# serial_comp_ctrl_flat

serial_comp_ctrl_flat, cells coloured by class:
Fill, decap, tap and diode cells in grey.
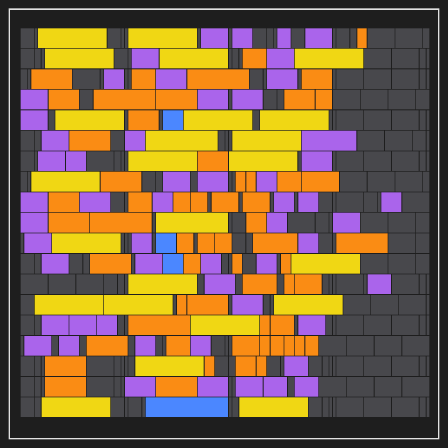

File: src/rtl/serial_comp_ctrl_if.sv
// Host and comparator-slice signal bundle for serial_comp_ctrl.
// The slave modport is the controller; the master side issues requests and hosts the 2-bit slice.
interface serial_comp_ctrl_if #(
  parameter int WIDTH = 8
);
  logic             start;
  logic [WIDTH-1:0] a;
  logic [WIDTH-1:0] b;
  logic [1:0]       slice_a;
  logic [1:0]       slice_b;
  logic             slice_eq_in;
  logic             slice_gt_in;
  logic             slice_eq_out;
  logic             slice_gt_out;
  logic             busy;
  logic             done;
  logic             eq;
  logic             gt;
  logic             lt;
  logic             err;

  modport slave (
    input  start, a, b, slice_eq_out, slice_gt_out,
    output slice_a, slice_b, slice_eq_in, slice_gt_in,
    output busy, done, eq, gt, lt, err
  );

  modport master (
    output start, a, b, slice_eq_out, slice_gt_out,
    input  slice_a, slice_b, slice_eq_in, slice_gt_in,
    input  busy, done, eq, gt, lt, err
  );
endinterface

File: src/rtl/serial_comp_ctrl.sv
// Serial unsigned magnitude comparator controller: walks operand bit pairs MSB-first
// through an external 2-bit cascade slice, exiting early on the first unequal pair.
module serial_comp_ctrl #(
  parameter int WIDTH = 8
) (
  input  logic                clk,
  input  logic                rst_n,
  serial_comp_ctrl_if.slave   bus
);

  localparam int                PAIRS   = WIDTH / 2;
  localparam int                IDX_W   = (PAIRS > 1) ? $clog2(PAIRS) : 1;
  localparam logic [IDX_W-1:0]  IDX_TOP = IDX_W'(PAIRS - 1);

  typedef enum logic [1:0] {
    IDLE,
    RUN,
    DONE
  } state_t;

  typedef struct packed {
    logic eq;
    logic gt;
    logic lt;
    logic err;
  } flags_t;

  state_t           state_q, state_d;
  logic [IDX_W-1:0] idx_q, idx_d;
  logic [WIDTH-1:0] a_q, a_d;
  logic [WIDTH-1:0] b_q, b_d;
  flags_t           flags_q, flags_d;

  logic [1:0]       slice_a;
  logic [1:0]       slice_b;
  logic             slice_eq_in;
  logic             slice_gt_in;
  logic [IDX_W:0]   pair_lsb;

  assign pair_lsb = {idx_q, 1'b0};

  // NOTE: the operand registers are reset too: they are small flops, not a memory,
  // and clearing them keeps the slice inputs and any debug view deterministic.
  // NOTE: sequential state uses non-blocking assignments so every register samples
  // the pre-edge value of every other register.
  always_ff @(posedge clk or negedge rst_n) begin
    if (!rst_n) begin
      state_q <= IDLE;
      idx_q   <= '0;
      a_q     <= '0;
      b_q     <= '0;
      flags_q <= '0;
    end else begin
      state_q <= state_d;
      idx_q   <= idx_d;
      a_q     <= a_d;
      b_q     <= b_d;
      flags_q <= flags_d;
    end
  end

  // NOTE: every signal written here is given a default first, so no path leaves
  // one unassigned and no latch is inferred.
  always_comb begin
    state_d     = state_q;
    idx_d       = idx_q;
    a_d         = a_q;
    b_d         = b_q;
    flags_d     = flags_q;
    slice_a     = 2'b00;
    slice_b     = 2'b00;
    slice_eq_in = 1'b0;
    slice_gt_in = 1'b0;

    unique case (state_q)
      IDLE: begin
        if (bus.start) begin
          a_d     = bus.a;
          b_d     = bus.b;
          idx_d   = IDX_TOP;
          flags_d = '0;
          state_d = RUN;
        end
      end

      RUN: begin
        // Each pair is compared in isolation: the cascade is seeded as "equal so far".
        slice_a     = a_q[pair_lsb +: 2];
        slice_b     = b_q[pair_lsb +: 2];
        slice_eq_in = 1'b1;
        slice_gt_in = 1'b0;

        if (bus.slice_eq_out && bus.slice_gt_out) begin
          flags_d     = '0;
          flags_d.err = 1'b1;
          state_d     = DONE;
        end else if (!bus.slice_eq_out) begin
          flags_d     = '0;
          flags_d.gt  = bus.slice_gt_out;
          flags_d.lt  = !bus.slice_gt_out;
          state_d     = DONE;
        end else if (idx_q == '0) begin
          flags_d     = '0;
          flags_d.eq  = 1'b1;
          state_d     = DONE;
        end else begin
          idx_d       = idx_q - 1'b1;
        end
      end

      DONE: begin
        state_d = IDLE;
      end

      default: begin
        state_d = IDLE;
      end
    endcase
  end

  assign bus.slice_a     = slice_a;
  assign bus.slice_b     = slice_b;
  assign bus.slice_eq_in = slice_eq_in;
  assign bus.slice_gt_in = slice_gt_in;
  assign bus.busy        = (state_q == RUN);
  assign bus.done        = (state_q == DONE);
  assign bus.eq          = flags_q.eq;
  assign bus.gt          = flags_q.gt;
  assign bus.lt          = flags_q.lt;
  assign bus.err         = flags_q.err;

  // A result is always exactly one of eq/gt/lt/err, and busy never overlaps done.
  a_one_hot_at_done : assert property (
    @(posedge clk) disable iff (!rst_n)
    (state_q == DONE) |-> $onehot({flags_q.eq, flags_q.gt, flags_q.lt, flags_q.err})
  );

  a_busy_done_excl : assert property (
    @(posedge clk) disable iff (!rst_n)
    !(bus.busy && bus.done)
  );

endmodule

File: src/flat_wrapper.sv
// flat-port wrapper written by rule: the top's interface ports become plain ports
module serial_comp_ctrl_flat 
#(
  parameter int WIDTH = 8
)
  (clk, rst_n, bus_start, bus_a, bus_b, bus_slice_eq_out, bus_slice_gt_out, bus_slice_a, bus_slice_b, bus_slice_eq_in, bus_slice_gt_in, bus_busy, bus_done, bus_eq, bus_gt, bus_lt, bus_err);
  serial_comp_ctrl_if #(.WIDTH(WIDTH)) bus_i ();
  input  logic clk;
  input  logic rst_n;
  input wire logic [$bits(bus_i.start)-1:0] bus_start;
  input wire logic [$bits(bus_i.a)-1:0] bus_a;
  input wire logic [$bits(bus_i.b)-1:0] bus_b;
  input wire logic [$bits(bus_i.slice_eq_out)-1:0] bus_slice_eq_out;
  input wire logic [$bits(bus_i.slice_gt_out)-1:0] bus_slice_gt_out;
  output wire logic [$bits(bus_i.slice_a)-1:0] bus_slice_a;
  output wire logic [$bits(bus_i.slice_b)-1:0] bus_slice_b;
  output wire logic [$bits(bus_i.slice_eq_in)-1:0] bus_slice_eq_in;
  output wire logic [$bits(bus_i.slice_gt_in)-1:0] bus_slice_gt_in;
  output wire logic [$bits(bus_i.busy)-1:0] bus_busy;
  output wire logic [$bits(bus_i.done)-1:0] bus_done;
  output wire logic [$bits(bus_i.eq)-1:0] bus_eq;
  output wire logic [$bits(bus_i.gt)-1:0] bus_gt;
  output wire logic [$bits(bus_i.lt)-1:0] bus_lt;
  output wire logic [$bits(bus_i.err)-1:0] bus_err;
  assign bus_i.start = bus_start;
  assign bus_i.a = bus_a;
  assign bus_i.b = bus_b;
  assign bus_i.slice_eq_out = bus_slice_eq_out;
  assign bus_i.slice_gt_out = bus_slice_gt_out;
  assign bus_slice_a = bus_i.slice_a;
  assign bus_slice_b = bus_i.slice_b;
  assign bus_slice_eq_in = bus_i.slice_eq_in;
  assign bus_slice_gt_in = bus_i.slice_gt_in;
  assign bus_busy = bus_i.busy;
  assign bus_done = bus_i.done;
  assign bus_eq = bus_i.eq;
  assign bus_gt = bus_i.gt;
  assign bus_lt = bus_i.lt;
  assign bus_err = bus_i.err;
  serial_comp_ctrl #(.WIDTH(WIDTH)) u_core (.clk(clk), .rst_n(rst_n), .bus(bus_i));
endmodule
File: config.mk
export PLATFORM = sky130hd
export DESIGN_NAME = serial_comp_ctrl_flat
export DESIGN_NICKNAME = d
export VERILOG_FILES = /design/src/rtl/serial_comp_ctrl_if.sv /design/src/rtl/serial_comp_ctrl.sv /design/src/flat_wrapper.sv
export SDC_FILE = /design/constraint.sdc
export NUM_CORES = 1
export LEC_CHECK = 0
export ABC_CLOCK_PERIOD_IN_PS = 1500
export CORE_UTILIZATION = 40
export CTS_CLUSTER_DIAMETER = 120
export DETAILED_ROUTE_END_ITERATION = 8
export PLACE_DENSITY = 0.78
export SLEW_MARGIN = 15
export SYNTH_ARGS = -nofsm -noshare
export SYNTH_HDL_FRONTEND = slang
export SYNTH_SLANG_ARGS = --single-unit
File: constraint.sdc
create_clock -name clk -period 1.5 [get_ports clk]
set_input_delay 0.3 -clock clk [delete_from_list [all_inputs] [get_ports clk]]
set_output_delay 0.3 -clock clk [all_outputs]
set_load 0.02 [all_outputs]
# mem_stage

**src/rtl/mem_stage_pkg.sv**
```systemverilog
// Shared widths, FSM encoding and MEM/WB payload for the memory stage.
// Optional alignment checking is enabled with the MEM_ALIGN_CHECK_EN macro.
package mem_stage_pkg;

    localparam int unsigned REGISTER_LEN  = 32;
    localparam int unsigned ADDRESS_LEN   = 32;
    localparam int unsigned SRAM_ADDR_LEN = 18;
    localparam int unsigned SRAM_DATA_LEN = 16;
    localparam int unsigned WORD_IDX_LEN  = SRAM_ADDR_LEN - 1;
    localparam int unsigned CNT_LEN       = 3;

    typedef enum logic [1:0] {
        ST_IDLE = 2'd0,
        ST_LO   = 2'd1,
        ST_HI   = 2'd2,
        ST_DONE = 2'd3
    } mem_state_e;

    typedef struct packed {
        logic                    wb_enable;
        logic                    mem_read;
        logic [3:0]              dest;
        logic [REGISTER_LEN-1:0] alu_res;
        logic [REGISTER_LEN-1:0] mem_data;
        logic                    align_fault;
    } memwb_t;

endpackage

```
**src/rtl/mem_stage_sram_controller.sv**
```systemverilog
// Two-halfword SRAM access sequencer: FSM, wait counter, SRAM pins, read assembly, ready.
// A mem op arriving in IDLE already occupies the first LO cycle.
module mem_stage_sram_controller
    import mem_stage_pkg::*;
#(
    parameter int unsigned WAIT_CYCLES = 1
) (
    input  logic                     clk,
    input  logic                     rst,
    input  logic                     i_start,
    input  logic                     i_write,
    input  logic                     i_load,
    input  logic [WORD_IDX_LEN-1:0]  i_word,
    input  logic [REGISTER_LEN-1:0]  i_wdata,
    input  logic [SRAM_DATA_LEN-1:0] i_sram_rdata,
    output logic                     o_ready,
    output logic                     o_done,
    output logic [REGISTER_LEN-1:0]  o_rdata,
    output logic [SRAM_ADDR_LEN-1:0] o_sram_addr,
    output logic [SRAM_DATA_LEN-1:0] o_sram_wdata,
    output logic                     o_sram_oe,
    output logic                     o_sram_we_n
);

    mem_state_e                 r_state;
    mem_state_e                 w_cur;
    mem_state_e                 w_next;
    logic [CNT_LEN-1:0]         r_cnt;
    logic [CNT_LEN-1:0]         w_cnt_next;
    logic [SRAM_DATA_LEN-1:0]   r_lo;
    logic [SRAM_DATA_LEN-1:0]   r_hi;
    logic                       w_last;

    assign w_cur  = (r_state == ST_IDLE && i_start) ? ST_LO : r_state;
    assign w_last = (r_cnt == CNT_LEN'(WAIT_CYCLES));

    // State and wait-counter register
    always_ff @(posedge clk) begin
        if (!rst) begin
            r_state <= ST_IDLE;
            r_cnt   <= '0;
        end else begin
            r_state <= w_next;
            r_cnt   <= w_cnt_next;
        end
    end

    // Next state; counter clears on every state change
    always_comb begin
        w_next     = w_cur;
        w_cnt_next = '0;
        case (w_cur)
            ST_IDLE: w_next = ST_IDLE;
            ST_LO:   w_next = w_last ? ST_HI : ST_LO;
            ST_HI:   w_next = w_last ? ST_DONE : ST_HI;
            ST_DONE: w_next = ST_IDLE;
            default: w_next = ST_IDLE;
        endcase
        if ((w_cur == ST_LO || w_cur == ST_HI) && w_next == w_cur)
            w_cnt_next = r_cnt + CNT_LEN'(1);
    end

    // SRAM pins and handshake
    always_comb begin
        o_ready      = 1'b0;
        o_done       = 1'b0;
        o_sram_addr  = '0;
        o_sram_wdata = '0;
        o_sram_oe    = 1'b0;
        o_sram_we_n  = 1'b1;
        case (w_cur)
            ST_IDLE: o_ready = 1'b1;
            ST_LO: begin
                o_sram_addr = {i_word, 1'b0};
                if (i_write) begin
                    o_sram_oe    = 1'b1;
                    o_sram_wdata = i_wdata[15:0];
                    o_sram_we_n  = w_last;
                end
            end
            ST_HI: begin
                o_sram_addr = {i_word, 1'b1};
                if (i_write) begin
                    o_sram_oe    = 1'b1;
                    o_sram_wdata = i_wdata[31:16];
                    o_sram_we_n  = w_last;
                end
            end
            ST_DONE: begin
                o_ready = 1'b1;
                o_done  = 1'b1;
            end
            default: o_ready = 1'b0;
        endcase
    end

    // Capture each read half on the last cycle of its phase
    always_ff @(posedge clk) begin
        if (!rst) begin
            r_lo <= '0;
            r_hi <= '0;
        end else if (i_load && w_last) begin
            if (w_cur == ST_LO) r_lo <= i_sram_rdata;
            if (w_cur == ST_HI) r_hi <= i_sram_rdata;
        end
    end

    assign o_rdata = {r_hi, r_lo};

endmodule

```
**src/rtl/mem_stage.sv**
```systemverilog
// Pipeline MEM stage: address mapping, alignment check and MEM/WB register.
// Define MEM_ALIGN_CHECK_EN to trap misaligned loads/stores instead of ignoring bits [1:0].
module mem_stage
    import mem_stage_pkg::*;
#(
    parameter int unsigned ADDR_OFFSET = 1024,
    parameter int unsigned WAIT_CYCLES = 1
) (
    input  logic                     clk,
    input  logic                     rst,
    input  logic                     wb_enable_in,
    input  logic                     mem_read_in,
    input  logic                     mem_write_in,
    input  logic [3:0]               dest_in,
    input  logic [REGISTER_LEN-1:0]  alu_res_in,
    input  logic [REGISTER_LEN-1:0]  val_rm_in,
    output logic                     ready,
    output logic                     wb_enable_out,
    output logic                     mem_read_out,
    output logic [3:0]               dest_out,
    output logic [REGISTER_LEN-1:0]  alu_res_out,
    output logic [REGISTER_LEN-1:0]  mem_data_out,
    output logic [SRAM_ADDR_LEN-1:0] sram_addr,
    output logic [SRAM_DATA_LEN-1:0] sram_wdata,
    input  logic [SRAM_DATA_LEN-1:0] sram_rdata,
    output logic                     sram_oe,
    output logic                     sram_we_n,
    output logic                     align_fault
);

    logic [WORD_IDX_LEN-1:0] w_word;
    logic [1:0]              w_offs_unused;
    logic                    w_mem_op;
    logic                    w_misalign;
    logic                    w_start;
    logic                    w_load;
    logic                    w_done;
    logic [REGISTER_LEN-1:0] w_rdata;
    memwb_t                  r_memwb;

    // Only offset bits [18:0] matter after the wrap to 2^18 halfwords
    assign {w_word, w_offs_unused} = alu_res_in[18:0] - 19'(ADDR_OFFSET);

    assign w_mem_op = mem_read_in | mem_write_in;
    assign w_load   = mem_read_in & ~mem_write_in;
`ifdef MEM_ALIGN_CHECK_EN
    assign w_misalign = w_mem_op && (alu_res_in[1:0] != 2'b00);
`else
    assign w_misalign = 1'b0;
`endif
    assign w_start = w_mem_op & ~w_misalign;

    mem_stage_sram_controller #(
        .WAIT_CYCLES (WAIT_CYCLES)
    ) u_sram_ctrl (
        .clk          (clk),
        .rst          (rst),
        .i_start      (w_start),
        .i_write      (mem_write_in),
        .i_load       (w_load),
        .i_word       (w_word),
        .i_wdata      (val_rm_in),
        .i_sram_rdata (sram_rdata),
        .o_ready      (ready),
        .o_done       (w_done),
        .o_rdata      (w_rdata),
        .o_sram_addr  (sram_addr),
        .o_sram_wdata (sram_wdata),
        .o_sram_oe    (sram_oe),
        .o_sram_we_n  (sram_we_n)
    );

    // MEM/WB register advances only when the stage is not stalling
    always_ff @(posedge clk) begin
        if (!rst) begin
            r_memwb <= '0;
        end else if (ready) begin
            r_memwb.wb_enable   <= wb_enable_in & ~w_misalign;
            r_memwb.mem_read    <= mem_read_in;
            r_memwb.dest        <= dest_in;
            r_memwb.alu_res     <= alu_res_in;
            r_memwb.mem_data    <= (w_done && w_load) ? w_rdata : '0;
            r_memwb.align_fault <= w_misalign;
        end
    end

    assign wb_enable_out = r_memwb.wb_enable;
    assign mem_read_out  = r_memwb.mem_read;
    assign dest_out      = r_memwb.dest;
    assign alu_res_out   = r_memwb.alu_res;
    assign mem_data_out  = r_memwb.mem_data;
    assign align_fault   = r_memwb.align_fault;

endmodule

```
**config.mk**
```make
export PLATFORM = sky130hd
export DESIGN_NAME = mem_stage
export DESIGN_NICKNAME = d
export VERILOG_FILES = /design/src/rtl/mem_stage_pkg.sv /design/src/rtl/mem_stage_sram_controller.sv /design/src/rtl/mem_stage.sv
export SDC_FILE = /design/constraint.sdc
export NUM_CORES = 1
export LEC_CHECK = 0
export CORE_AREA = 2 2 118 120
export CTS_CLUSTER_SIZE = 28
export DETAILED_ROUTE_END_ITERATION = 12
export DIE_AREA = 0 0 120 122
export GPL_TIMING_DRIVEN = 0
export PLACE_DENSITY = 0.77
export SYNTH_ARGS = -nofsm -noshare
export SYNTH_HDL_FRONTEND = slang
export SYNTH_SLANG_ARGS = --single-unit
```
**constraint.sdc**
```tcl
create_clock -name clk -period 2.3 [get_ports clk]
set_input_delay 0.46 -clock clk [delete_from_list [all_inputs] [get_ports clk]]
set_output_delay 0.46 -clock clk [all_outputs]
set_load 0.02 [all_outputs]
```
serial_comp_ctrl_flat, wiring by layer:
Bar = 20 um. Only two layers are drawn.
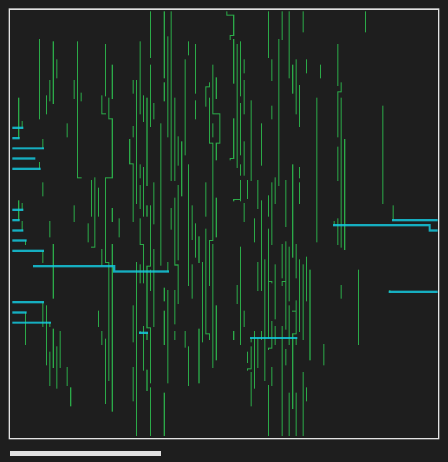
- met3: cyan (wire length 82.3 um)
- met2: green (wire length 1270 um)

## Picture notes: 'cells coloured by class' of serial_comp_ctrl_flat
- other buffers and delay cells: purple (cells 55)
- clock drivers and dummy loads: blue (cells 4)
- flops: yellow (cells 24)
- all other logic: orange (cells 59)
Rows: 19
flop share of the area: 33.4%

==> job_summary.md, serial_comp_ctrl_flat <==
## Implementation flow summary

| Metric | Value |
|---|---|
| Area leader, netlist | `dfrtp_1` |
| First-pass GRT wire length | `4.07 mm` |
| CTS Hold Bufs | `0` |
| # setup viols final | `4` |
| Violated checks | `DRC, setup timing` |
| Result of the run | `finished, violations left` |
| Non-clock buffer count | `55` |
| Mapped Area | `1200 sq um` |
| Fin worst setup slack | `-413 ps` |
| R2R Path End | `u_core.idx_q[0]` |
| Antenna-violating nets left | `0` |
| Simple-Gate Area Share | `8.97%` |
| Register Area | `603 sq um` |
| Number of vias in the routed layout | `874` |
| Antenna cells | `0` |
| Setup slack, reg-to-reg | `approximately 20 ps` |
| YS chip area | `1200 sq um` |
| Residual DRC | `2` |
mem_stage, sequential cells coloured by netlist name:
Other sequential cells in the stronger grey, the rest of the logic in the fainter grey.
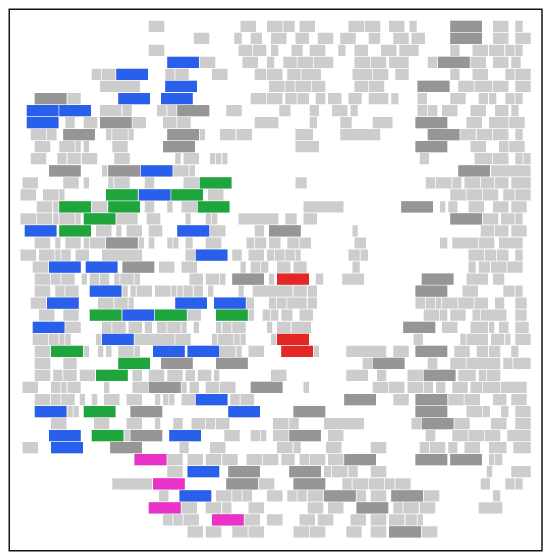
- `u_sram_ctrl.r_cnt`: red (placed flops 3)
- `mem_data_out`: blue (placed flops 32)
- `dest_out`: magenta (placed flops 4)
- `u_sram_ctrl.r_lo`: green (placed flops 16; where left middle)
- not coloured: 52

==> job_summary.md, mem_stage <==
## Implementation flow summary

| Metric | Value |
|---|---|
| Final Cell Area | `7200 sq um` |
| Most frequent logic cell in the layout | `clkdlybuf4s50_1` |
| Flop share of the area | `29.8%` |
| Largest net degree at the start of global routing | `17` |
| Max stage delay cell, worst path | `or4_4` |
| Post-layout util | `53.3%` |
| ClkCell Share | `4.00%` |
| Fin worst setup slack | `-140 ps` |
| Least-Margin Pin Slew | `slightly below 700 ps` |
| GPL Wtd Cong | `approximately 0.90` |
| Result of the run | `finished, violations left` |
| # setup viols final | `1` |
| Max Cap Viol | `0` |
| CP required | `between 1500 and 2000 ps` |
| Violated checks | `setup timing` |
| Finished Layout Cells | `just under 900` |
| Sequential area share after synthesis | `46.5%` |
| Signal buffers share of area | `28.5%` |
| Share of post-route cells with drive strength above 1 | `17.3%` |

# secjmp_monitor

$ cat config.mk
export PLATFORM = sky130hd
export DESIGN_NAME = secjmp_monitor
export DESIGN_NICKNAME = d
export VERILOG_FILES = /design/src/rtl/secjmp_monitor.sv
export SDC_FILE = /design/constraint.sdc
export NUM_CORES = 1
export LEC_CHECK = 0
export ABC_AREA = 1
export CAP_MARGIN = 40
export CORE_ASPECT_RATIO = 1.1
export CORE_UTILIZATION = 49
export CTS_CLUSTER_SIZE = 16
export DETAILED_ROUTE_END_ITERATION = 12
export HOLD_SLACK_MARGIN = 0.02
export PLACE_DENSITY = 0.91
export SYNTH_ARGS = -nofsm -noshare
export SYNTH_HDL_FRONTEND = slang
export SYNTH_SLANG_ARGS = --single-unit
$ cat constraint.sdc
create_clock -name clk -period 9.1 [get_ports clk]
set_input_delay 0.91 -clock clk [delete_from_list [all_inputs] [get_ports clk]]
set_output_delay 0.91 -clock clk [all_outputs]
set_load 0.03 [all_outputs]
$ cat src/rtl/secjmp_monitor.sv
// secjmp_monitor: registered stage behind the jump-security filter.
// Forwards the filtered word stream through a 2-entry valid/ready buffer,
// counts words the filter suppressed, remembers the last offender, and
// raises a sticky alarm when suppressions within one window hit THRESH.
module secjmp_monitor #(
    parameter int WIDTH        = 64,
    parameter int CNT_W        = 16,
    parameter int THRESH       = 4,
    parameter int WINDOW       = 256,
    parameter bit DROP_BLOCKED = 1'b1
) (
    input  logic             clk,
    input  logic             rst,
    input  logic             in_valid,
    output logic             in_ready,
    input  logic [WIDTH-1:0] in_raw,
    input  logic [WIDTH-1:0] in_filt,
    output logic             out_valid,
    input  logic             out_ready,
    output logic [WIDTH-1:0] out_data,
    input  logic             clr,
    output logic             alarm,
    output logic [CNT_W-1:0] blk_count,
    output logic [WIDTH-1:0] last_blk
);

    localparam int WW = (WINDOW > 1) ? $clog2(WINDOW) : 1;
    // One spare bit so win_hits + blocked never wraps before the compare.
    localparam int HW = $clog2(THRESH + 1) + 1;

    typedef enum logic [1:0] {
        IDLE  = 2'd0,
        WATCH = 2'd1,
        ALARM = 2'd2
    } state_t;

    state_t          state, state_n;
    logic [1:0]      occ;
    logic [WIDTH-1:0] head, tail;
    logic [WW-1:0]   win_cnt;
    logic [HW-1:0]   win_hits, hits_now;

    logic accept, blocked, push, pop, wrap, thr_hit;

    // Handshake and classification of the incoming word.
    always_comb begin
        in_ready  = (occ != 2'd2) && (state != ALARM);
        accept    = in_valid && in_ready;
        blocked   = accept && (|in_raw) && !(|in_filt);
        push      = accept && !(blocked && DROP_BLOCKED);
        out_valid = (occ != 2'd0);
        pop       = out_valid && out_ready;
        wrap      = (win_cnt == WW'(WINDOW - 1));
        hits_now  = win_hits + HW'(blocked);
        thr_hit   = (hits_now >= HW'(THRESH));
    end

    assign out_data = head;
    assign alarm    = (state == ALARM);

    // Buffer: head is the visible entry, tail the second slot. head keeps
    // its last value when the buffer empties.
    always_ff @(posedge clk or posedge rst) begin
        if (rst) begin
            occ  <= 2'd0;
            head <= '0;
            tail <= '0;
        end else begin
            case ({push, pop})
                2'b10: begin
                    if (occ == 2'd0) head <= in_filt;
                    else             tail <= in_filt;
                    occ <= occ + 2'd1;
                end
                2'b01: begin
                    if (occ == 2'd2) head <= tail;
                    occ <= occ - 2'd1;
                end
                2'b11: begin
                    if (occ == 2'd1) begin
                        head <= in_filt;
                    end else begin
                        head <= tail;
                        tail <= in_filt;
                    end
                end
                default: ;
            endcase
        end
    end

    // Next-state logic; the threshold test includes this cycle's blocked
    // word, so a hit on the wrap cycle still counts toward the old window.
    always_comb begin
        state_n = state;
        case (state)
            IDLE: begin
                if (thr_hit)      state_n = ALARM;
                else if (blocked) state_n = WATCH;
            end
            WATCH: begin
                if (thr_hit)      state_n = ALARM;
                else if (wrap)    state_n = IDLE;
            end
            ALARM:   state_n = ALARM;
            default: state_n = IDLE;
        endcase
    end

    // State register; clr overrides everything but reset.
    always_ff @(posedge clk or posedge rst) begin
        if (rst)      state <= IDLE;
        else if (clr) state <= IDLE;
        else          state <= state_n;
    end

    // Window, hit and total counters; frozen while alarmed.
    always_ff @(posedge clk or posedge rst) begin
        if (rst) begin
            win_cnt   <= '0;
            win_hits  <= '0;
            blk_count <= '0;
        end else if (clr) begin
            win_cnt   <= '0;
            win_hits  <= '0;
            blk_count <= '0;
        end else if (state != ALARM) begin
            win_cnt  <= wrap ? '0 : win_cnt + WW'(1);
            win_hits <= wrap ? '0 : hits_now;
            if (blocked && (blk_count != {CNT_W{1'b1}}))
                blk_count <= blk_count + CNT_W'(1);
        end
    end

    // Last offender: raw word of the most recent blocked accept.
    always_ff @(posedge clk or posedge rst) begin
        if (rst)          last_blk <= '0;
        else if (blocked) last_blk <= in_raw;
    end

endmodule

# regfile_sb

==> config.mk <==
export PLATFORM = sky130hd
export DESIGN_NAME = regfile_sb
export DESIGN_NICKNAME = d
export VERILOG_FILES = /design/src/rtl/regfile_sb.sv
export SDC_FILE = /design/constraint.sdc
export NUM_CORES = 1
export LEC_CHECK = 0
export CAP_MARGIN = 0
export CORE_ASPECT_RATIO = 1.1
export CORE_MARGIN = 5
export CORE_UTILIZATION = 45
export CTS_CLUSTER_DIAMETER = 60
export DETAILED_ROUTE_END_ITERATION = 8
export PLACE_DENSITY = 0.65
export SLEW_MARGIN = 20
export SYNTH_ARGS = -nofsm -noshare
export SYNTH_HDL_FRONTEND = slang
export SYNTH_SLANG_ARGS = --single-unit
==> constraint.sdc <==
create_clock -name clk -period 5.35 [get_ports clk]
set_input_delay 0.8025 -clock clk [delete_from_list [all_inputs] [get_ports clk]]
set_output_delay 0.8025 -clock clk [all_outputs]
set_load 0.005 [all_outputs]
==> src/rtl/regfile_sb.sv <==
// Parametrised register file with two combinational read ports, two write
// ports (port 4 has priority), optional write-to-read bypass, optional
// hardwired-zero register 0 and a per-register pending scoreboard.
module regfile_sb #(
  parameter int WIDTH    = 16,
  parameter int ADDR_W   = 3,
  parameter bit ZERO_REG = 1'b1,
  parameter bit BYPASS   = 1'b1
) (
  input  logic              clk,
  input  logic              reset,
  input  logic [ADDR_W-1:0] a1,
  input  logic [ADDR_W-1:0] a2,
  output logic [WIDTH-1:0]  rd1,
  output logic [WIDTH-1:0]  rd2,
  input  logic              we3,
  input  logic [ADDR_W-1:0] a3,
  input  logic [WIDTH-1:0]  wd3,
  input  logic              we4,
  input  logic [ADDR_W-1:0] a4,
  input  logic [WIDTH-1:0]  wd4,
  input  logic              rsv,
  input  logic [ADDR_W-1:0] ra,
  output logic              busy1,
  output logic              busy2
);

  localparam int DEPTH = 2 ** ADDR_W;

  logic [WIDTH-1:0]  mem_q [DEPTH];
  logic [WIDTH-1:0]  mem_d [DEPTH];
  logic [DEPTH-1:0]  pending_q;
  logic [DEPTH-1:0]  pending_d;

  logic              wr3Ok;
  logic              wr4Ok;
  logic              rsvOk;

  logic [ADDR_W-1:0] rAddr [2];
  logic [WIDTH-1:0]  rData [2];
  logic              rBusy [2];

  // Writes and reservations aimed at the hardwired zero register are dropped.
  assign wr3Ok = we3 && !(ZERO_REG && (a3 == '0));
  assign wr4Ok = we4 && !(ZERO_REG && (a4 == '0));
  assign rsvOk = rsv && !(ZERO_REG && (ra == '0));

  // Port 4 is applied after port 3 so it wins an address clash; the
  // reservation is applied last because it belongs to a newer producer.
  always_comb begin
    mem_d     = mem_q;
    pending_d = pending_q;
    if (wr3Ok) begin
      mem_d[a3]     = wd3;
      pending_d[a3] = 1'b0;
    end
    if (wr4Ok) begin
      mem_d[a4]     = wd4;
      pending_d[a4] = 1'b0;
    end
    if (rsvOk) begin
      pending_d[ra] = 1'b1;
    end
  end

  always_ff @(posedge clk or posedge reset) begin
    if (reset) begin
      mem_q     <= '{default: '0};
      pending_q <= '0;
    end else begin
      mem_q     <= mem_d;
      pending_q <= pending_d;
    end
  end

  assign rAddr[0] = a1;
  assign rAddr[1] = a2;

  // Both read ports share one priority chain: zero register, then forwarded
  // write data (port 4 before port 3), then stored contents. A forwarded
  // register is not reported busy since its value is already on the port.
  always_comb begin
    for (int p = 0; p < 2; p++) begin
      rData[p] = mem_q[rAddr[p]];
      rBusy[p] = pending_q[rAddr[p]];
      if (reset) begin
        rData[p] = '0;
        rBusy[p] = 1'b0;
      end else if (ZERO_REG && (rAddr[p] == '0)) begin
        rData[p] = '0;
        rBusy[p] = 1'b0;
      end else if (BYPASS && we4 && (a4 == rAddr[p])) begin
        rData[p] = wd4;
        rBusy[p] = 1'b0;
      end else if (BYPASS && we3 && (a3 == rAddr[p])) begin
        rData[p] = wd3;
        rBusy[p] = 1'b0;
      end
    end
  end

  assign rd1   = rData[0];
  assign rd2   = rData[1];
  assign busy1 = rBusy[0];
  assign busy2 = rBusy[1];

endmodule
# lector_alertas

--- src/rtl/lector_alertas.sv ---
// lector_alertas: reads an active-low 4-line alert register, confirms a stable
// alert pattern over CONFIRM_N samples, raises an alarm until acknowledged and
// then clears the alert register through its output enable.
//   Latency: with CONFIRM_N=3, alarm rises on the 3rd rising edge after the first low sample.
//   Backpressure: none; Q and ack are sampled every cycle, ack only acts in ALARM.
// Ports:
//   clock, reset       : single clock, synchronous active-high reset
//   Q[3:0]             : alert lines (active-low, bit 0 highest priority)
//   ack                : operator acknowledge (level)
//   OE                 : alert register output enable (0 clears the register)
//   alarm, alert_code  : confirmed unacknowledged alert and its line index
//   pending[3:0]       : lines seen low since alarm entry
//   alarm_count[7:0]   : saturating count of alarm entries since reset
module lector_alertas #(
    parameter int CONFIRM_N = 3
) (
    input  logic       clock,
    input  logic       reset,
    input  logic [3:0] Q,
    input  logic       ack,
    output logic       OE,
    output logic       alarm,
    output logic [1:0] alert_code,
    output logic [3:0] pending,
    output logic [7:0] alarm_count
);

    localparam logic [2:0] CONF = 3'(CONFIRM_N);

    typedef enum logic [1:0] {
        S_IDLE,
        S_CONFIRM,
        S_ALARM,
        S_CLEAR
    } state_t;

    state_t      state_q, state_d;
    logic [3:0]  cand_q, cand_d;
    logic [1:0]  cnt_q, cnt_d;
    logic        clr_q, clr_d;
    logic        alarm_q, alarm_d;
    logic [1:0]  code_q, code_d;
    logic [3:0]  pending_q, pending_d;
    logic [7:0]  count_q, count_d;

    logic [3:0]  mask;
    logic [2:0]  cnt_inc;
    logic        enter_alarm;
    logic [3:0]  enter_mask;

    // Lines are active-low: a set bit in mask means that line is asserted.
    assign mask    = ~Q;
    assign cnt_inc = {1'b0, cnt_q} + 3'd1;

    function automatic logic [1:0] lowest_idx(input logic [3:0] m);
        logic [1:0] idx;
        if (m[0])      idx = 2'd0;
        else if (m[1]) idx = 2'd1;
        else if (m[2]) idx = 2'd2;
        else           idx = 2'd3;
        return idx;
    endfunction

    always_comb begin
        state_d     = state_q;
        cand_d      = cand_q;
        cnt_d       = cnt_q;
        clr_d       = clr_q;
        alarm_d     = alarm_q;
        code_d      = code_q;
        pending_d   = pending_q;
        count_d     = count_q;
        enter_alarm = 1'b0;
        enter_mask  = cand_q;

        case (state_q)
            S_IDLE: begin
                if (mask != 4'b0000) begin
                    cand_d = mask;
                    cnt_d  = 2'd1;
                    if (CONF <= 3'd1) begin
                        enter_alarm = 1'b1;
                        enter_mask  = mask;
                    end else begin
                        state_d = S_CONFIRM;
                    end
                end
            end

            S_CONFIRM: begin
                if (mask == 4'b0000) begin
                    // Glitch: drop the candidate silently.
                    state_d = S_IDLE;
                    cand_d  = 4'b0000;
                    cnt_d   = 2'd0;
                end else if (mask == cand_q) begin
                    if (cnt_inc >= CONF) begin
                        enter_alarm = 1'b1;
                        enter_mask  = cand_q;
                    end else begin
                        cnt_d = cnt_inc[1:0];
                    end
                end else begin
                    // Pattern changed: restart confirmation on the new pattern.
                    cand_d = mask;
                    cnt_d  = 2'd1;
                end
            end

            S_ALARM: begin
                // ack wins over any line that is low in the same cycle.
                if (ack) begin
                    state_d   = S_CLEAR;
                    alarm_d   = 1'b0;
                    pending_d = 4'b0000;
                    code_d    = 2'd0;
                    clr_d     = 1'b0;
                    cand_d    = 4'b0000;
                    cnt_d     = 2'd0;
                end else begin
                    pending_d = pending_q | mask;
                end
            end

            S_CLEAR: begin
                // Two cycles with OE low: one to clear the register, one for
                // its output to settle before lines are trusted again.
                if (clr_q) begin
                    state_d = S_IDLE;
                    clr_d   = 1'b0;
                end else begin
                    clr_d = 1'b1;
                end
            end

            default: begin
                state_d = S_IDLE;
            end
        endcase

        if (enter_alarm) begin
            state_d   = S_ALARM;
            alarm_d   = 1'b1;
            code_d    = lowest_idx(enter_mask);
            pending_d = enter_mask;
            cnt_d     = 2'd0;
            if (count_q != 8'd255) begin
                count_d = count_q + 8'd1;
            end
        end
    end

    always_ff @(posedge clock) begin
        if (reset) begin
            state_q   <= S_IDLE;
            cand_q    <= 4'b0000;
            cnt_q     <= 2'd0;
            clr_q     <= 1'b0;
            alarm_q   <= 1'b0;
            code_q    <= 2'd0;
            pending_q <= 4'b0000;
            count_q   <= 8'd0;
        end else begin
            state_q   <= state_d;
            cand_q    <= cand_d;
            cnt_q     <= cnt_d;
            clr_q     <= clr_d;
            alarm_q   <= alarm_d;
            code_q    <= code_d;
            pending_q <= pending_d;
            count_q   <= count_d;
        end
    end

    assign OE          = (state_q != S_CLEAR);
    assign alarm       = alarm_q;
    assign alert_code  = code_q;
    assign pending     = pending_q;
    assign alarm_count = count_q;

endmodule

--- config.mk ---
export PLATFORM = sky130hd
export DESIGN_NAME = lector_alertas
export DESIGN_NICKNAME = d
export VERILOG_FILES = /design/src/rtl/lector_alertas.sv
export SDC_FILE = /design/constraint.sdc
export NUM_CORES = 1
export LEC_CHECK = 0
export ABC_AREA = 1
export CAP_MARGIN = 20
export CORE_ASPECT_RATIO = 0.5
export CORE_MARGIN = 4
export CORE_UTILIZATION = 52
export CTS_BUF_LIST = sky130_fd_sc_hd__clkbuf_8
export DETAILED_ROUTE_END_ITERATION = 6
export GPL_ROUTABILITY_DRIVEN = 0
export MAX_ROUTING_LAYER = met4
export PLACE_DENSITY = 0.81
export REMOVE_ABC_BUFFERS = 1
export SETUP_SLACK_MARGIN = 0.05
export SYNTH_ARGS = -nofsm -noshare
export SYNTH_HDL_FRONTEND = slang
export SYNTH_SLANG_ARGS = --single-unit
--- constraint.sdc ---
create_clock -name clock -period 4 [get_ports clock]
set_input_delay 1 -clock clock [delete_from_list [all_inputs] [get_ports clock]]
set_output_delay 1 -clock clock [all_outputs]
set_load 0.03 [all_outputs]
# moore_seq_detector

**config.mk**
```make
export PLATFORM = sky130hd
export DESIGN_NAME = moore_seq_detector
export DESIGN_NICKNAME = d
export VERILOG_FILES = /design/src/rtl/seq_det_pkg.sv /design/src/rtl/moore_seq_detector_sat_counter.sv /design/src/rtl/moore_seq_detector.sv
export SDC_FILE = /design/constraint.sdc
export NUM_CORES = 1
export LEC_CHECK = 0
export CAP_MARGIN = 0
export CORE_AREA = 2 2 53 55
export DETAILED_ROUTE_END_ITERATION = 10
export DIE_AREA = 0 0 55 57
export PLACE_DENSITY = 0.68
export SYNTH_ARGS = -nofsm -noshare
export SYNTH_HDL_FRONTEND = slang
export SYNTH_HIERARCHICAL = 1
export SYNTH_SLANG_ARGS = --single-unit
```
**constraint.sdc**
```tcl
create_clock -name clk -period 3.4 [get_ports clk]
set_input_delay 0.85 -clock clk [delete_from_list [all_inputs] [get_ports clk]]
set_output_delay 0.85 -clock clk [all_outputs]
set_load 0.02 [all_outputs]
```
**src/rtl/seq_det_pkg.sv**
```systemverilog
`default_nettype none
// ============================================================================
// Module      : seq_det_pkg
// Description : Shared state encoding and helpers for the Moore sequence
//               detector and its sub-blocks.
// Revision    : 1.0 - initial release
// ============================================================================
package seq_det_pkg;

  // Width of the detector state register.
  localparam int STATE_W = 2;

  typedef logic [STATE_W-1:0] state_t;

  // FILL  : fewer than PAT_W fresh bits collected since the last restart
  // HUNT  : window full, current window does not equal the pattern
  // MATCH : the most recently accepted sample completed the pattern
  localparam logic [STATE_W-1:0] FILL    = 2'd0;
  localparam logic [STATE_W-1:0] HUNT    = 2'd1;
  localparam logic [STATE_W-1:0] MATCH   = 2'd2;
  localparam logic [STATE_W-1:0] ILLEGAL = 2'd3;

  // The unused encoding is folded back onto FILL so a corrupted state
  // register recovers by re-collecting a full window.
  function automatic state_t decode_state(input state_t s);
    return (s == ILLEGAL) ? FILL : s;
  endfunction

endpackage
`default_nettype wire

```
**src/rtl/moore_seq_detector_sat_counter.sv**
```systemverilog
`default_nettype none
// ============================================================================
// Module      : sat_counter
// Description : Saturating up-counter with synchronous clear. Clear wins over
//               a coincident increment; at all-ones the count holds.
// Revision    : 1.0 - initial release
// ============================================================================
module sat_counter #(
  parameter int CNT_W = 8
) (
  input  logic             clk,
  input  logic             reset,
  input  logic             inc,
  input  logic             clr,
  output logic [CNT_W-1:0] cnt,
  output logic             sat
);

  localparam logic [CNT_W-1:0] C_CNT_ONE = CNT_W'(1);

  logic [CNT_W-1:0] r_cnt;

  // Count events, clear has priority, hold once every bit is set.
  always_ff @(posedge clk or negedge reset) begin
    if (!reset) begin
      r_cnt <= '0;
    end else if (clr) begin
      r_cnt <= '0;
    end else if (inc && !sat) begin
      r_cnt <= r_cnt + C_CNT_ONE;
    end
  end

  assign cnt = r_cnt;
  assign sat = &r_cnt;

endmodule
`default_nettype wire

```
**src/rtl/moore_seq_detector.sv**
```systemverilog
`default_nettype none
// ============================================================================
// Module      : moore_seq_detector
// Description : Moore detector that compares a serial bit stream against a
//               runtime-loadable PAT_W-bit pattern. Overlapping or
//               non-overlapping matching is selectable per sample, samples are
//               gated by en, and matches are tallied in a saturating counter.
// Revision    : 1.0 - initial release
// ============================================================================
module moore_seq_detector
  import seq_det_pkg::*;
#(
  parameter int               PAT_W     = 4,
  parameter int               CNT_W     = 8,
  parameter logic [PAT_W-1:0] PAT_RESET = 4'b1011
) (
  input  logic             clk,
  input  logic             reset,
  input  logic             en,
  input  logic             x,
  input  logic             overlap,
  input  logic             pat_load,
  input  logic [PAT_W-1:0] pat_in,
  input  logic             clr_cnt,
  output logic             y,
  output logic [CNT_W-1:0] match_cnt,
  output logic             cnt_sat
);

  // fill counts 0..PAT_W inclusive, so it needs one more code than PAT_W-1.
  localparam int               FILL_W      = $clog2(PAT_W + 1);
  localparam logic [FILL_W-1:0] C_FILL_FULL = FILL_W'(PAT_W);
  localparam logic [FILL_W-1:0] C_FILL_ONE  = FILL_W'(1);

  state_t            r_state;
  state_t            w_state_n;
  logic [PAT_W-1:0]  r_pat;
  logic [PAT_W-1:0]  r_hist;
  logic [FILL_W-1:0] r_fill;

  logic [PAT_W-1:0]  w_hist_shift;
  logic [FILL_W-1:0] w_fill_inc;
  logic              w_accept;
  logic              w_window_full;
  logic              w_hit;
  logic              w_cnt_inc;

  // A pattern load discards the coincident sample, so it masks en.
  assign w_accept = en & ~pat_load;

  // Window after taking x: oldest bit falls off the MSB, x enters the LSB.
  assign w_hist_shift = (r_hist << 1) | {{(PAT_W-1){1'b0}}, x};

  // Fill advances by one per accepted bit and sticks at PAT_W.
  assign w_fill_inc = (r_fill >= C_FILL_FULL) ? C_FILL_FULL : (r_fill + C_FILL_ONE);

  assign w_window_full = (w_fill_inc == C_FILL_FULL);
  assign w_hit         = w_window_full & (w_hist_shift == r_pat);
  assign w_cnt_inc     = w_accept & w_hit;

  // Pattern register: reloaded on demand, restored to its default on reset.
  always_ff @(posedge clk or negedge reset) begin
    if (!reset) begin
      r_pat <= PAT_RESET;
    end else if (pat_load) begin
      r_pat <= pat_in;
    end
  end

  // Shift/fill datapath; a non-overlapping match throws away the window age
  // so the next match must be built entirely from new bits.
  always_ff @(posedge clk or negedge reset) begin
    if (!reset) begin
      r_hist <= '0;
      r_fill <= '0;
    end else if (pat_load) begin
      r_hist <= '0;
      r_fill <= '0;
    end else if (en) begin
      r_hist <= w_hist_shift;
      r_fill <= (w_hit && !overlap) ? '0 : w_fill_inc;
    end
  end

  // Next-state logic: transitions happen only on accepted samples.
  always_comb begin
    w_state_n = decode_state(r_state);
    if (pat_load) begin
      w_state_n = FILL;
    end else if (en) begin
      if (w_hit) begin
        w_state_n = MATCH;
      end else if (w_window_full) begin
        w_state_n = HUNT;
      end else begin
        w_state_n = FILL;
      end
    end
  end

  // State register.
  always_ff @(posedge clk or negedge reset) begin
    if (!reset) begin
      r_state <= FILL;
    end else begin
      r_state <= w_state_n;
    end
  end

  // Moore output: purely a function of the registered state.
  assign y = (r_state == MATCH);

  sat_counter #(
    .CNT_W (CNT_W)
  ) u_match_cnt (
    .clk   (clk),
    .reset (reset),
    .inc   (w_cnt_inc),
    .clr   (clr_cnt),
    .cnt   (match_cnt),
    .sat   (cnt_sat)
  );

endmodule
`default_nettype wire

```
# dcache_miss_ctrl

==> config.mk <==
export PLATFORM = sky130hd
export DESIGN_NAME = dcache_miss_ctrl
export DESIGN_NICKNAME = d
export VERILOG_FILES = /design/src/rtl/pipeline_pkg.sv /design/src/rtl/dcache_miss_ctrl_mem_latency_counter.sv /design/src/rtl/dcache_miss_ctrl.sv
export SDC_FILE = /design/constraint.sdc
export NUM_CORES = 1
export LEC_CHECK = 0
export CORE_AREA = 2 2 42 44
export CTS_CLUSTER_SIZE = 28
export DETAILED_ROUTE_END_ITERATION = 6
export DIE_AREA = 0 0 44 46
export PLACE_DENSITY = 0.7
export SLEW_MARGIN = 5
export SYNTH_ARGS = -nofsm -noshare
export SYNTH_HDL_FRONTEND = slang
export SYNTH_SLANG_ARGS = --single-unit
==> constraint.sdc <==
create_clock -name clk -period 2.7 [get_ports clk]
set_clock_uncertainty 0.15 [all_clocks]
set_input_delay 0.54 -clock clk [delete_from_list [all_inputs] [get_ports clk]]
set_output_delay 0.54 -clock clk [all_outputs]
set_load 0.01 [all_outputs]
==> src/rtl/pipeline_pkg.sv <==
// Shared definitions for the MEM-stage data-cache miss controller.
//   miss_state_e    : controller states (IDLE, LOOKUP1, WB, RF, REPLAY)
//   MEM_LATENCY_DEF : default main-memory latency per writeback or refill
//   LANE0 / LANE1   : lane index values carried on sel_lane_mem
package pipeline_pkg;

    localparam int MEM_LATENCY_DEF = 20;

    localparam logic LANE0 = 1'b0;
    localparam logic LANE1 = 1'b1;

    typedef enum logic [2:0] {
        IDLE,
        LOOKUP1,
        WB,
        RF,
        REPLAY
    } miss_state_e;

endpackage

==> src/rtl/dcache_miss_ctrl_mem_latency_counter.sv <==
// Main-memory latency counter shared by the writeback and refill phases.
// Ports:
//   clk    in  clock, rising edge
//   clear  in  synchronous clear to 0 (dominates enable)
//   enable in  count this cycle
//   cnt    out current count, 0..MEM_LATENCY-1
//   last   out cnt is at MEM_LATENCY-1 (final cycle of a transfer)
module mem_latency_counter #(
    parameter int MEM_LATENCY = 20,
    parameter int CNT_W       = $clog2(MEM_LATENCY)
) (
    input  logic             clk,
    input  logic             clear,
    input  logic             enable,
    output logic [CNT_W-1:0] cnt,
    output logic             last
);

    assign last = (cnt == CNT_W'(MEM_LATENCY - 1));

    // Wraps to 0 on the final cycle so the next phase starts from a clean count.
    always_ff @(posedge clk) begin
        if (clear) begin
            cnt <= '0;
        end else if (enable) begin
            cnt <= last ? '0 : cnt + 1'b1;
        end
    end

endmodule

==> src/rtl/dcache_miss_ctrl.sv <==
// MEM-stage data-cache port controller for the dual-issue pipeline.
// Serialises lane0/lane1 accesses onto the single cache port and sequences
// dirty-victim writeback plus line refill against fixed-latency main memory.
// Ports:
//   clk, reset                    clock and synchronous active-high reset
//   memread0_mem, memwrite0_mem   lane0 load / store in MEM
//   memread1_mem, memwrite1_mem   lane1 load / store in MEM
//   cache_hit_mem                 tag hit for the lane on sel_lane_mem
//   valid_dirty_mem               victim line is valid and dirty
//   sel_lane_mem                  lane driving the cache port
//   stall_latch_mem               hold IF/ID/EXE/MEM, flush WB
//   cache_we_mem                  commit store of the selected lane
//   refill_we_mem                 one-cycle pulse writing the fetched line
//   mainmem_read / mainmem_write  refill / writeback in progress
module dcache_miss_ctrl
    import pipeline_pkg::*;
#(
    parameter int MEM_LATENCY = MEM_LATENCY_DEF,
    parameter int CNT_W       = $clog2(MEM_LATENCY)
) (
    input  logic clk,
    input  logic reset,
    input  logic memread0_mem,
    input  logic memwrite0_mem,
    input  logic memread1_mem,
    input  logic memwrite1_mem,
    input  logic cache_hit_mem,
    input  logic valid_dirty_mem,
    output logic sel_lane_mem,
    output logic stall_latch_mem,
    output logic cache_we_mem,
    output logic refill_we_mem,
    output logic mainmem_read,
    output logic mainmem_write
);

    miss_state_e      state, state_nxt;
    logic             cur_lane, cur_lane_nxt;
    logic             lane1_pend, lane1_pend_nxt;
    logic [CNT_W-1:0] cnt;
    logic             cnt_last;
    logic             mem_busy;
    logic             acc0, acc1;
    miss_state_e      miss_target;

    assign acc0        = memread0_mem | memwrite0_mem;
    assign acc1        = memread1_mem | memwrite1_mem;
    assign miss_target = valid_dirty_mem ? WB : RF;
    assign mem_busy    = (state == WB) || (state == RF);

    // Outside WB/RF the counter is held clear so it always starts a transfer at 0.
    mem_latency_counter #(
        .MEM_LATENCY(MEM_LATENCY),
        .CNT_W      (CNT_W)
    ) u_lat_cnt (
        .clk    (clk),
        .clear  (reset | ~mem_busy),
        .enable (mem_busy),
        .cnt    (cnt),
        .last   (cnt_last)
    );

    always_ff @(posedge clk) begin
        if (reset) begin
            state      <= IDLE;
            cur_lane   <= LANE0;
            lane1_pend <= 1'b0;
        end else begin
            state      <= state_nxt;
            cur_lane   <= cur_lane_nxt;
            lane1_pend <= lane1_pend_nxt;
        end
    end

    always_ff @(posedge clk) begin
        if (!reset) begin
            assert ({1'b0, cnt} < (CNT_W + 1)'(MEM_LATENCY));
        end
    end

    always_comb begin
        state_nxt       = state;
        cur_lane_nxt    = cur_lane;
        lane1_pend_nxt  = lane1_pend;
        sel_lane_mem    = LANE0;
        stall_latch_mem = 1'b0;
        cache_we_mem    = 1'b0;
        refill_we_mem   = 1'b0;
        mainmem_read    = 1'b0;
        mainmem_write   = 1'b0;

        // While reset is high every output stays low; the registers reload on the edge.
        if (!reset) begin
            case (state)
                IDLE: begin
                    sel_lane_mem = acc0 ? LANE0 : LANE1;
                    if (acc0 || acc1) begin
                        if (!cache_hit_mem) begin
                            stall_latch_mem = 1'b1;
                            cur_lane_nxt    = sel_lane_mem;
                            lane1_pend_nxt  = acc0 & acc1;
                            state_nxt       = miss_target;
                        end else if (acc0 && acc1) begin
                            // Lane0 hit commits now; lane1 gets its own lookup next cycle.
                            stall_latch_mem = 1'b1;
                            cache_we_mem    = memwrite0_mem;
                            state_nxt       = LOOKUP1;
                        end else begin
                            cache_we_mem = acc0 ? memwrite0_mem : memwrite1_mem;
                        end
                    end
                end

                LOOKUP1: begin
                    sel_lane_mem = LANE1;
                    if (cache_hit_mem) begin
                        cache_we_mem = memwrite1_mem;
                        state_nxt    = IDLE;
                    end else begin
                        stall_latch_mem = 1'b1;
                        cur_lane_nxt    = LANE1;
                        lane1_pend_nxt  = 1'b0;
                        state_nxt       = miss_target;
                    end
                end

                WB: begin
                    sel_lane_mem    = cur_lane;
                    stall_latch_mem = 1'b1;
                    mainmem_write   = 1'b1;
                    if (cnt_last) begin
                        state_nxt = RF;
                    end
                end

                RF: begin
                    sel_lane_mem    = cur_lane;
                    stall_latch_mem = 1'b1;
                    mainmem_read    = 1'b1;
                    if (cnt_last) begin
                        refill_we_mem = 1'b1;
                        state_nxt     = REPLAY;
                    end
                end

                REPLAY: begin
                    sel_lane_mem = cur_lane;
                    if (cache_hit_mem) begin
                        cache_we_mem = (cur_lane == LANE1) ? memwrite1_mem : memwrite0_mem;
                        if (lane1_pend) begin
                            stall_latch_mem = 1'b1;
                            lane1_pend_nxt  = 1'b0;
                            state_nxt       = LOOKUP1;
                        end else begin
                            state_nxt = IDLE;
                        end
                    end else begin
                        // Refilled line was lost; fetch it again, keeping lane1_pend.
                        stall_latch_mem = 1'b1;
                        state_nxt       = miss_target;
                    end
                end

                default: begin
                    state_nxt = IDLE;
                end
            endcase
        end
    end

endmodule

secjmp_monitor, cell placement:
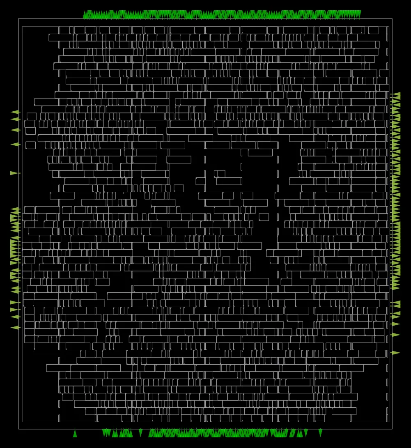
Flops: 224
CORE AREA: 20800 sq um

==> job_summary.md, secjmp_monitor <==
## Implementation flow summary

| Metric | Value |
|---|---|
| Result of the run | `finished, final reports clean` |
| Pwr top | `registers` |
| Max stage delay cell, worst path | `buf_4` |
| Placed instance count | `1724` |
| DR top layer | `met5` |
| Overflow after GRT | `0` |
| Well-Tap Cells | `285` |
| Synth area leaders | `dfrtp_1, nand2_1, mux2_2` |
| Residual DRC | `0` |
| Hold path depth | `2` |
| Synthesized flop and latch total | `224` |
| Metal-1 WL | `11.6 mm` |
| Post-CTS Setup Bufs | `0` |
| Area leader, netlist | `dfrtp_1` |
| Crit-path leading delay family | `simple AND/OR/NAND/NOR gates` |
| Met2 routed WL | `around 14 mm` |
| HPWL after detailed placement | `20.5 mm` |
| Total CTS buffers | `23` |
| YS chip area | `10500 sq um` |
| Post-Synthesis Cells | `1207` |
| Final Hold Violation Tally | `0` |
| Setup TNS | `0 ps` |
| Synth warn | `0` |
| Xor/xnor share | `roughly 1.5%` |
| PwrDens | `265 nW/um^2` |
| Setup slack, reg-to-reg | `4720 ps` |
| Cell count in the Yosys report | `1207` |
| Yosys aoi share | `under 10%` |
| VDD IR max | `0.186 mV` |
| Busiest grt layer | `met2` |
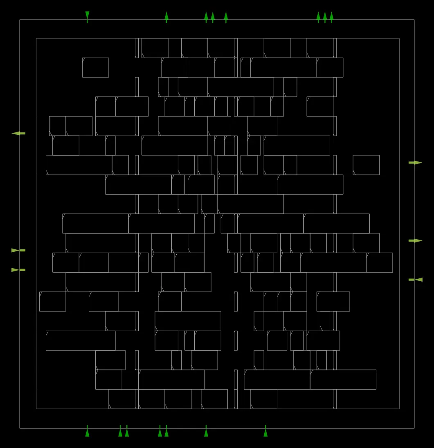
moore_seq_detector: cell placement
fill cell count: 257
Well-Tap Cells: 31
CORE AREA: 2620 sq um

==> job_summary.md, moore_seq_detector <==
## Implementation flow summary

| Metric | Value |
|---|---|
| Result of the run | `finished, final reports clean` |
| DR top layer | `met4` |
| Init Core Util | `41.6%` |
| Post-layout period usage | `85.6%` |
| Synth warn | `6` |
| Routing usage on met3 | `3.14%` |
| Yosys aoi share | `12.1%` |
| Rows | `19` |
| Tool warnings | `28` |
| R2R depth | `7` |
| Antenna cells | `0` |
| P_clk | `0.120 mW` |
| YS chip area | `approximately 1100 sq um` |
| Dominant kind of cell by area | `multi-input combinational cells` |
| Crit-path cells | `ha_1 > and4_4 > nand2_1 > inv_1 > clkdlybuf4s50_1` |
| Net switching power | `0.104 mW` |
| Comb power | `between 0.05 and 0.06 mW` |
| Pre-CTS setup slack | `576 ps` |
| Final min period | `2910 ps` |
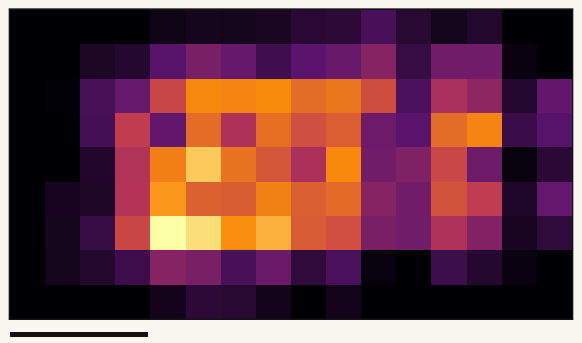
lector_alertas: signal metal coverage by tile
Bar = 20 um. The die is cut into 16 by 9 equal tiles; black is low, pale yellow is high, scaled to the fullest tile. Values are wire area over tile area, all layers added.
- tiles over half the peak: 24%
- fullest tile: 0.49
- mean over tiles: 0.13
- nearly empty tiles: 22%
number of vias in the routed layout: 1349
final wirelength: 3.07 mm
All-Layer GR Usage: 18.9%
WL per Instance: 11.8 um

==> job_summary.md, lector_alertas <==
## Implementation flow summary

| Metric | Value |
|---|---|
| Initial antenna violation count | `0` |
| Comb. cell area | `798 sq um` |
| CORE AREA | `roughly 2600 sq um` |
| Distinct lib cells | `24` |
| Most common logic cells in the final layout | `nand2_1, nand3_1, dfxtp_1` |
| Via/cell ratio | `between 5 and 6` |
| Worst hold slack | `between 400 and 500 ps` |
| Largest net degree at the start of global routing | `19` |
| R2R Path End | `cand_q[3]` |
| Least-Margin Pin Slew | `484 ps` |
| Tool warnings | `29` |
| Simple-Gate Area Share | `between 30% and 40%` |
| Final Power | `between 0.8 and 0.9 mW` |
| Die X-Extent | `81.7 um` |
| Result of the run | `finished, final reports clean` |
| Post-layout util | `66.2%` |
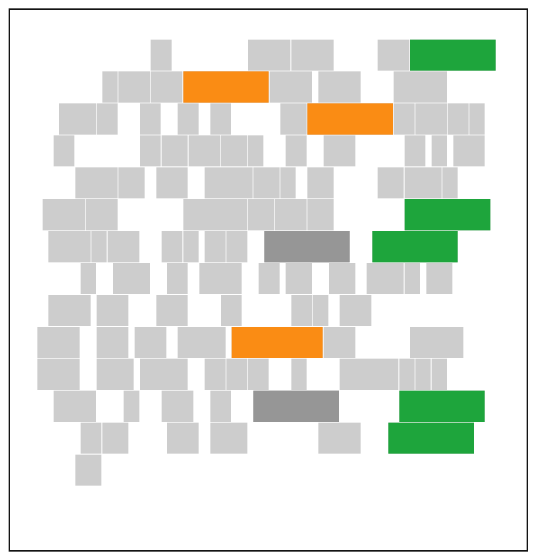
dcache_miss_ctrl: sequential cells coloured by netlist name
Other sequential cells in the stronger grey, the rest of the logic in the fainter grey.
- `u_lat_cnt.cnt`: green (placed flops 5)
- `state`: orange (placed flops 3)
post-layout util: 55.7%
sequential group power: 0.168 mW
flop share of the area: 22.4%
Register Area: 201 sq um

dcache_miss_ctrl, cells coloured by class:
Fill, decap, tap and diode cells in grey.
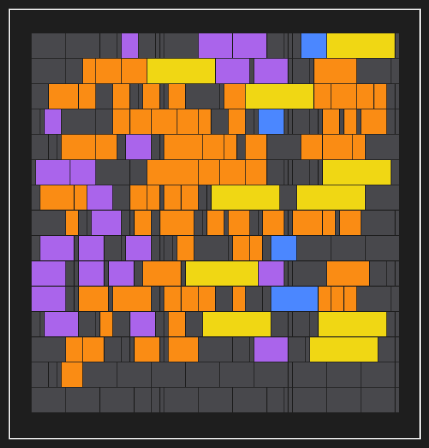
- flops: yellow (cells 10)
- other buffers and delay cells: purple (cells 22)
- clock drivers and dummy loads: blue (cells 4)
- all other logic: orange (cells 72)
CORE AREA: 1610 sq um
Rows: 15
Final Cell Area: 898 sq um

==> job_summary.md, dcache_miss_ctrl <==
## Implementation flow summary

| Metric | Value |
|---|---|
| CTS root buffer | `clkbuf_4` |
| Comb area leader | `simple AND/OR/NAND/NOR gates` |
| Crit-path leading delay family | `buffers and inverters` |
| WP data arrival | `1910 ps` |
| Biggest register | `u_lat_cnt.cnt` |
| Tool warnings | `26` |
| Worst hold slack | `296 ps` |
| Die X-Extent | `44 um` |
| Fill cell count | `approximately 160` |
| Overflow after GRT | `0` |
| # setup viols final | `0` |
| WL per Instance | `approximately 12 um` |
| Crit path to | `refill_we_mem` |
| Antenna cells | `0` |
| Distinct lib cells | `34` |
| Synth area leaders | `dfxtp_1, o21ai_0, nor2_1` |
| Flops | `10` |
| Number of logic gates | `slightly below 70` |
| Result of the run | `finished, final reports clean` |
| Xor/xnor share | `between 2 and 3%` |
| Via/cell ratio | `between 5 and 6` |
| Main flop type | `dfxtp_1` |
| CTS Hold Bufs | `0` |
| Comb power | `0.0844 mW` |
| Cell count in the Yosys report | `87` |
| Met3 WL | `between 15 and 20 um` |
regfile_sb, signal metal coverage by tile:
Bar = 50 um. The die is cut into 29 by 32 equal tiles; black is low, pale yellow is high, scaled to the fullest tile. Values are wire area over tile area, all layers added.
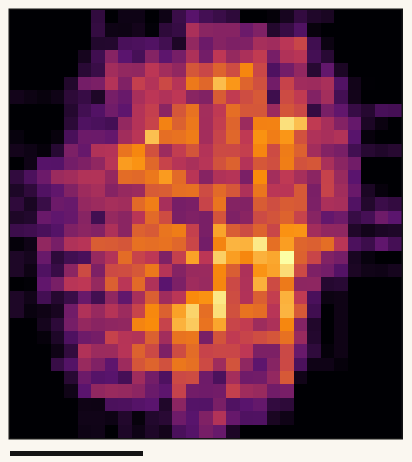
- densest ninth of the die: middle
- nearly empty tiles: 23%
- fullest tile: 0.67
- emptiest ninth of the die: bottom right

regfile_sb, cells coloured by class:
Fill, decap, tap and diode cells in grey.
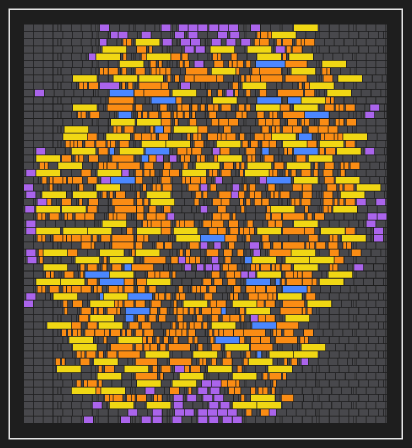
- all other logic: orange (cells 666)
- clock drivers and dummy loads: blue (cells 32)
- flops: yellow (cells 136)
- other buffers and delay cells: purple (cells 113)

==> job_summary.md, regfile_sb <==
## Implementation flow summary

| Metric | Value |
|---|---|
| Result of the run | `finished, final reports clean` |
| All-Layer GR Usage | `between 20 and 30%` |
| Final Power | `3.40 mW` |
| Dominant kind of cell by area | `multi-input combinational cells` |
| Comb. cell area | `5030 sq um` |
| Met3 WL | `2.11 mm` |
| Tool warnings | `28` |
| R2R Path End | `mem_q[33]` |
| Mapped Area | `9250 sq um` |
| Setup TNS | `0 ps` |
| Most frequent cells after synthesis | `mux2i_1, dfrtp_1, nand2_1, nor2_1, a21oi_1` |
| R2R depth | `2` |
| Finished Layout Cells | `1203` |
| Metal-1 WL | `between 10 and 15 mm` |
| Crit-path leading delay family | `buffers and inverters` |
| P_clk | `about 1.2 mW` |
| Worst hold endpoint | `mem_q[113]` |
| Logic gate share of total power | `25.5%` |
| CTS clk-pin slew, worst paths | `60 ps` |
| GR Util met2 | `40.4%` |

# multicycle_ctrl

multicycle_ctrl, cells coloured by class:
Fill, decap, tap and diode cells in grey.
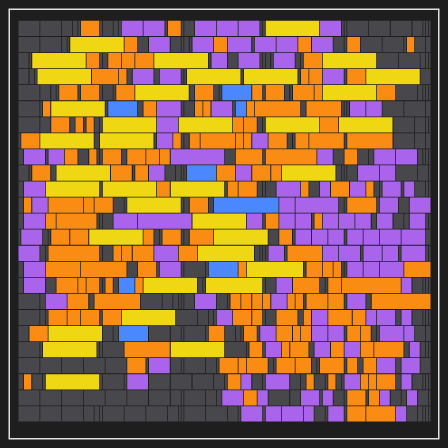

===== src/rtl/multicycle_ctrl.sv =====
// multicycle_ctrl: control FSM for a multicycle RV32I-subset core.
//   FETCH -> DECODE -> EXEC -> (MEM) -> (WB) -> FETCH, with an absorbing HALT.
//   Ports:
//     clk, rst                    clock, asynchronous active-low reset
//     opcode/funct3/funct7b5, eq  instruction fields and ALU equality flag
//     imem_ack, dmem_ack          memory completion strobes
//     imem_req, dmem_req, dmem_we memory requests and store enable
//     ir_we, pc_we, pcsrc, regwrite, alusrc, resultsrc, aluctrl, immsrc
//                                 datapath strobes and selects
//     state, halted, err, instret FSM state, halt flag, error code, retired count
//   Build option: define MEM_TIMEOUT_EN to enable the memory-ack watchdog
//   (TIMEOUT pending cycles -> HALT with err=10).
module multicycle_ctrl #(
  parameter int TIMEOUT = 15
) (
  input  logic        clk,
  input  logic        rst,
  input  logic [6:0]  opcode,
  input  logic [2:0]  funct3,
  input  logic        funct7b5,
  input  logic        eq,
  input  logic        imem_ack,
  input  logic        dmem_ack,
  output logic        imem_req,
  output logic        dmem_req,
  output logic        dmem_we,
  output logic        ir_we,
  output logic        pc_we,
  output logic        pcsrc,
  output logic        regwrite,
  output logic        alusrc,
  output logic        resultsrc,
  output logic [2:0]  aluctrl,
  output logic [2:0]  immsrc,
  output logic [2:0]  state,
  output logic        halted,
  output logic [1:0]  err,
  output logic [31:0] instret
);

  localparam int WDW = (TIMEOUT < 2) ? 1 : $clog2(TIMEOUT + 1);

  typedef enum logic [2:0] {
    S_FETCH  = 3'd0,
    S_DECODE = 3'd1,
    S_EXEC   = 3'd2,
    S_MEM    = 3'd3,
    S_WB     = 3'd4,
    S_HALT   = 3'd5
  } state_t;

  state_t         cur, nxt;
  logic           set_ill, set_to;
  logic           pending, wd_en, wd_lim, wd_hit;
  logic [WDW-1:0] wd_cnt;

  // Instruction class decode
  logic is_r, is_i, is_ld, is_st, is_br, legal;
  assign is_r  = (opcode == 7'b0110011);
  assign is_i  = (opcode == 7'b0010011);
  assign is_ld = (opcode == 7'b0000011);
  assign is_st = (opcode == 7'b0100011);
  assign is_br = (opcode == 7'b1100011) && (funct3[2:1] == 2'b00);
  assign legal = is_r | is_i | is_ld | is_st | is_br;

`ifdef MEM_TIMEOUT_EN
  assign wd_en = 1'b1;
`else
  assign wd_en = 1'b0;
`endif

  // A request is pending when it is driven and not acknowledged this cycle.
  assign pending = ((cur == S_FETCH) && !imem_ack) || ((cur == S_MEM) && !dmem_ack);
  assign wd_lim  = (wd_cnt == WDW'(TIMEOUT - 1));
  assign wd_hit  = wd_en && pending && wd_lim;

  assign state = cur;

  always_comb begin
    nxt       = cur;
    imem_req  = 1'b0;
    dmem_req  = 1'b0;
    dmem_we   = 1'b0;
    ir_we     = 1'b0;
    pc_we     = 1'b0;
    pcsrc     = 1'b0;
    regwrite  = 1'b0;
    resultsrc = 1'b0;
    alusrc    = 1'b0;
    immsrc    = 3'b000;
    aluctrl   = 3'b000;
    halted    = 1'b0;
    set_ill   = 1'b0;
    set_to    = 1'b0;

    // Selects follow the instruction register in every live state.
    if (cur != S_HALT) begin
      alusrc = is_i | is_ld | is_st;
      if (is_st)      immsrc = 3'b001;
      else if (is_br) immsrc = 3'b010;
      if (is_br) aluctrl = 3'b001;
      else if (is_r || is_i) begin
        case (funct3)
          3'b000:  aluctrl = (is_r && funct7b5) ? 3'b001 : 3'b000;
          3'b111:  aluctrl = 3'b010;
          3'b110:  aluctrl = 3'b011;
          3'b010:  aluctrl = 3'b101;
          default: aluctrl = 3'b000;
        endcase
      end
    end

    case (cur)
      S_FETCH: begin
        imem_req = 1'b1;
        if (imem_ack) begin
          ir_we = 1'b1;
          nxt   = S_DECODE;
        end
      end
      S_DECODE: begin
        if (legal) nxt = S_EXEC;
        else begin
          nxt     = S_HALT;
          set_ill = 1'b1;
        end
      end
      S_EXEC: begin
        if (is_r || is_i)        nxt = S_WB;
        else if (is_ld || is_st) nxt = S_MEM;
        else if (is_br) begin
          pc_we = 1'b1;
          pcsrc = funct3[0] ? !eq : eq;
          nxt   = S_FETCH;
        end else begin
          // Instruction register changed under us: treat as illegal.
          nxt     = S_HALT;
          set_ill = 1'b1;
        end
      end
      S_MEM: begin
        dmem_req = 1'b1;
        dmem_we  = is_st;
        if (dmem_ack) begin
          if (is_st) begin
            pc_we = 1'b1;
            nxt   = S_FETCH;
          end else nxt = S_WB;
        end
      end
      S_WB: begin
        regwrite  = 1'b1;
        resultsrc = is_ld;
        pc_we     = 1'b1;
        nxt       = S_FETCH;
      end
      S_HALT: halted = 1'b1;
      default: nxt = S_HALT;
    endcase

    if (wd_hit) begin
      nxt    = S_HALT;
      set_to = 1'b1;
    end

    // Requests and strobes drop as soon as reset is asserted, not at the next edge.
    if (!rst) begin
      imem_req = 1'b0;
      dmem_req = 1'b0;
      dmem_we  = 1'b0;
      ir_we    = 1'b0;
      pc_we    = 1'b0;
      regwrite = 1'b0;
    end
  end

  always_ff @(posedge clk or negedge rst) begin
    if (!rst) begin
      cur     <= S_FETCH;
      err     <= 2'b00;
      instret <= 32'd0;
      wd_cnt  <= '0;
    end else begin
      cur <= nxt;
      if (set_to)       err <= 2'b10;
      else if (set_ill) err <= 2'b01;
      if (pc_we) instret <= instret + 32'd1;
      // Any state change (entry to FETCH/MEM included) restarts the watchdog.
      if (nxt != cur)             wd_cnt <= '0;
      else if (pending && !wd_lim) wd_cnt <= wd_cnt + WDW'(1);
    end
  end

endmodule

===== config.mk =====
export PLATFORM = sky130hd
export DESIGN_NAME = multicycle_ctrl
export DESIGN_NICKNAME = d
export VERILOG_FILES = /design/src/rtl/multicycle_ctrl.sv
export SDC_FILE = /design/constraint.sdc
export NUM_CORES = 1
export LEC_CHECK = 0
export CORE_MARGIN = 1
export CORE_UTILIZATION = 41
export DETAILED_ROUTE_END_ITERATION = 8
export PLACE_DENSITY = 0.83
export SLEW_MARGIN = 20
export SYNTH_ARGS = -nofsm -noshare
export SYNTH_HDL_FRONTEND = slang
export SYNTH_SLANG_ARGS = --single-unit

===== constraint.sdc =====
create_clock -name clk -period 2 [get_ports clk]
set_input_delay 0.4 -clock clk [delete_from_list [all_inputs] [get_ports clk]]
set_output_delay 0.4 -clock clk [all_outputs]
set_load 0.01 [all_outputs]

# gr_cell

**config.mk**
```make
export PLATFORM = sky130hd
export DESIGN_NAME = gr_cell
export DESIGN_NICKNAME = d
export VERILOG_FILES = /design/src/rtl/qr_cordic_pkg.sv /design/src/rtl/cordic_rot_stage.sv /design/src/rtl/dynamic_shift.sv /design/src/rtl/gr_cell.sv
export SDC_FILE = /design/constraint.sdc
export NUM_CORES = 2
export LEC_CHECK = 0
export CORE_MARGIN = 4
export CORE_UTILIZATION = 54
export DETAILED_ROUTE_END_ITERATION = 6
export GPL_TIMING_DRIVEN = 0
export PLACE_DENSITY = 0.74
export SYNTH_ARGS = -nofsm -noshare
export SYNTH_HDL_FRONTEND = slang
export SYNTH_SLANG_ARGS = --single-unit
```
**constraint.sdc**
```tcl
create_clock -name clk -period 31.7 [get_ports clk]
set_input_delay 6.34 -clock clk [delete_from_list [all_inputs] [get_ports clk]]
set_output_delay 6.34 -clock clk [all_outputs]
set_load 0.005 [all_outputs]
```
**src/rtl/qr_cordic_pkg.sv**
```systemverilog
// Shared definitions for the CORDIC QR systolic array (GG and GR cells).
// Holds the datapath widths, the CORDIC gain constant, the cell FSM state
// encoding and the two's-complement saturation helper used by every
// micro-rotation stage.
package qr_cordic_pkg;

    localparam int DATA_WIDTH = 20;  // signed data width
    localparam int D_WIDTH    = 4;   // direction bits per beat
    localparam int ITER_NUM   = 12;  // micro-rotations per vector
    localparam int K_WIDTH    = 11;  // width of the gain constant
    localparam int SHIFT_W    = $clog2(ITER_NUM);

    // CORDIC gain 1/1.6468 as unsigned Q1.10 (621/1024).
    localparam logic [K_WIDTH-1:0] K = 11'b0_1001101101;

    // IDLE waits for a sample, ROT consumes direction beats, OUT is the
    // scale-and-write-back step.
    typedef enum logic [1:0] {
        ST_IDLE = 2'd0,
        ST_ROT  = 2'd1,
        ST_OUT  = 2'd2
    } cordic_state_e;

    // Clamp a DATA_WIDTH+1 bit sum back into DATA_WIDTH bits. The sum has
    // overflowed exactly when its two top bits differ.
    function automatic logic signed [DATA_WIDTH-1:0] sat(
        input logic signed [DATA_WIDTH:0] v
    );
        if (v[DATA_WIDTH] != v[DATA_WIDTH-1]) begin
            return v[DATA_WIDTH] ? {1'b1, {(DATA_WIDTH-1){1'b0}}}
                                 : {1'b0, {(DATA_WIDTH-1){1'b1}}};
        end
        return v[DATA_WIDTH-1:0];
    endfunction

endpackage

```
**src/rtl/cordic_rot_stage.sv**
```systemverilog
// One saturating CORDIC micro-rotation, shared by the GG and GR cells.
// Ports:
//   x_i, y_i  input vector
//   d_i       direction: 1 -> x+(y>>>s), y-(x>>>s); 0 -> x-(y>>>s), y+(x>>>s)
//   shift_i   iteration index s
//   x_o, y_o  rotated vector, each clamped to the DATA_WIDTH range
// Purely combinational; the cells chain several of these per clock.
module cordic_rot_stage #(
    parameter int DATA_WIDTH = qr_cordic_pkg::DATA_WIDTH,
    parameter int SHIFT_W    = qr_cordic_pkg::SHIFT_W
) (
    input  logic signed [DATA_WIDTH-1:0] x_i,
    input  logic signed [DATA_WIDTH-1:0] y_i,
    input  logic                         d_i,
    input  logic        [SHIFT_W-1:0]    shift_i,
    output logic signed [DATA_WIDTH-1:0] x_o,
    output logic signed [DATA_WIDTH-1:0] y_o
);
    import qr_cordic_pkg::*;

    logic signed [DATA_WIDTH-1:0] x_sh;
    logic signed [DATA_WIDTH-1:0] y_sh;
    logic signed [DATA_WIDTH:0]   x_sum;
    logic signed [DATA_WIDTH:0]   y_sum;

    dynamic_shift #(.WIDTH(DATA_WIDTH), .SHIFT_W(SHIFT_W)) u_shift_x (
        .data_i  (x_i),
        .shift_i (shift_i),
        .data_o  (x_sh)
    );

    dynamic_shift #(.WIDTH(DATA_WIDTH), .SHIFT_W(SHIFT_W)) u_shift_y (
        .data_i  (y_i),
        .shift_i (shift_i),
        .data_o  (y_sh)
    );

    // One guard bit so the add itself cannot wrap before saturation.
    always_comb begin
        if (d_i) begin
            x_sum = {x_i[DATA_WIDTH-1], x_i} + {y_sh[DATA_WIDTH-1], y_sh};
            y_sum = {y_i[DATA_WIDTH-1], y_i} - {x_sh[DATA_WIDTH-1], x_sh};
        end else begin
            x_sum = {x_i[DATA_WIDTH-1], x_i} - {y_sh[DATA_WIDTH-1], y_sh};
            y_sum = {y_i[DATA_WIDTH-1], y_i} + {x_sh[DATA_WIDTH-1], x_sh};
        end
    end

    assign x_o = sat(x_sum);
    assign y_o = sat(y_sum);

endmodule

```
**src/rtl/dynamic_shift.sv**
```systemverilog
// Arithmetic right shift by a run-time amount.
// Ports:
//   data_i   signed operand
//   shift_i  shift amount
//   data_o   data_i >>> shift_i (sign-filling)
module dynamic_shift #(
    parameter int WIDTH   = 20,
    parameter int SHIFT_W = 4
) (
    input  logic signed [WIDTH-1:0]   data_i,
    input  logic        [SHIFT_W-1:0] shift_i,
    output logic signed [WIDTH-1:0]   data_o
);

    assign data_o = data_i >>> shift_i;

endmodule

```
**src/rtl/gr_cell.sv**
```systemverilog
// Givens-rotation cell of the CORDIC QR systolic array. Applies the
// rotation directions produced by the GG cell to (stored r_ij, incoming
// a_ij), keeps the rotated r_ij and passes the K-scaled rotated element down.
// Ports:
//   clk, rst           clock, synchronous active-high reset
//   clr_i              drop stored r and the first-sample flag, abort rotation
//   valid_i, a_ij      one-cycle sample from the row above (ignored when busy_o)
//   d_valid_i, d_i     direction beat; bit j is iteration D_WIDTH*beat+j
//   busy_o             rotation in progress
//   valid_o            one-cycle pulse: a_o and rij_o carry a new result
//   a_o, rij_o         scaled rotated y, current stored r
//   d_valid_o, d_o     direction beat forwarded one cycle later
// Handshake: there is no back-pressure. valid_i is a qualifier that is only
// honoured while busy_o is low; d_valid_i qualifies each direction beat and
// may be held low for any number of cycles; valid_o is a single-cycle strobe
// the consumer must take when it appears.
// The first sample after rst/clr only loads r. Each later sample starts a
// rotation of D_WIDTH chained micro-rotations per beat. The K scaling and
// write-back are folded into the clock edge that consumes the final beat,
// so the result is registered one cycle after the last beat and the cell is
// already back in ST_IDLE, ready for the next sample, in that same cycle;
// ST_OUT is never held for a cycle here.
module gr_cell #(
    parameter int                DATA_WIDTH = qr_cordic_pkg::DATA_WIDTH,
    parameter int                D_WIDTH    = qr_cordic_pkg::D_WIDTH,
    parameter int                ITER_NUM   = qr_cordic_pkg::ITER_NUM,
    parameter int                K_WIDTH    = qr_cordic_pkg::K_WIDTH,
    parameter logic [K_WIDTH-1:0] K         = qr_cordic_pkg::K
) (
    input  logic                         clk,
    input  logic                         rst,
    input  logic                         clr_i,
    input  logic                         valid_i,
    input  logic signed [DATA_WIDTH-1:0] a_ij,
    input  logic                         d_valid_i,
    input  logic        [D_WIDTH-1:0]    d_i,
    output logic                         busy_o,
    output logic                         valid_o,
    output logic signed [DATA_WIDTH-1:0] a_o,
    output logic signed [DATA_WIDTH-1:0] rij_o,
    output logic                         d_valid_o,
    output logic        [D_WIDTH-1:0]    d_o
);
    import qr_cordic_pkg::*;

    localparam int NUM_BEATS = ITER_NUM / D_WIDTH;
    localparam int BEAT_W    = (NUM_BEATS > 1) ? $clog2(NUM_BEATS) : 1;
    localparam int SHIFT_W   = (ITER_NUM > 1) ? $clog2(ITER_NUM) : 1;
    localparam int PROD_W    = DATA_WIDTH + K_WIDTH;
    localparam logic [BEAT_W-1:0] LAST_BEAT = BEAT_W'(NUM_BEATS - 1);

    cordic_state_e                state_q, state_d;
    logic                         first_done_q, first_done_d;
    logic        [BEAT_W-1:0]     beat_q, beat_d;
    logic signed [DATA_WIDTH-1:0] x_q, x_d;
    logic signed [DATA_WIDTH-1:0] y_q, y_d;
    logic signed [DATA_WIDTH-1:0] r_q, r_d;
    logic signed [DATA_WIDTH-1:0] a_o_q, a_o_d;
    logic                         valid_o_q, valid_o_d;
    logic        [D_WIDTH-1:0]    d_o_q;
    logic                         d_valid_o_q;

    logic signed [DATA_WIDTH-1:0] x_chain [D_WIDTH+1];
    logic signed [DATA_WIDTH-1:0] y_chain [D_WIDTH+1];

    // v * K (K zero-extended) in Q.10, back to integer scale, clamped.
    function automatic logic signed [DATA_WIDTH-1:0] scale_k(
        input logic signed [DATA_WIDTH-1:0] v
    );
        logic signed [PROD_W-1:0] v_ext;
        logic signed [PROD_W-1:0] k_ext;
        logic signed [PROD_W-1:0] prod;
        logic signed [PROD_W-1:0] shifted;
        v_ext   = {{K_WIDTH{v[DATA_WIDTH-1]}}, v};
        k_ext   = {{DATA_WIDTH{1'b0}}, K};
        prod    = v_ext * k_ext;
        shifted = prod >>> (K_WIDTH - 1);
        if (shifted[PROD_W-1:DATA_WIDTH-1] ==
            {(PROD_W-DATA_WIDTH+1){shifted[PROD_W-1]}}) begin
            return shifted[DATA_WIDTH-1:0];
        end
        return shifted[PROD_W-1] ? {1'b1, {(DATA_WIDTH-1){1'b0}}}
                                 : {1'b0, {(DATA_WIDTH-1){1'b1}}};
    endfunction

    assign x_chain[0] = x_q;
    assign y_chain[0] = y_q;

    // Stage j of the current beat performs iteration D_WIDTH*beat + j.
    for (genvar j = 0; j < D_WIDTH; j++) begin : g_stage
        cordic_rot_stage #(.DATA_WIDTH(DATA_WIDTH), .SHIFT_W(SHIFT_W)) u_stage (
            .x_i     (x_chain[j]),
            .y_i     (y_chain[j]),
            .d_i     (d_i[j]),
            .shift_i (SHIFT_W'(32'(beat_q) * D_WIDTH + j)),
            .x_o     (x_chain[j+1]),
            .y_o     (y_chain[j+1])
        );
    end

    always_comb begin
        state_d      = state_q;
        first_done_d = first_done_q;
        beat_d       = beat_q;
        x_d          = x_q;
        y_d          = y_q;
        r_d          = r_q;
        a_o_d        = a_o_q;
        valid_o_d    = 1'b0;

        case (state_q)
            ST_IDLE: begin
                if (valid_i) begin
                    if (!first_done_q) begin
                        r_d          = a_ij;
                        first_done_d = 1'b1;
                    end else begin
                        x_d     = r_q;
                        y_d     = a_ij;
                        beat_d  = '0;
                        state_d = ST_ROT;
                    end
                end
            end
            ST_ROT: begin
                if (d_valid_i) begin
                    x_d    = x_chain[D_WIDTH];
                    y_d    = y_chain[D_WIDTH];
                    beat_d = beat_q + 1'b1;
                    if (beat_q == LAST_BEAT) begin
                        r_d       = scale_k(x_chain[D_WIDTH]);
                        a_o_d     = scale_k(y_chain[D_WIDTH]);
                        valid_o_d = 1'b1;
                        beat_d    = '0;
                        state_d   = ST_IDLE;
                    end
                end
            end
            default: state_d = ST_IDLE;
        endcase

        // Clear overrides everything, including a sample in the same cycle.
        if (clr_i) begin
            state_d      = ST_IDLE;
            first_done_d = 1'b0;
            r_d          = '0;
            valid_o_d    = 1'b0;
        end
    end

    always_ff @(posedge clk) begin
        if (rst) begin
            state_q      <= ST_IDLE;
            first_done_q <= 1'b0;
            beat_q       <= '0;
            x_q          <= '0;
            y_q          <= '0;
            r_q          <= '0;
            a_o_q        <= '0;
            valid_o_q    <= 1'b0;
            d_o_q        <= '0;
            d_valid_o_q  <= 1'b0;
        end else begin
            state_q      <= state_d;
            first_done_q <= first_done_d;
            beat_q       <= beat_d;
            x_q          <= x_d;
            y_q          <= y_d;
            r_q          <= r_d;
            a_o_q        <= a_o_d;
            valid_o_q    <= valid_o_d;
            d_o_q        <= d_i;
            d_valid_o_q  <= d_valid_i;
        end
    end

    assign busy_o    = (state_q != ST_IDLE);
    assign valid_o   = valid_o_q;
    assign a_o       = a_o_q;
    assign rij_o     = r_q;
    assign d_o       = d_o_q;
    assign d_valid_o = d_valid_o_q;

endmodule

```
# morra_scoreboard

## src/rtl/morra_scoreboard.sv

```systemverilog
// morra_scoreboard
//   Tallies rounds, games and the match outcome reported by the MorraCinese
//   FSMD. A three-state FSM (IDLE, PLAY, HOLD) decides which FSMD results
//   count. All outputs are registered, so each one changes on the clock edge
//   after the inputs that cause it are sampled.
//
// Ports
//   clk           system clock; all state changes on its rising edge
//   RST           synchronous active-high reset
//   START         start strobe shared with the FSMD
//   ROUND[1:0]    round result: 00 none, 01 P1, 10 P2, 11 tie
//   GAME[1:0]     game result: 00 in progress, 01 P1, 10 P2, 11 tie
//   R1/R2/RT_CNT  round tallies for the current game (P1, P2, tie)
//   G1/G2/GT_CNT  game tallies for the current match (P1, P2, tie)
//   GAME_DONE     one-cycle pulse for every game that is counted
//   MATCH_OVER    high while the match is finished (HOLD)
//   MATCH_WINNER  01 P1, 10 P2, 00 none; valid while MATCH_OVER is high

module morra_scoreboard #(
    parameter int MATCH_WINS = 3,
    parameter int CNT_W      = 4
) (
    input  logic             clk,
    input  logic             RST,
    input  logic             START,
    input  logic [1:0]       ROUND,
    input  logic [1:0]       GAME,
    output logic [CNT_W-1:0] R1_CNT,
    output logic [CNT_W-1:0] R2_CNT,
    output logic [CNT_W-1:0] RT_CNT,
    output logic [CNT_W-1:0] G1_CNT,
    output logic [CNT_W-1:0] G2_CNT,
    output logic [CNT_W-1:0] GT_CNT,
    output logic             GAME_DONE,
    output logic             MATCH_OVER,
    output logic [1:0]       MATCH_WINNER
);

    typedef enum logic [1:0] {
        IDLE = 2'b00,
        PLAY = 2'b01,
        HOLD = 2'b10
    } state_t;

    localparam logic [CNT_W-1:0] CNT_ZERO  = '0;
    localparam logic [CNT_W-1:0] CNT_ONE   = CNT_W'(1);
    localparam logic [CNT_W-1:0] CNT_MAX   = '1;
    localparam logic [CNT_W-1:0] MATCH_TGT = CNT_W'(MATCH_WINS);

    state_t           state, state_nxt;
    logic [CNT_W-1:0] r1_nxt, r2_nxt, rt_nxt;
    logic [CNT_W-1:0] g1_nxt, g2_nxt, gt_nxt;
    logic             game_done_nxt;
    logic             match_over_nxt;
    logic [1:0]       winner_nxt;

    // Counters stick at all-ones instead of wrapping back to zero.
    function automatic logic [CNT_W-1:0] sat_inc(input logic [CNT_W-1:0] v);
        return (v == CNT_MAX) ? v : v + CNT_ONE;
    endfunction

    always_comb begin
        // NOTE: every signal gets a default before the case so no path leaves
        // one unassigned, which would otherwise infer a latch.
        state_nxt      = state;
        r1_nxt         = R1_CNT;
        r2_nxt         = R2_CNT;
        rt_nxt         = RT_CNT;
        g1_nxt         = G1_CNT;
        g2_nxt         = G2_CNT;
        gt_nxt         = GT_CNT;
        game_done_nxt  = 1'b0;
        match_over_nxt = MATCH_OVER;
        winner_nxt     = MATCH_WINNER;

        unique case (state)
            IDLE: begin
                // Results from the FSMD are meaningless until a match starts.
                if (START) begin
                    state_nxt = PLAY;
                    r1_nxt    = CNT_ZERO;
                    r2_nxt    = CNT_ZERO;
                    rt_nxt    = CNT_ZERO;
                    g1_nxt    = CNT_ZERO;
                    g2_nxt    = CNT_ZERO;
                    gt_nxt    = CNT_ZERO;
                end
            end

            PLAY: begin
                if (START) begin
                    // A restart abandons the current game without counting it.
                    r1_nxt = CNT_ZERO;
                    r2_nxt = CNT_ZERO;
                    rt_nxt = CNT_ZERO;
                end else if (GAME != 2'b00) begin
                    // A finished game overrides any round result in the same cycle.
                    r1_nxt        = CNT_ZERO;
                    r2_nxt        = CNT_ZERO;
                    rt_nxt        = CNT_ZERO;
                    game_done_nxt = 1'b1;
                    case (GAME)
                        2'b01: begin
                            g1_nxt = sat_inc(G1_CNT);
                            if (g1_nxt == MATCH_TGT) begin
                                state_nxt      = HOLD;
                                match_over_nxt = 1'b1;
                                winner_nxt     = 2'b01;
                            end
                        end
                        2'b10: begin
                            g2_nxt = sat_inc(G2_CNT);
                            if (g2_nxt == MATCH_TGT) begin
                                state_nxt      = HOLD;
                                match_over_nxt = 1'b1;
                                winner_nxt     = 2'b10;
                            end
                        end
                        default: gt_nxt = sat_inc(GT_CNT); // ties never end the match
                    endcase
                end else begin
                    case (ROUND)
                        2'b01:   r1_nxt = sat_inc(R1_CNT);
                        2'b10:   r2_nxt = sat_inc(R2_CNT);
                        2'b11:   rt_nxt = sat_inc(RT_CNT);
                        default: ;
                    endcase
                end
            end

            HOLD: begin
                // Final score stays on display until a new match is started.
                if (START) begin
                    state_nxt      = PLAY;
                    r1_nxt         = CNT_ZERO;
                    r2_nxt         = CNT_ZERO;
                    rt_nxt         = CNT_ZERO;
                    g1_nxt         = CNT_ZERO;
                    g2_nxt         = CNT_ZERO;
                    gt_nxt         = CNT_ZERO;
                    match_over_nxt = 1'b0;
                    winner_nxt     = 2'b00;
                end
            end

            default: begin
                state_nxt = IDLE;
            end
        endcase
    end

    // NOTE: state registers use non-blocking assignments so every flop samples
    // the pre-edge values regardless of statement order.
    always_ff @(posedge clk) begin
        if (RST) begin
            state        <= IDLE;
            R1_CNT       <= CNT_ZERO;
            R2_CNT       <= CNT_ZERO;
            RT_CNT       <= CNT_ZERO;
            G1_CNT       <= CNT_ZERO;
            G2_CNT       <= CNT_ZERO;
            GT_CNT       <= CNT_ZERO;
            GAME_DONE    <= 1'b0;
            MATCH_OVER   <= 1'b0;
            MATCH_WINNER <= 2'b00;
        end else begin
            state        <= state_nxt;
            R1_CNT       <= r1_nxt;
            R2_CNT       <= r2_nxt;
            RT_CNT       <= rt_nxt;
            G1_CNT       <= g1_nxt;
            G2_CNT       <= g2_nxt;
            GT_CNT       <= gt_nxt;
            GAME_DONE    <= game_done_nxt;
            MATCH_OVER   <= match_over_nxt;
            MATCH_WINNER <= winner_nxt;
        end
    end

endmodule
```

## config.mk

```make
export PLATFORM = sky130hd
export DESIGN_NAME = morra_scoreboard
export DESIGN_NICKNAME = d
export VERILOG_FILES = /design/src/rtl/morra_scoreboard.sv
export SDC_FILE = /design/constraint.sdc
export NUM_CORES = 1
export LEC_CHECK = 0
export CAP_MARGIN = 20
export CORE_UTILIZATION = 55
export CTS_CLUSTER_DIAMETER = 60
export CTS_CLUSTER_SIZE = 14
export DETAILED_ROUTE_END_ITERATION = 8
export GPL_TIMING_DRIVEN = 1
export HOLD_SLACK_MARGIN = 0.03
export PLACE_DENSITY = 0.83
export REMOVE_ABC_BUFFERS = 1
export SLEW_MARGIN = 30
export SYNTH_ARGS = -nofsm -noshare
export SYNTH_HDL_FRONTEND = slang
export SYNTH_SLANG_ARGS = --single-unit
```

## constraint.sdc

```tcl
create_clock -name clk -period 4.4 [get_ports clk]
set_input_delay 0.88 -clock clk [delete_from_list [all_inputs] [get_ports clk]]
set_output_delay 0.88 -clock clk [all_outputs]
set_load 0.05 [all_outputs]
```

# sram_pattern_gen

`config.mk`:
```
export PLATFORM = sky130hd
export DESIGN_NAME = sram_pattern_gen
export DESIGN_NICKNAME = d
export VERILOG_FILES = /design/src/rtl/hack_soc_pkg.sv /design/src/rtl/sram_pattern_gen.sv
export SDC_FILE = /design/constraint.sdc
export NUM_CORES = 1
export LEC_CHECK = 0
export CORE_AREA = 2 2 39 41
export DETAILED_ROUTE_END_ITERATION = 8
export DIE_AREA = 0 0 41 43
export PLACE_DENSITY_LB_ADDON = 0.15
export SLEW_MARGIN = 20
export SYNTH_ARGS = -nofsm -noshare
export SYNTH_HDL_FRONTEND = slang
export SYNTH_SLANG_ARGS = --single-unit
export TNS_END_PERCENT = 1
```
`constraint.sdc`:
```
create_clock -name vclk -period 1.55
set_input_delay 0.465 -clock vclk [all_inputs]
set_output_delay 0.465 -clock vclk [all_outputs]
set_load 0.005 [all_outputs]
```
`src/rtl/hack_soc_pkg.sv`:
```
// Shared SoC definitions: SRAM fill-checker state encoding and pattern selectors.
package hack_soc_pkg;

  typedef enum logic [2:0] {
    ST_IDLE,
    ST_WR_REQ,
    ST_WR_WAIT,
    ST_RD_REQ,
    ST_RD_WAIT,
    ST_CHECK,
    ST_DONE,
    ST_FAIL
  } fill_state_e;

  localparam logic PATTERN_ALTERNATE = 1'b0;
  localparam logic PATTERN_ADDRESS   = 1'b1;

endpackage

```
`src/rtl/sram_pattern_gen.sv`:
```
// Expected SRAM word for an address: alternating SEED/~SEED, or the address itself.
module sram_pattern_gen
  import hack_soc_pkg::*;
#(
  parameter int unsigned           WORD_WIDTH    = 16,
  parameter int unsigned           ADDRESS_WIDTH = 16,
  parameter logic [WORD_WIDTH-1:0] SEED          = WORD_WIDTH'(16'hFF00)
) (
  input  logic [ADDRESS_WIDTH-1:0] address,
  input  logic                     pattern_sel,
  output logic [WORD_WIDTH-1:0]    word_c
);

  always_comb begin
    word_c = SEED;
    case (pattern_sel)
      PATTERN_ALTERNATE: word_c = address[0] ? ~SEED : SEED;
      PATTERN_ADDRESS:   word_c = WORD_WIDTH'(address);
      default:           word_c = SEED;
    endcase
  end

endmodule

```
multicycle_ctrl, sequential cells coloured by netlist name:
Other sequential cells in the stronger grey, the rest of the logic in the fainter grey.
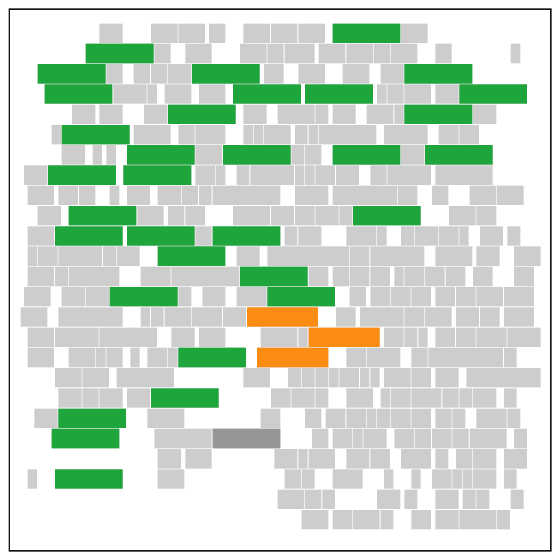
- `instret`: green (placed flops 32)
- `state`: orange (placed flops 3)

About 'cells coloured by class' of multicycle_ctrl:
- clock drivers and dummy loads: blue (cells 8)
- flops: yellow (cells 36)
- all other logic: orange (cells 165)
- other buffers and delay cells: purple (cells 119)
post-layout util: 73.4%
flop share of the area: 25.9%
Final Cell Area: 3490 sq um
Rows: 25
CORE AREA: 4750 sq um

==> job_summary.md, multicycle_ctrl <==
## Implementation flow summary

| Metric | Value |
|---|---|
| Violated checks | `setup timing` |
| Layout clock buffers | `5` |
| Clk latency late pin | `approximately 290 ps` |
| CTS clk-pin slew, worst paths | `roughly 80 ps` |
| # setup viols final | `14` |
| Initial DRC count | `152` |
| Crit path to | `pc_we` |
| HPWL after detailed placement | `3.91 mm` |
| Critical path class | `reg2out` |
| Fin worst setup slack | `-108 ps` |
| Result of the run | `finished, violations left` |
| Dominant kind of cell by area | `multi-input combinational cells` |
| WP data arrival | `1710 ps` |
| Buffers on Ports | `66` |
| Adder share | `less than 1%` |
| Max Cap Viol | `0` |
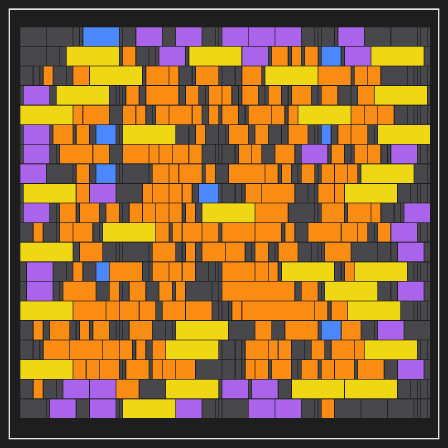
morra_scoreboard: cells coloured by class
Fill, decap, tap and diode cells in grey.
- flops: yellow (cells 30)
- all other logic: orange (cells 177)
- other buffers and delay cells: purple (cells 34)
- clock drivers and dummy loads: blue (cells 8)

morra_scoreboard, signal metal coverage by tile:
Bar = 20 um. The die is cut into 12 by 12 equal tiles; black is low, pale yellow is high, scaled to the fullest tile. Values are wire area over tile area, all layers added.
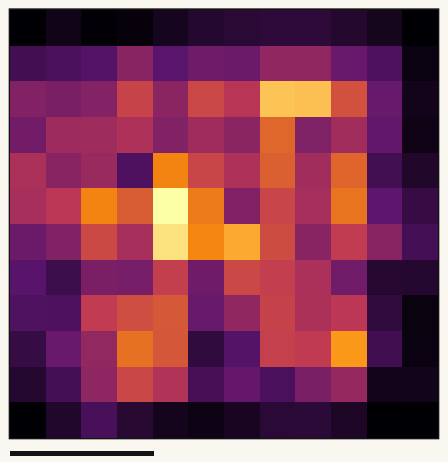
- densest ninth of the die: middle
- nearly empty tiles: 4.9%
- mean over tiles: 0.18
- tiles over half the peak: 24%
- fullest tile: 0.53
All-Layer GR Usage: 25.4%
WL per Instance: 13.9 um
final wirelength: 4.06 mm

==> job_summary.md, morra_scoreboard <==
## Implementation flow summary

| Metric | Value |
|---|---|
| Least-Margin Pin Slew | `a little under 1000 ps` |
| Post-synth EDFFs | `0` |
| Most frequent logic cell in the layout | `clkdlybuf4s50_1` |
| Result of the run | `finished, final reports clean` |
| Most common logic cells in the final layout | `clkdlybuf4s50_1, dfxtp_1, nor2_1` |
| Mux area share | `2.21%` |
| Adder share | `about 9%` |
| # H-tree levels | `2` |
| Critical Path Fanout Max | `8` |
| Xor/xnor share | `1.45%` |
| Post-layout period usage | `a little over three fifths` |
| Fill cell count | `just under 300` |
| Post-CTS Setup Bufs | `0` |
| Flops | `30` |
| CTS Hold Bufs | `0` |
| Startpoint types | `primary input` |
| Routing usage on met3 | `7.64%` |
| R2R Path End | `R1_CNT[3]` |
| Distinct lib cells | `48` |
| Crit-path leading delay family | `AND-OR/OR-AND gates` |
gr_cell, signal metal coverage by tile:
Bar = 50 um. The die is cut into 24 by 24 equal tiles; black is low, pale yellow is high, scaled to the fullest tile. Values are wire area over tile area, all layers added.
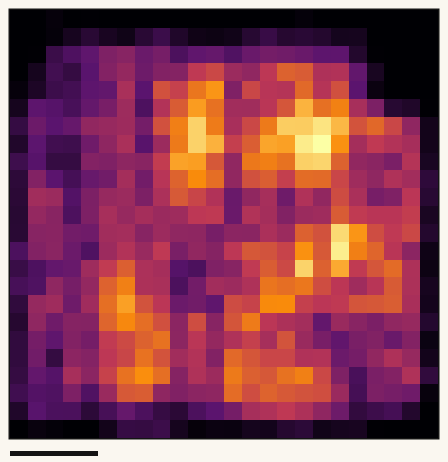
- tiles over half the peak: 27%
- fullest tile: 0.93
- mean over tiles: 0.34
final wirelength: 113 mm
All-Layer GR Usage: 36.3%
WL per Instance: 23.2 um
number of vias in the routed layout: 31.9k

==> job_summary.md, gr_cell <==
## Implementation flow summary

| Metric | Value |
|---|---|
| Final Cell Area | `~33000 sq um` |
| Mapped Area | `29600 sq um` |
| Synthesized flop and latch total | `90` |
| Drt first pass iters | `7` |
| Mapped Nets | `4569` |
| Max Cap Viol | `0` |
| Launching point of the worst reg2reg path | `beat_q[1]` |
| CORE AREA | `54000 sq um` |
| Yosys aoi share | `27.6%` |
| Pins Over Slew Limit | `0` |
| Crit path depth | `117` |
| Initial DRC count | `between 3k and 4k` |
| Result of the run | `finished, final reports clean` |
| ClkCell Share | `1.03%` |
| Post-synth EDFFs | `0` |
| Via/cell ratio | `6.57` |
| Comb. cell area | `26900 sq um` |
| First-pass GRT wire length | `approximately 170 mm` |
| Met3 WL | `11.7 mm` |
sram_pattern_gen, cells coloured by class:
Fill, decap, tap and diode cells in grey.
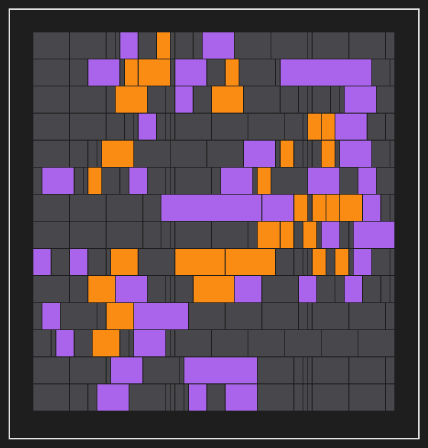
- all other logic: orange (cells 29)
- other buffers and delay cells: purple (cells 37)
post-layout util: 37.4%
Rows: 14
CORE AREA: 1380 sq um
Final Cell Area: 518 sq um

==> job_summary.md, sram_pattern_gen <==
## Implementation flow summary

| Metric | Value |
|---|---|
| Nets | `about 85` |
| Mapped Nets | `between 40 and 50` |
| Max stage delay cell, worst path | `nor2b_4` |
| Vias in the first global route | `237` |
| Comb/total area | `31.2%` |
| Hold path startpoint | `address[0]` |
| Dominant kind of cell by area | `non-clock buffers` |
| Final wirelength | `798 um` |
| Placed instance count | `80` |
| Max_slew headroom | `~89%` |
| Share of post-route cells with drive strength above 1 | `45.5%` |
| Result of the run | `finished, final reports clean` |
| WL per Instance | `a little under 10 um` |
| Startpoint types | `primary input` |
| Max Fclk | `0.660 GHz` |
| Worst hold slack | `roughly 1300 ps` |
| Pins Over Slew Limit | `0` |
| Distinct lib cells | `9` |


==> notes/layouts.md <==
Pictures saved along the way, in no particular order.

Layout detail.
image #1
Bar = 20 um. Region (10, 14) to (60, 64) um. Cells in grey, sequential cells in the stronger grey; small squares are vias.
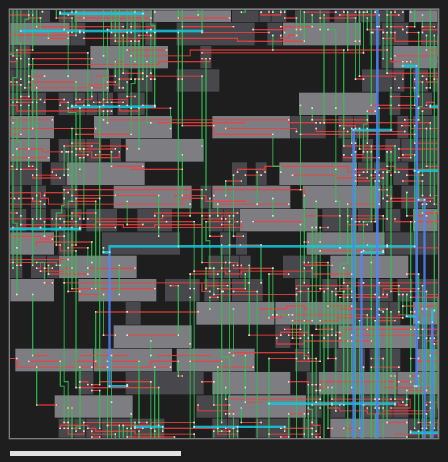
image #2
Bar = 20 um. Region (36, 36) to (86, 86) um. Cells in grey, sequential cells in the stronger grey; small squares are vias.
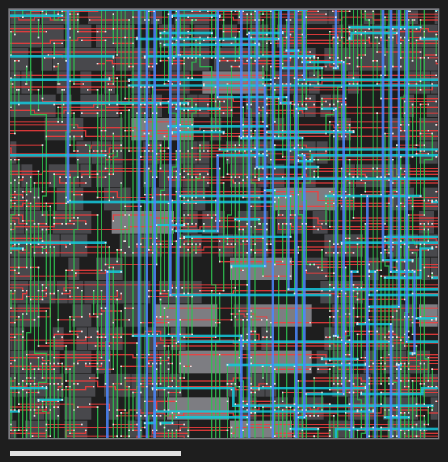
image #3
Bar = 20 um. Region (5, 6) to (55, 56) um. Cells in grey, sequential cells in the stronger grey; small squares are vias.
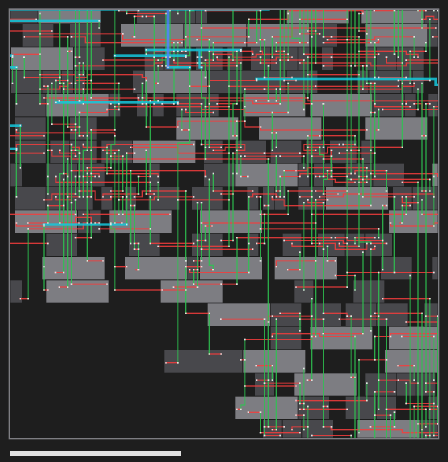
image #4
Bar = 20 um. Region (12, 15) to (62, 65) um. Cells in grey, sequential cells in the stronger grey; small squares are vias.
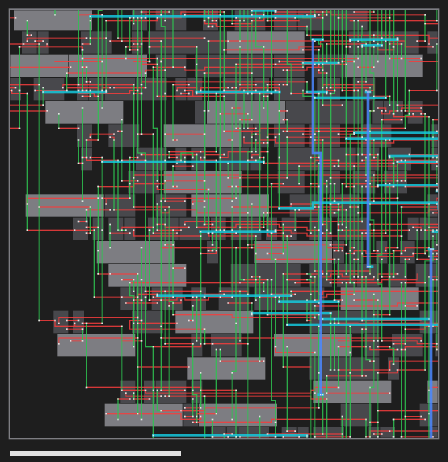
image #1 -> secjmp_monitor
image #4 -> regfile_sb
image #3 -> mem_stage
image #2 -> gr_cell
The one with the largest die is image #2.
The one with the smallest die is image #3.


==> notes/layouts.md <==
Pictures saved along the way, in no particular order.

Cells coloured by class.
Fill, decap, tap and diode cells in grey.
picture 1
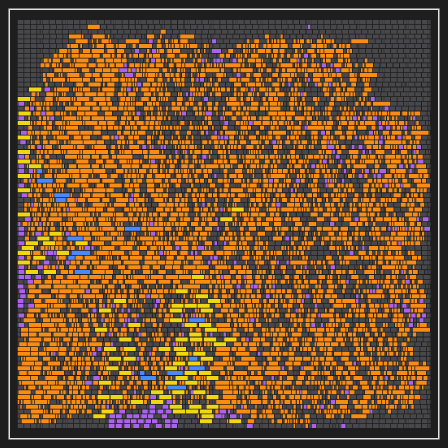
picture 2
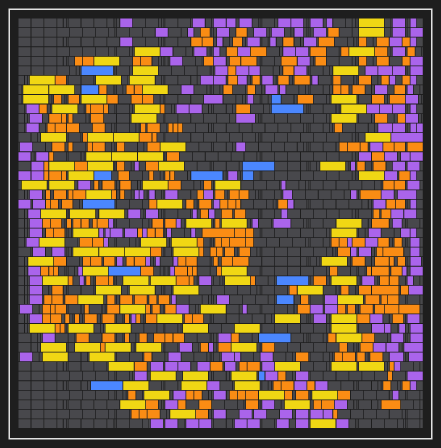
picture 3
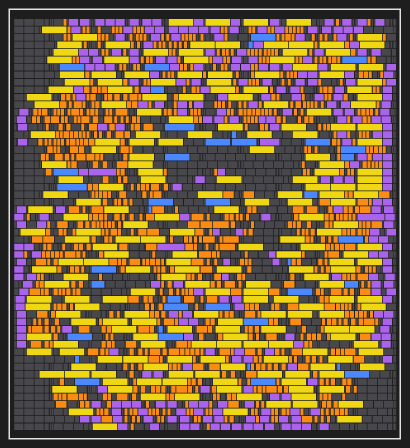
picture 4
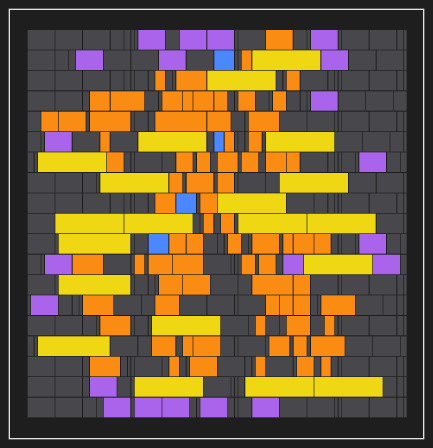
picture 5
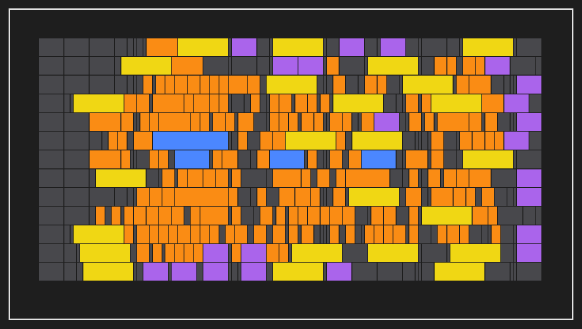
The one with the fewest cells is picture 4.
The one with the most sequential cells is picture 3.
For secjmp_monitor, see picture 3.
For gr_cell, see picture 1.
For moore_seq_detector, see picture 4.
For mem_stage, see picture 2.
For lector_alertas, see picture 5.

Power and IR drop assume default switching activity.
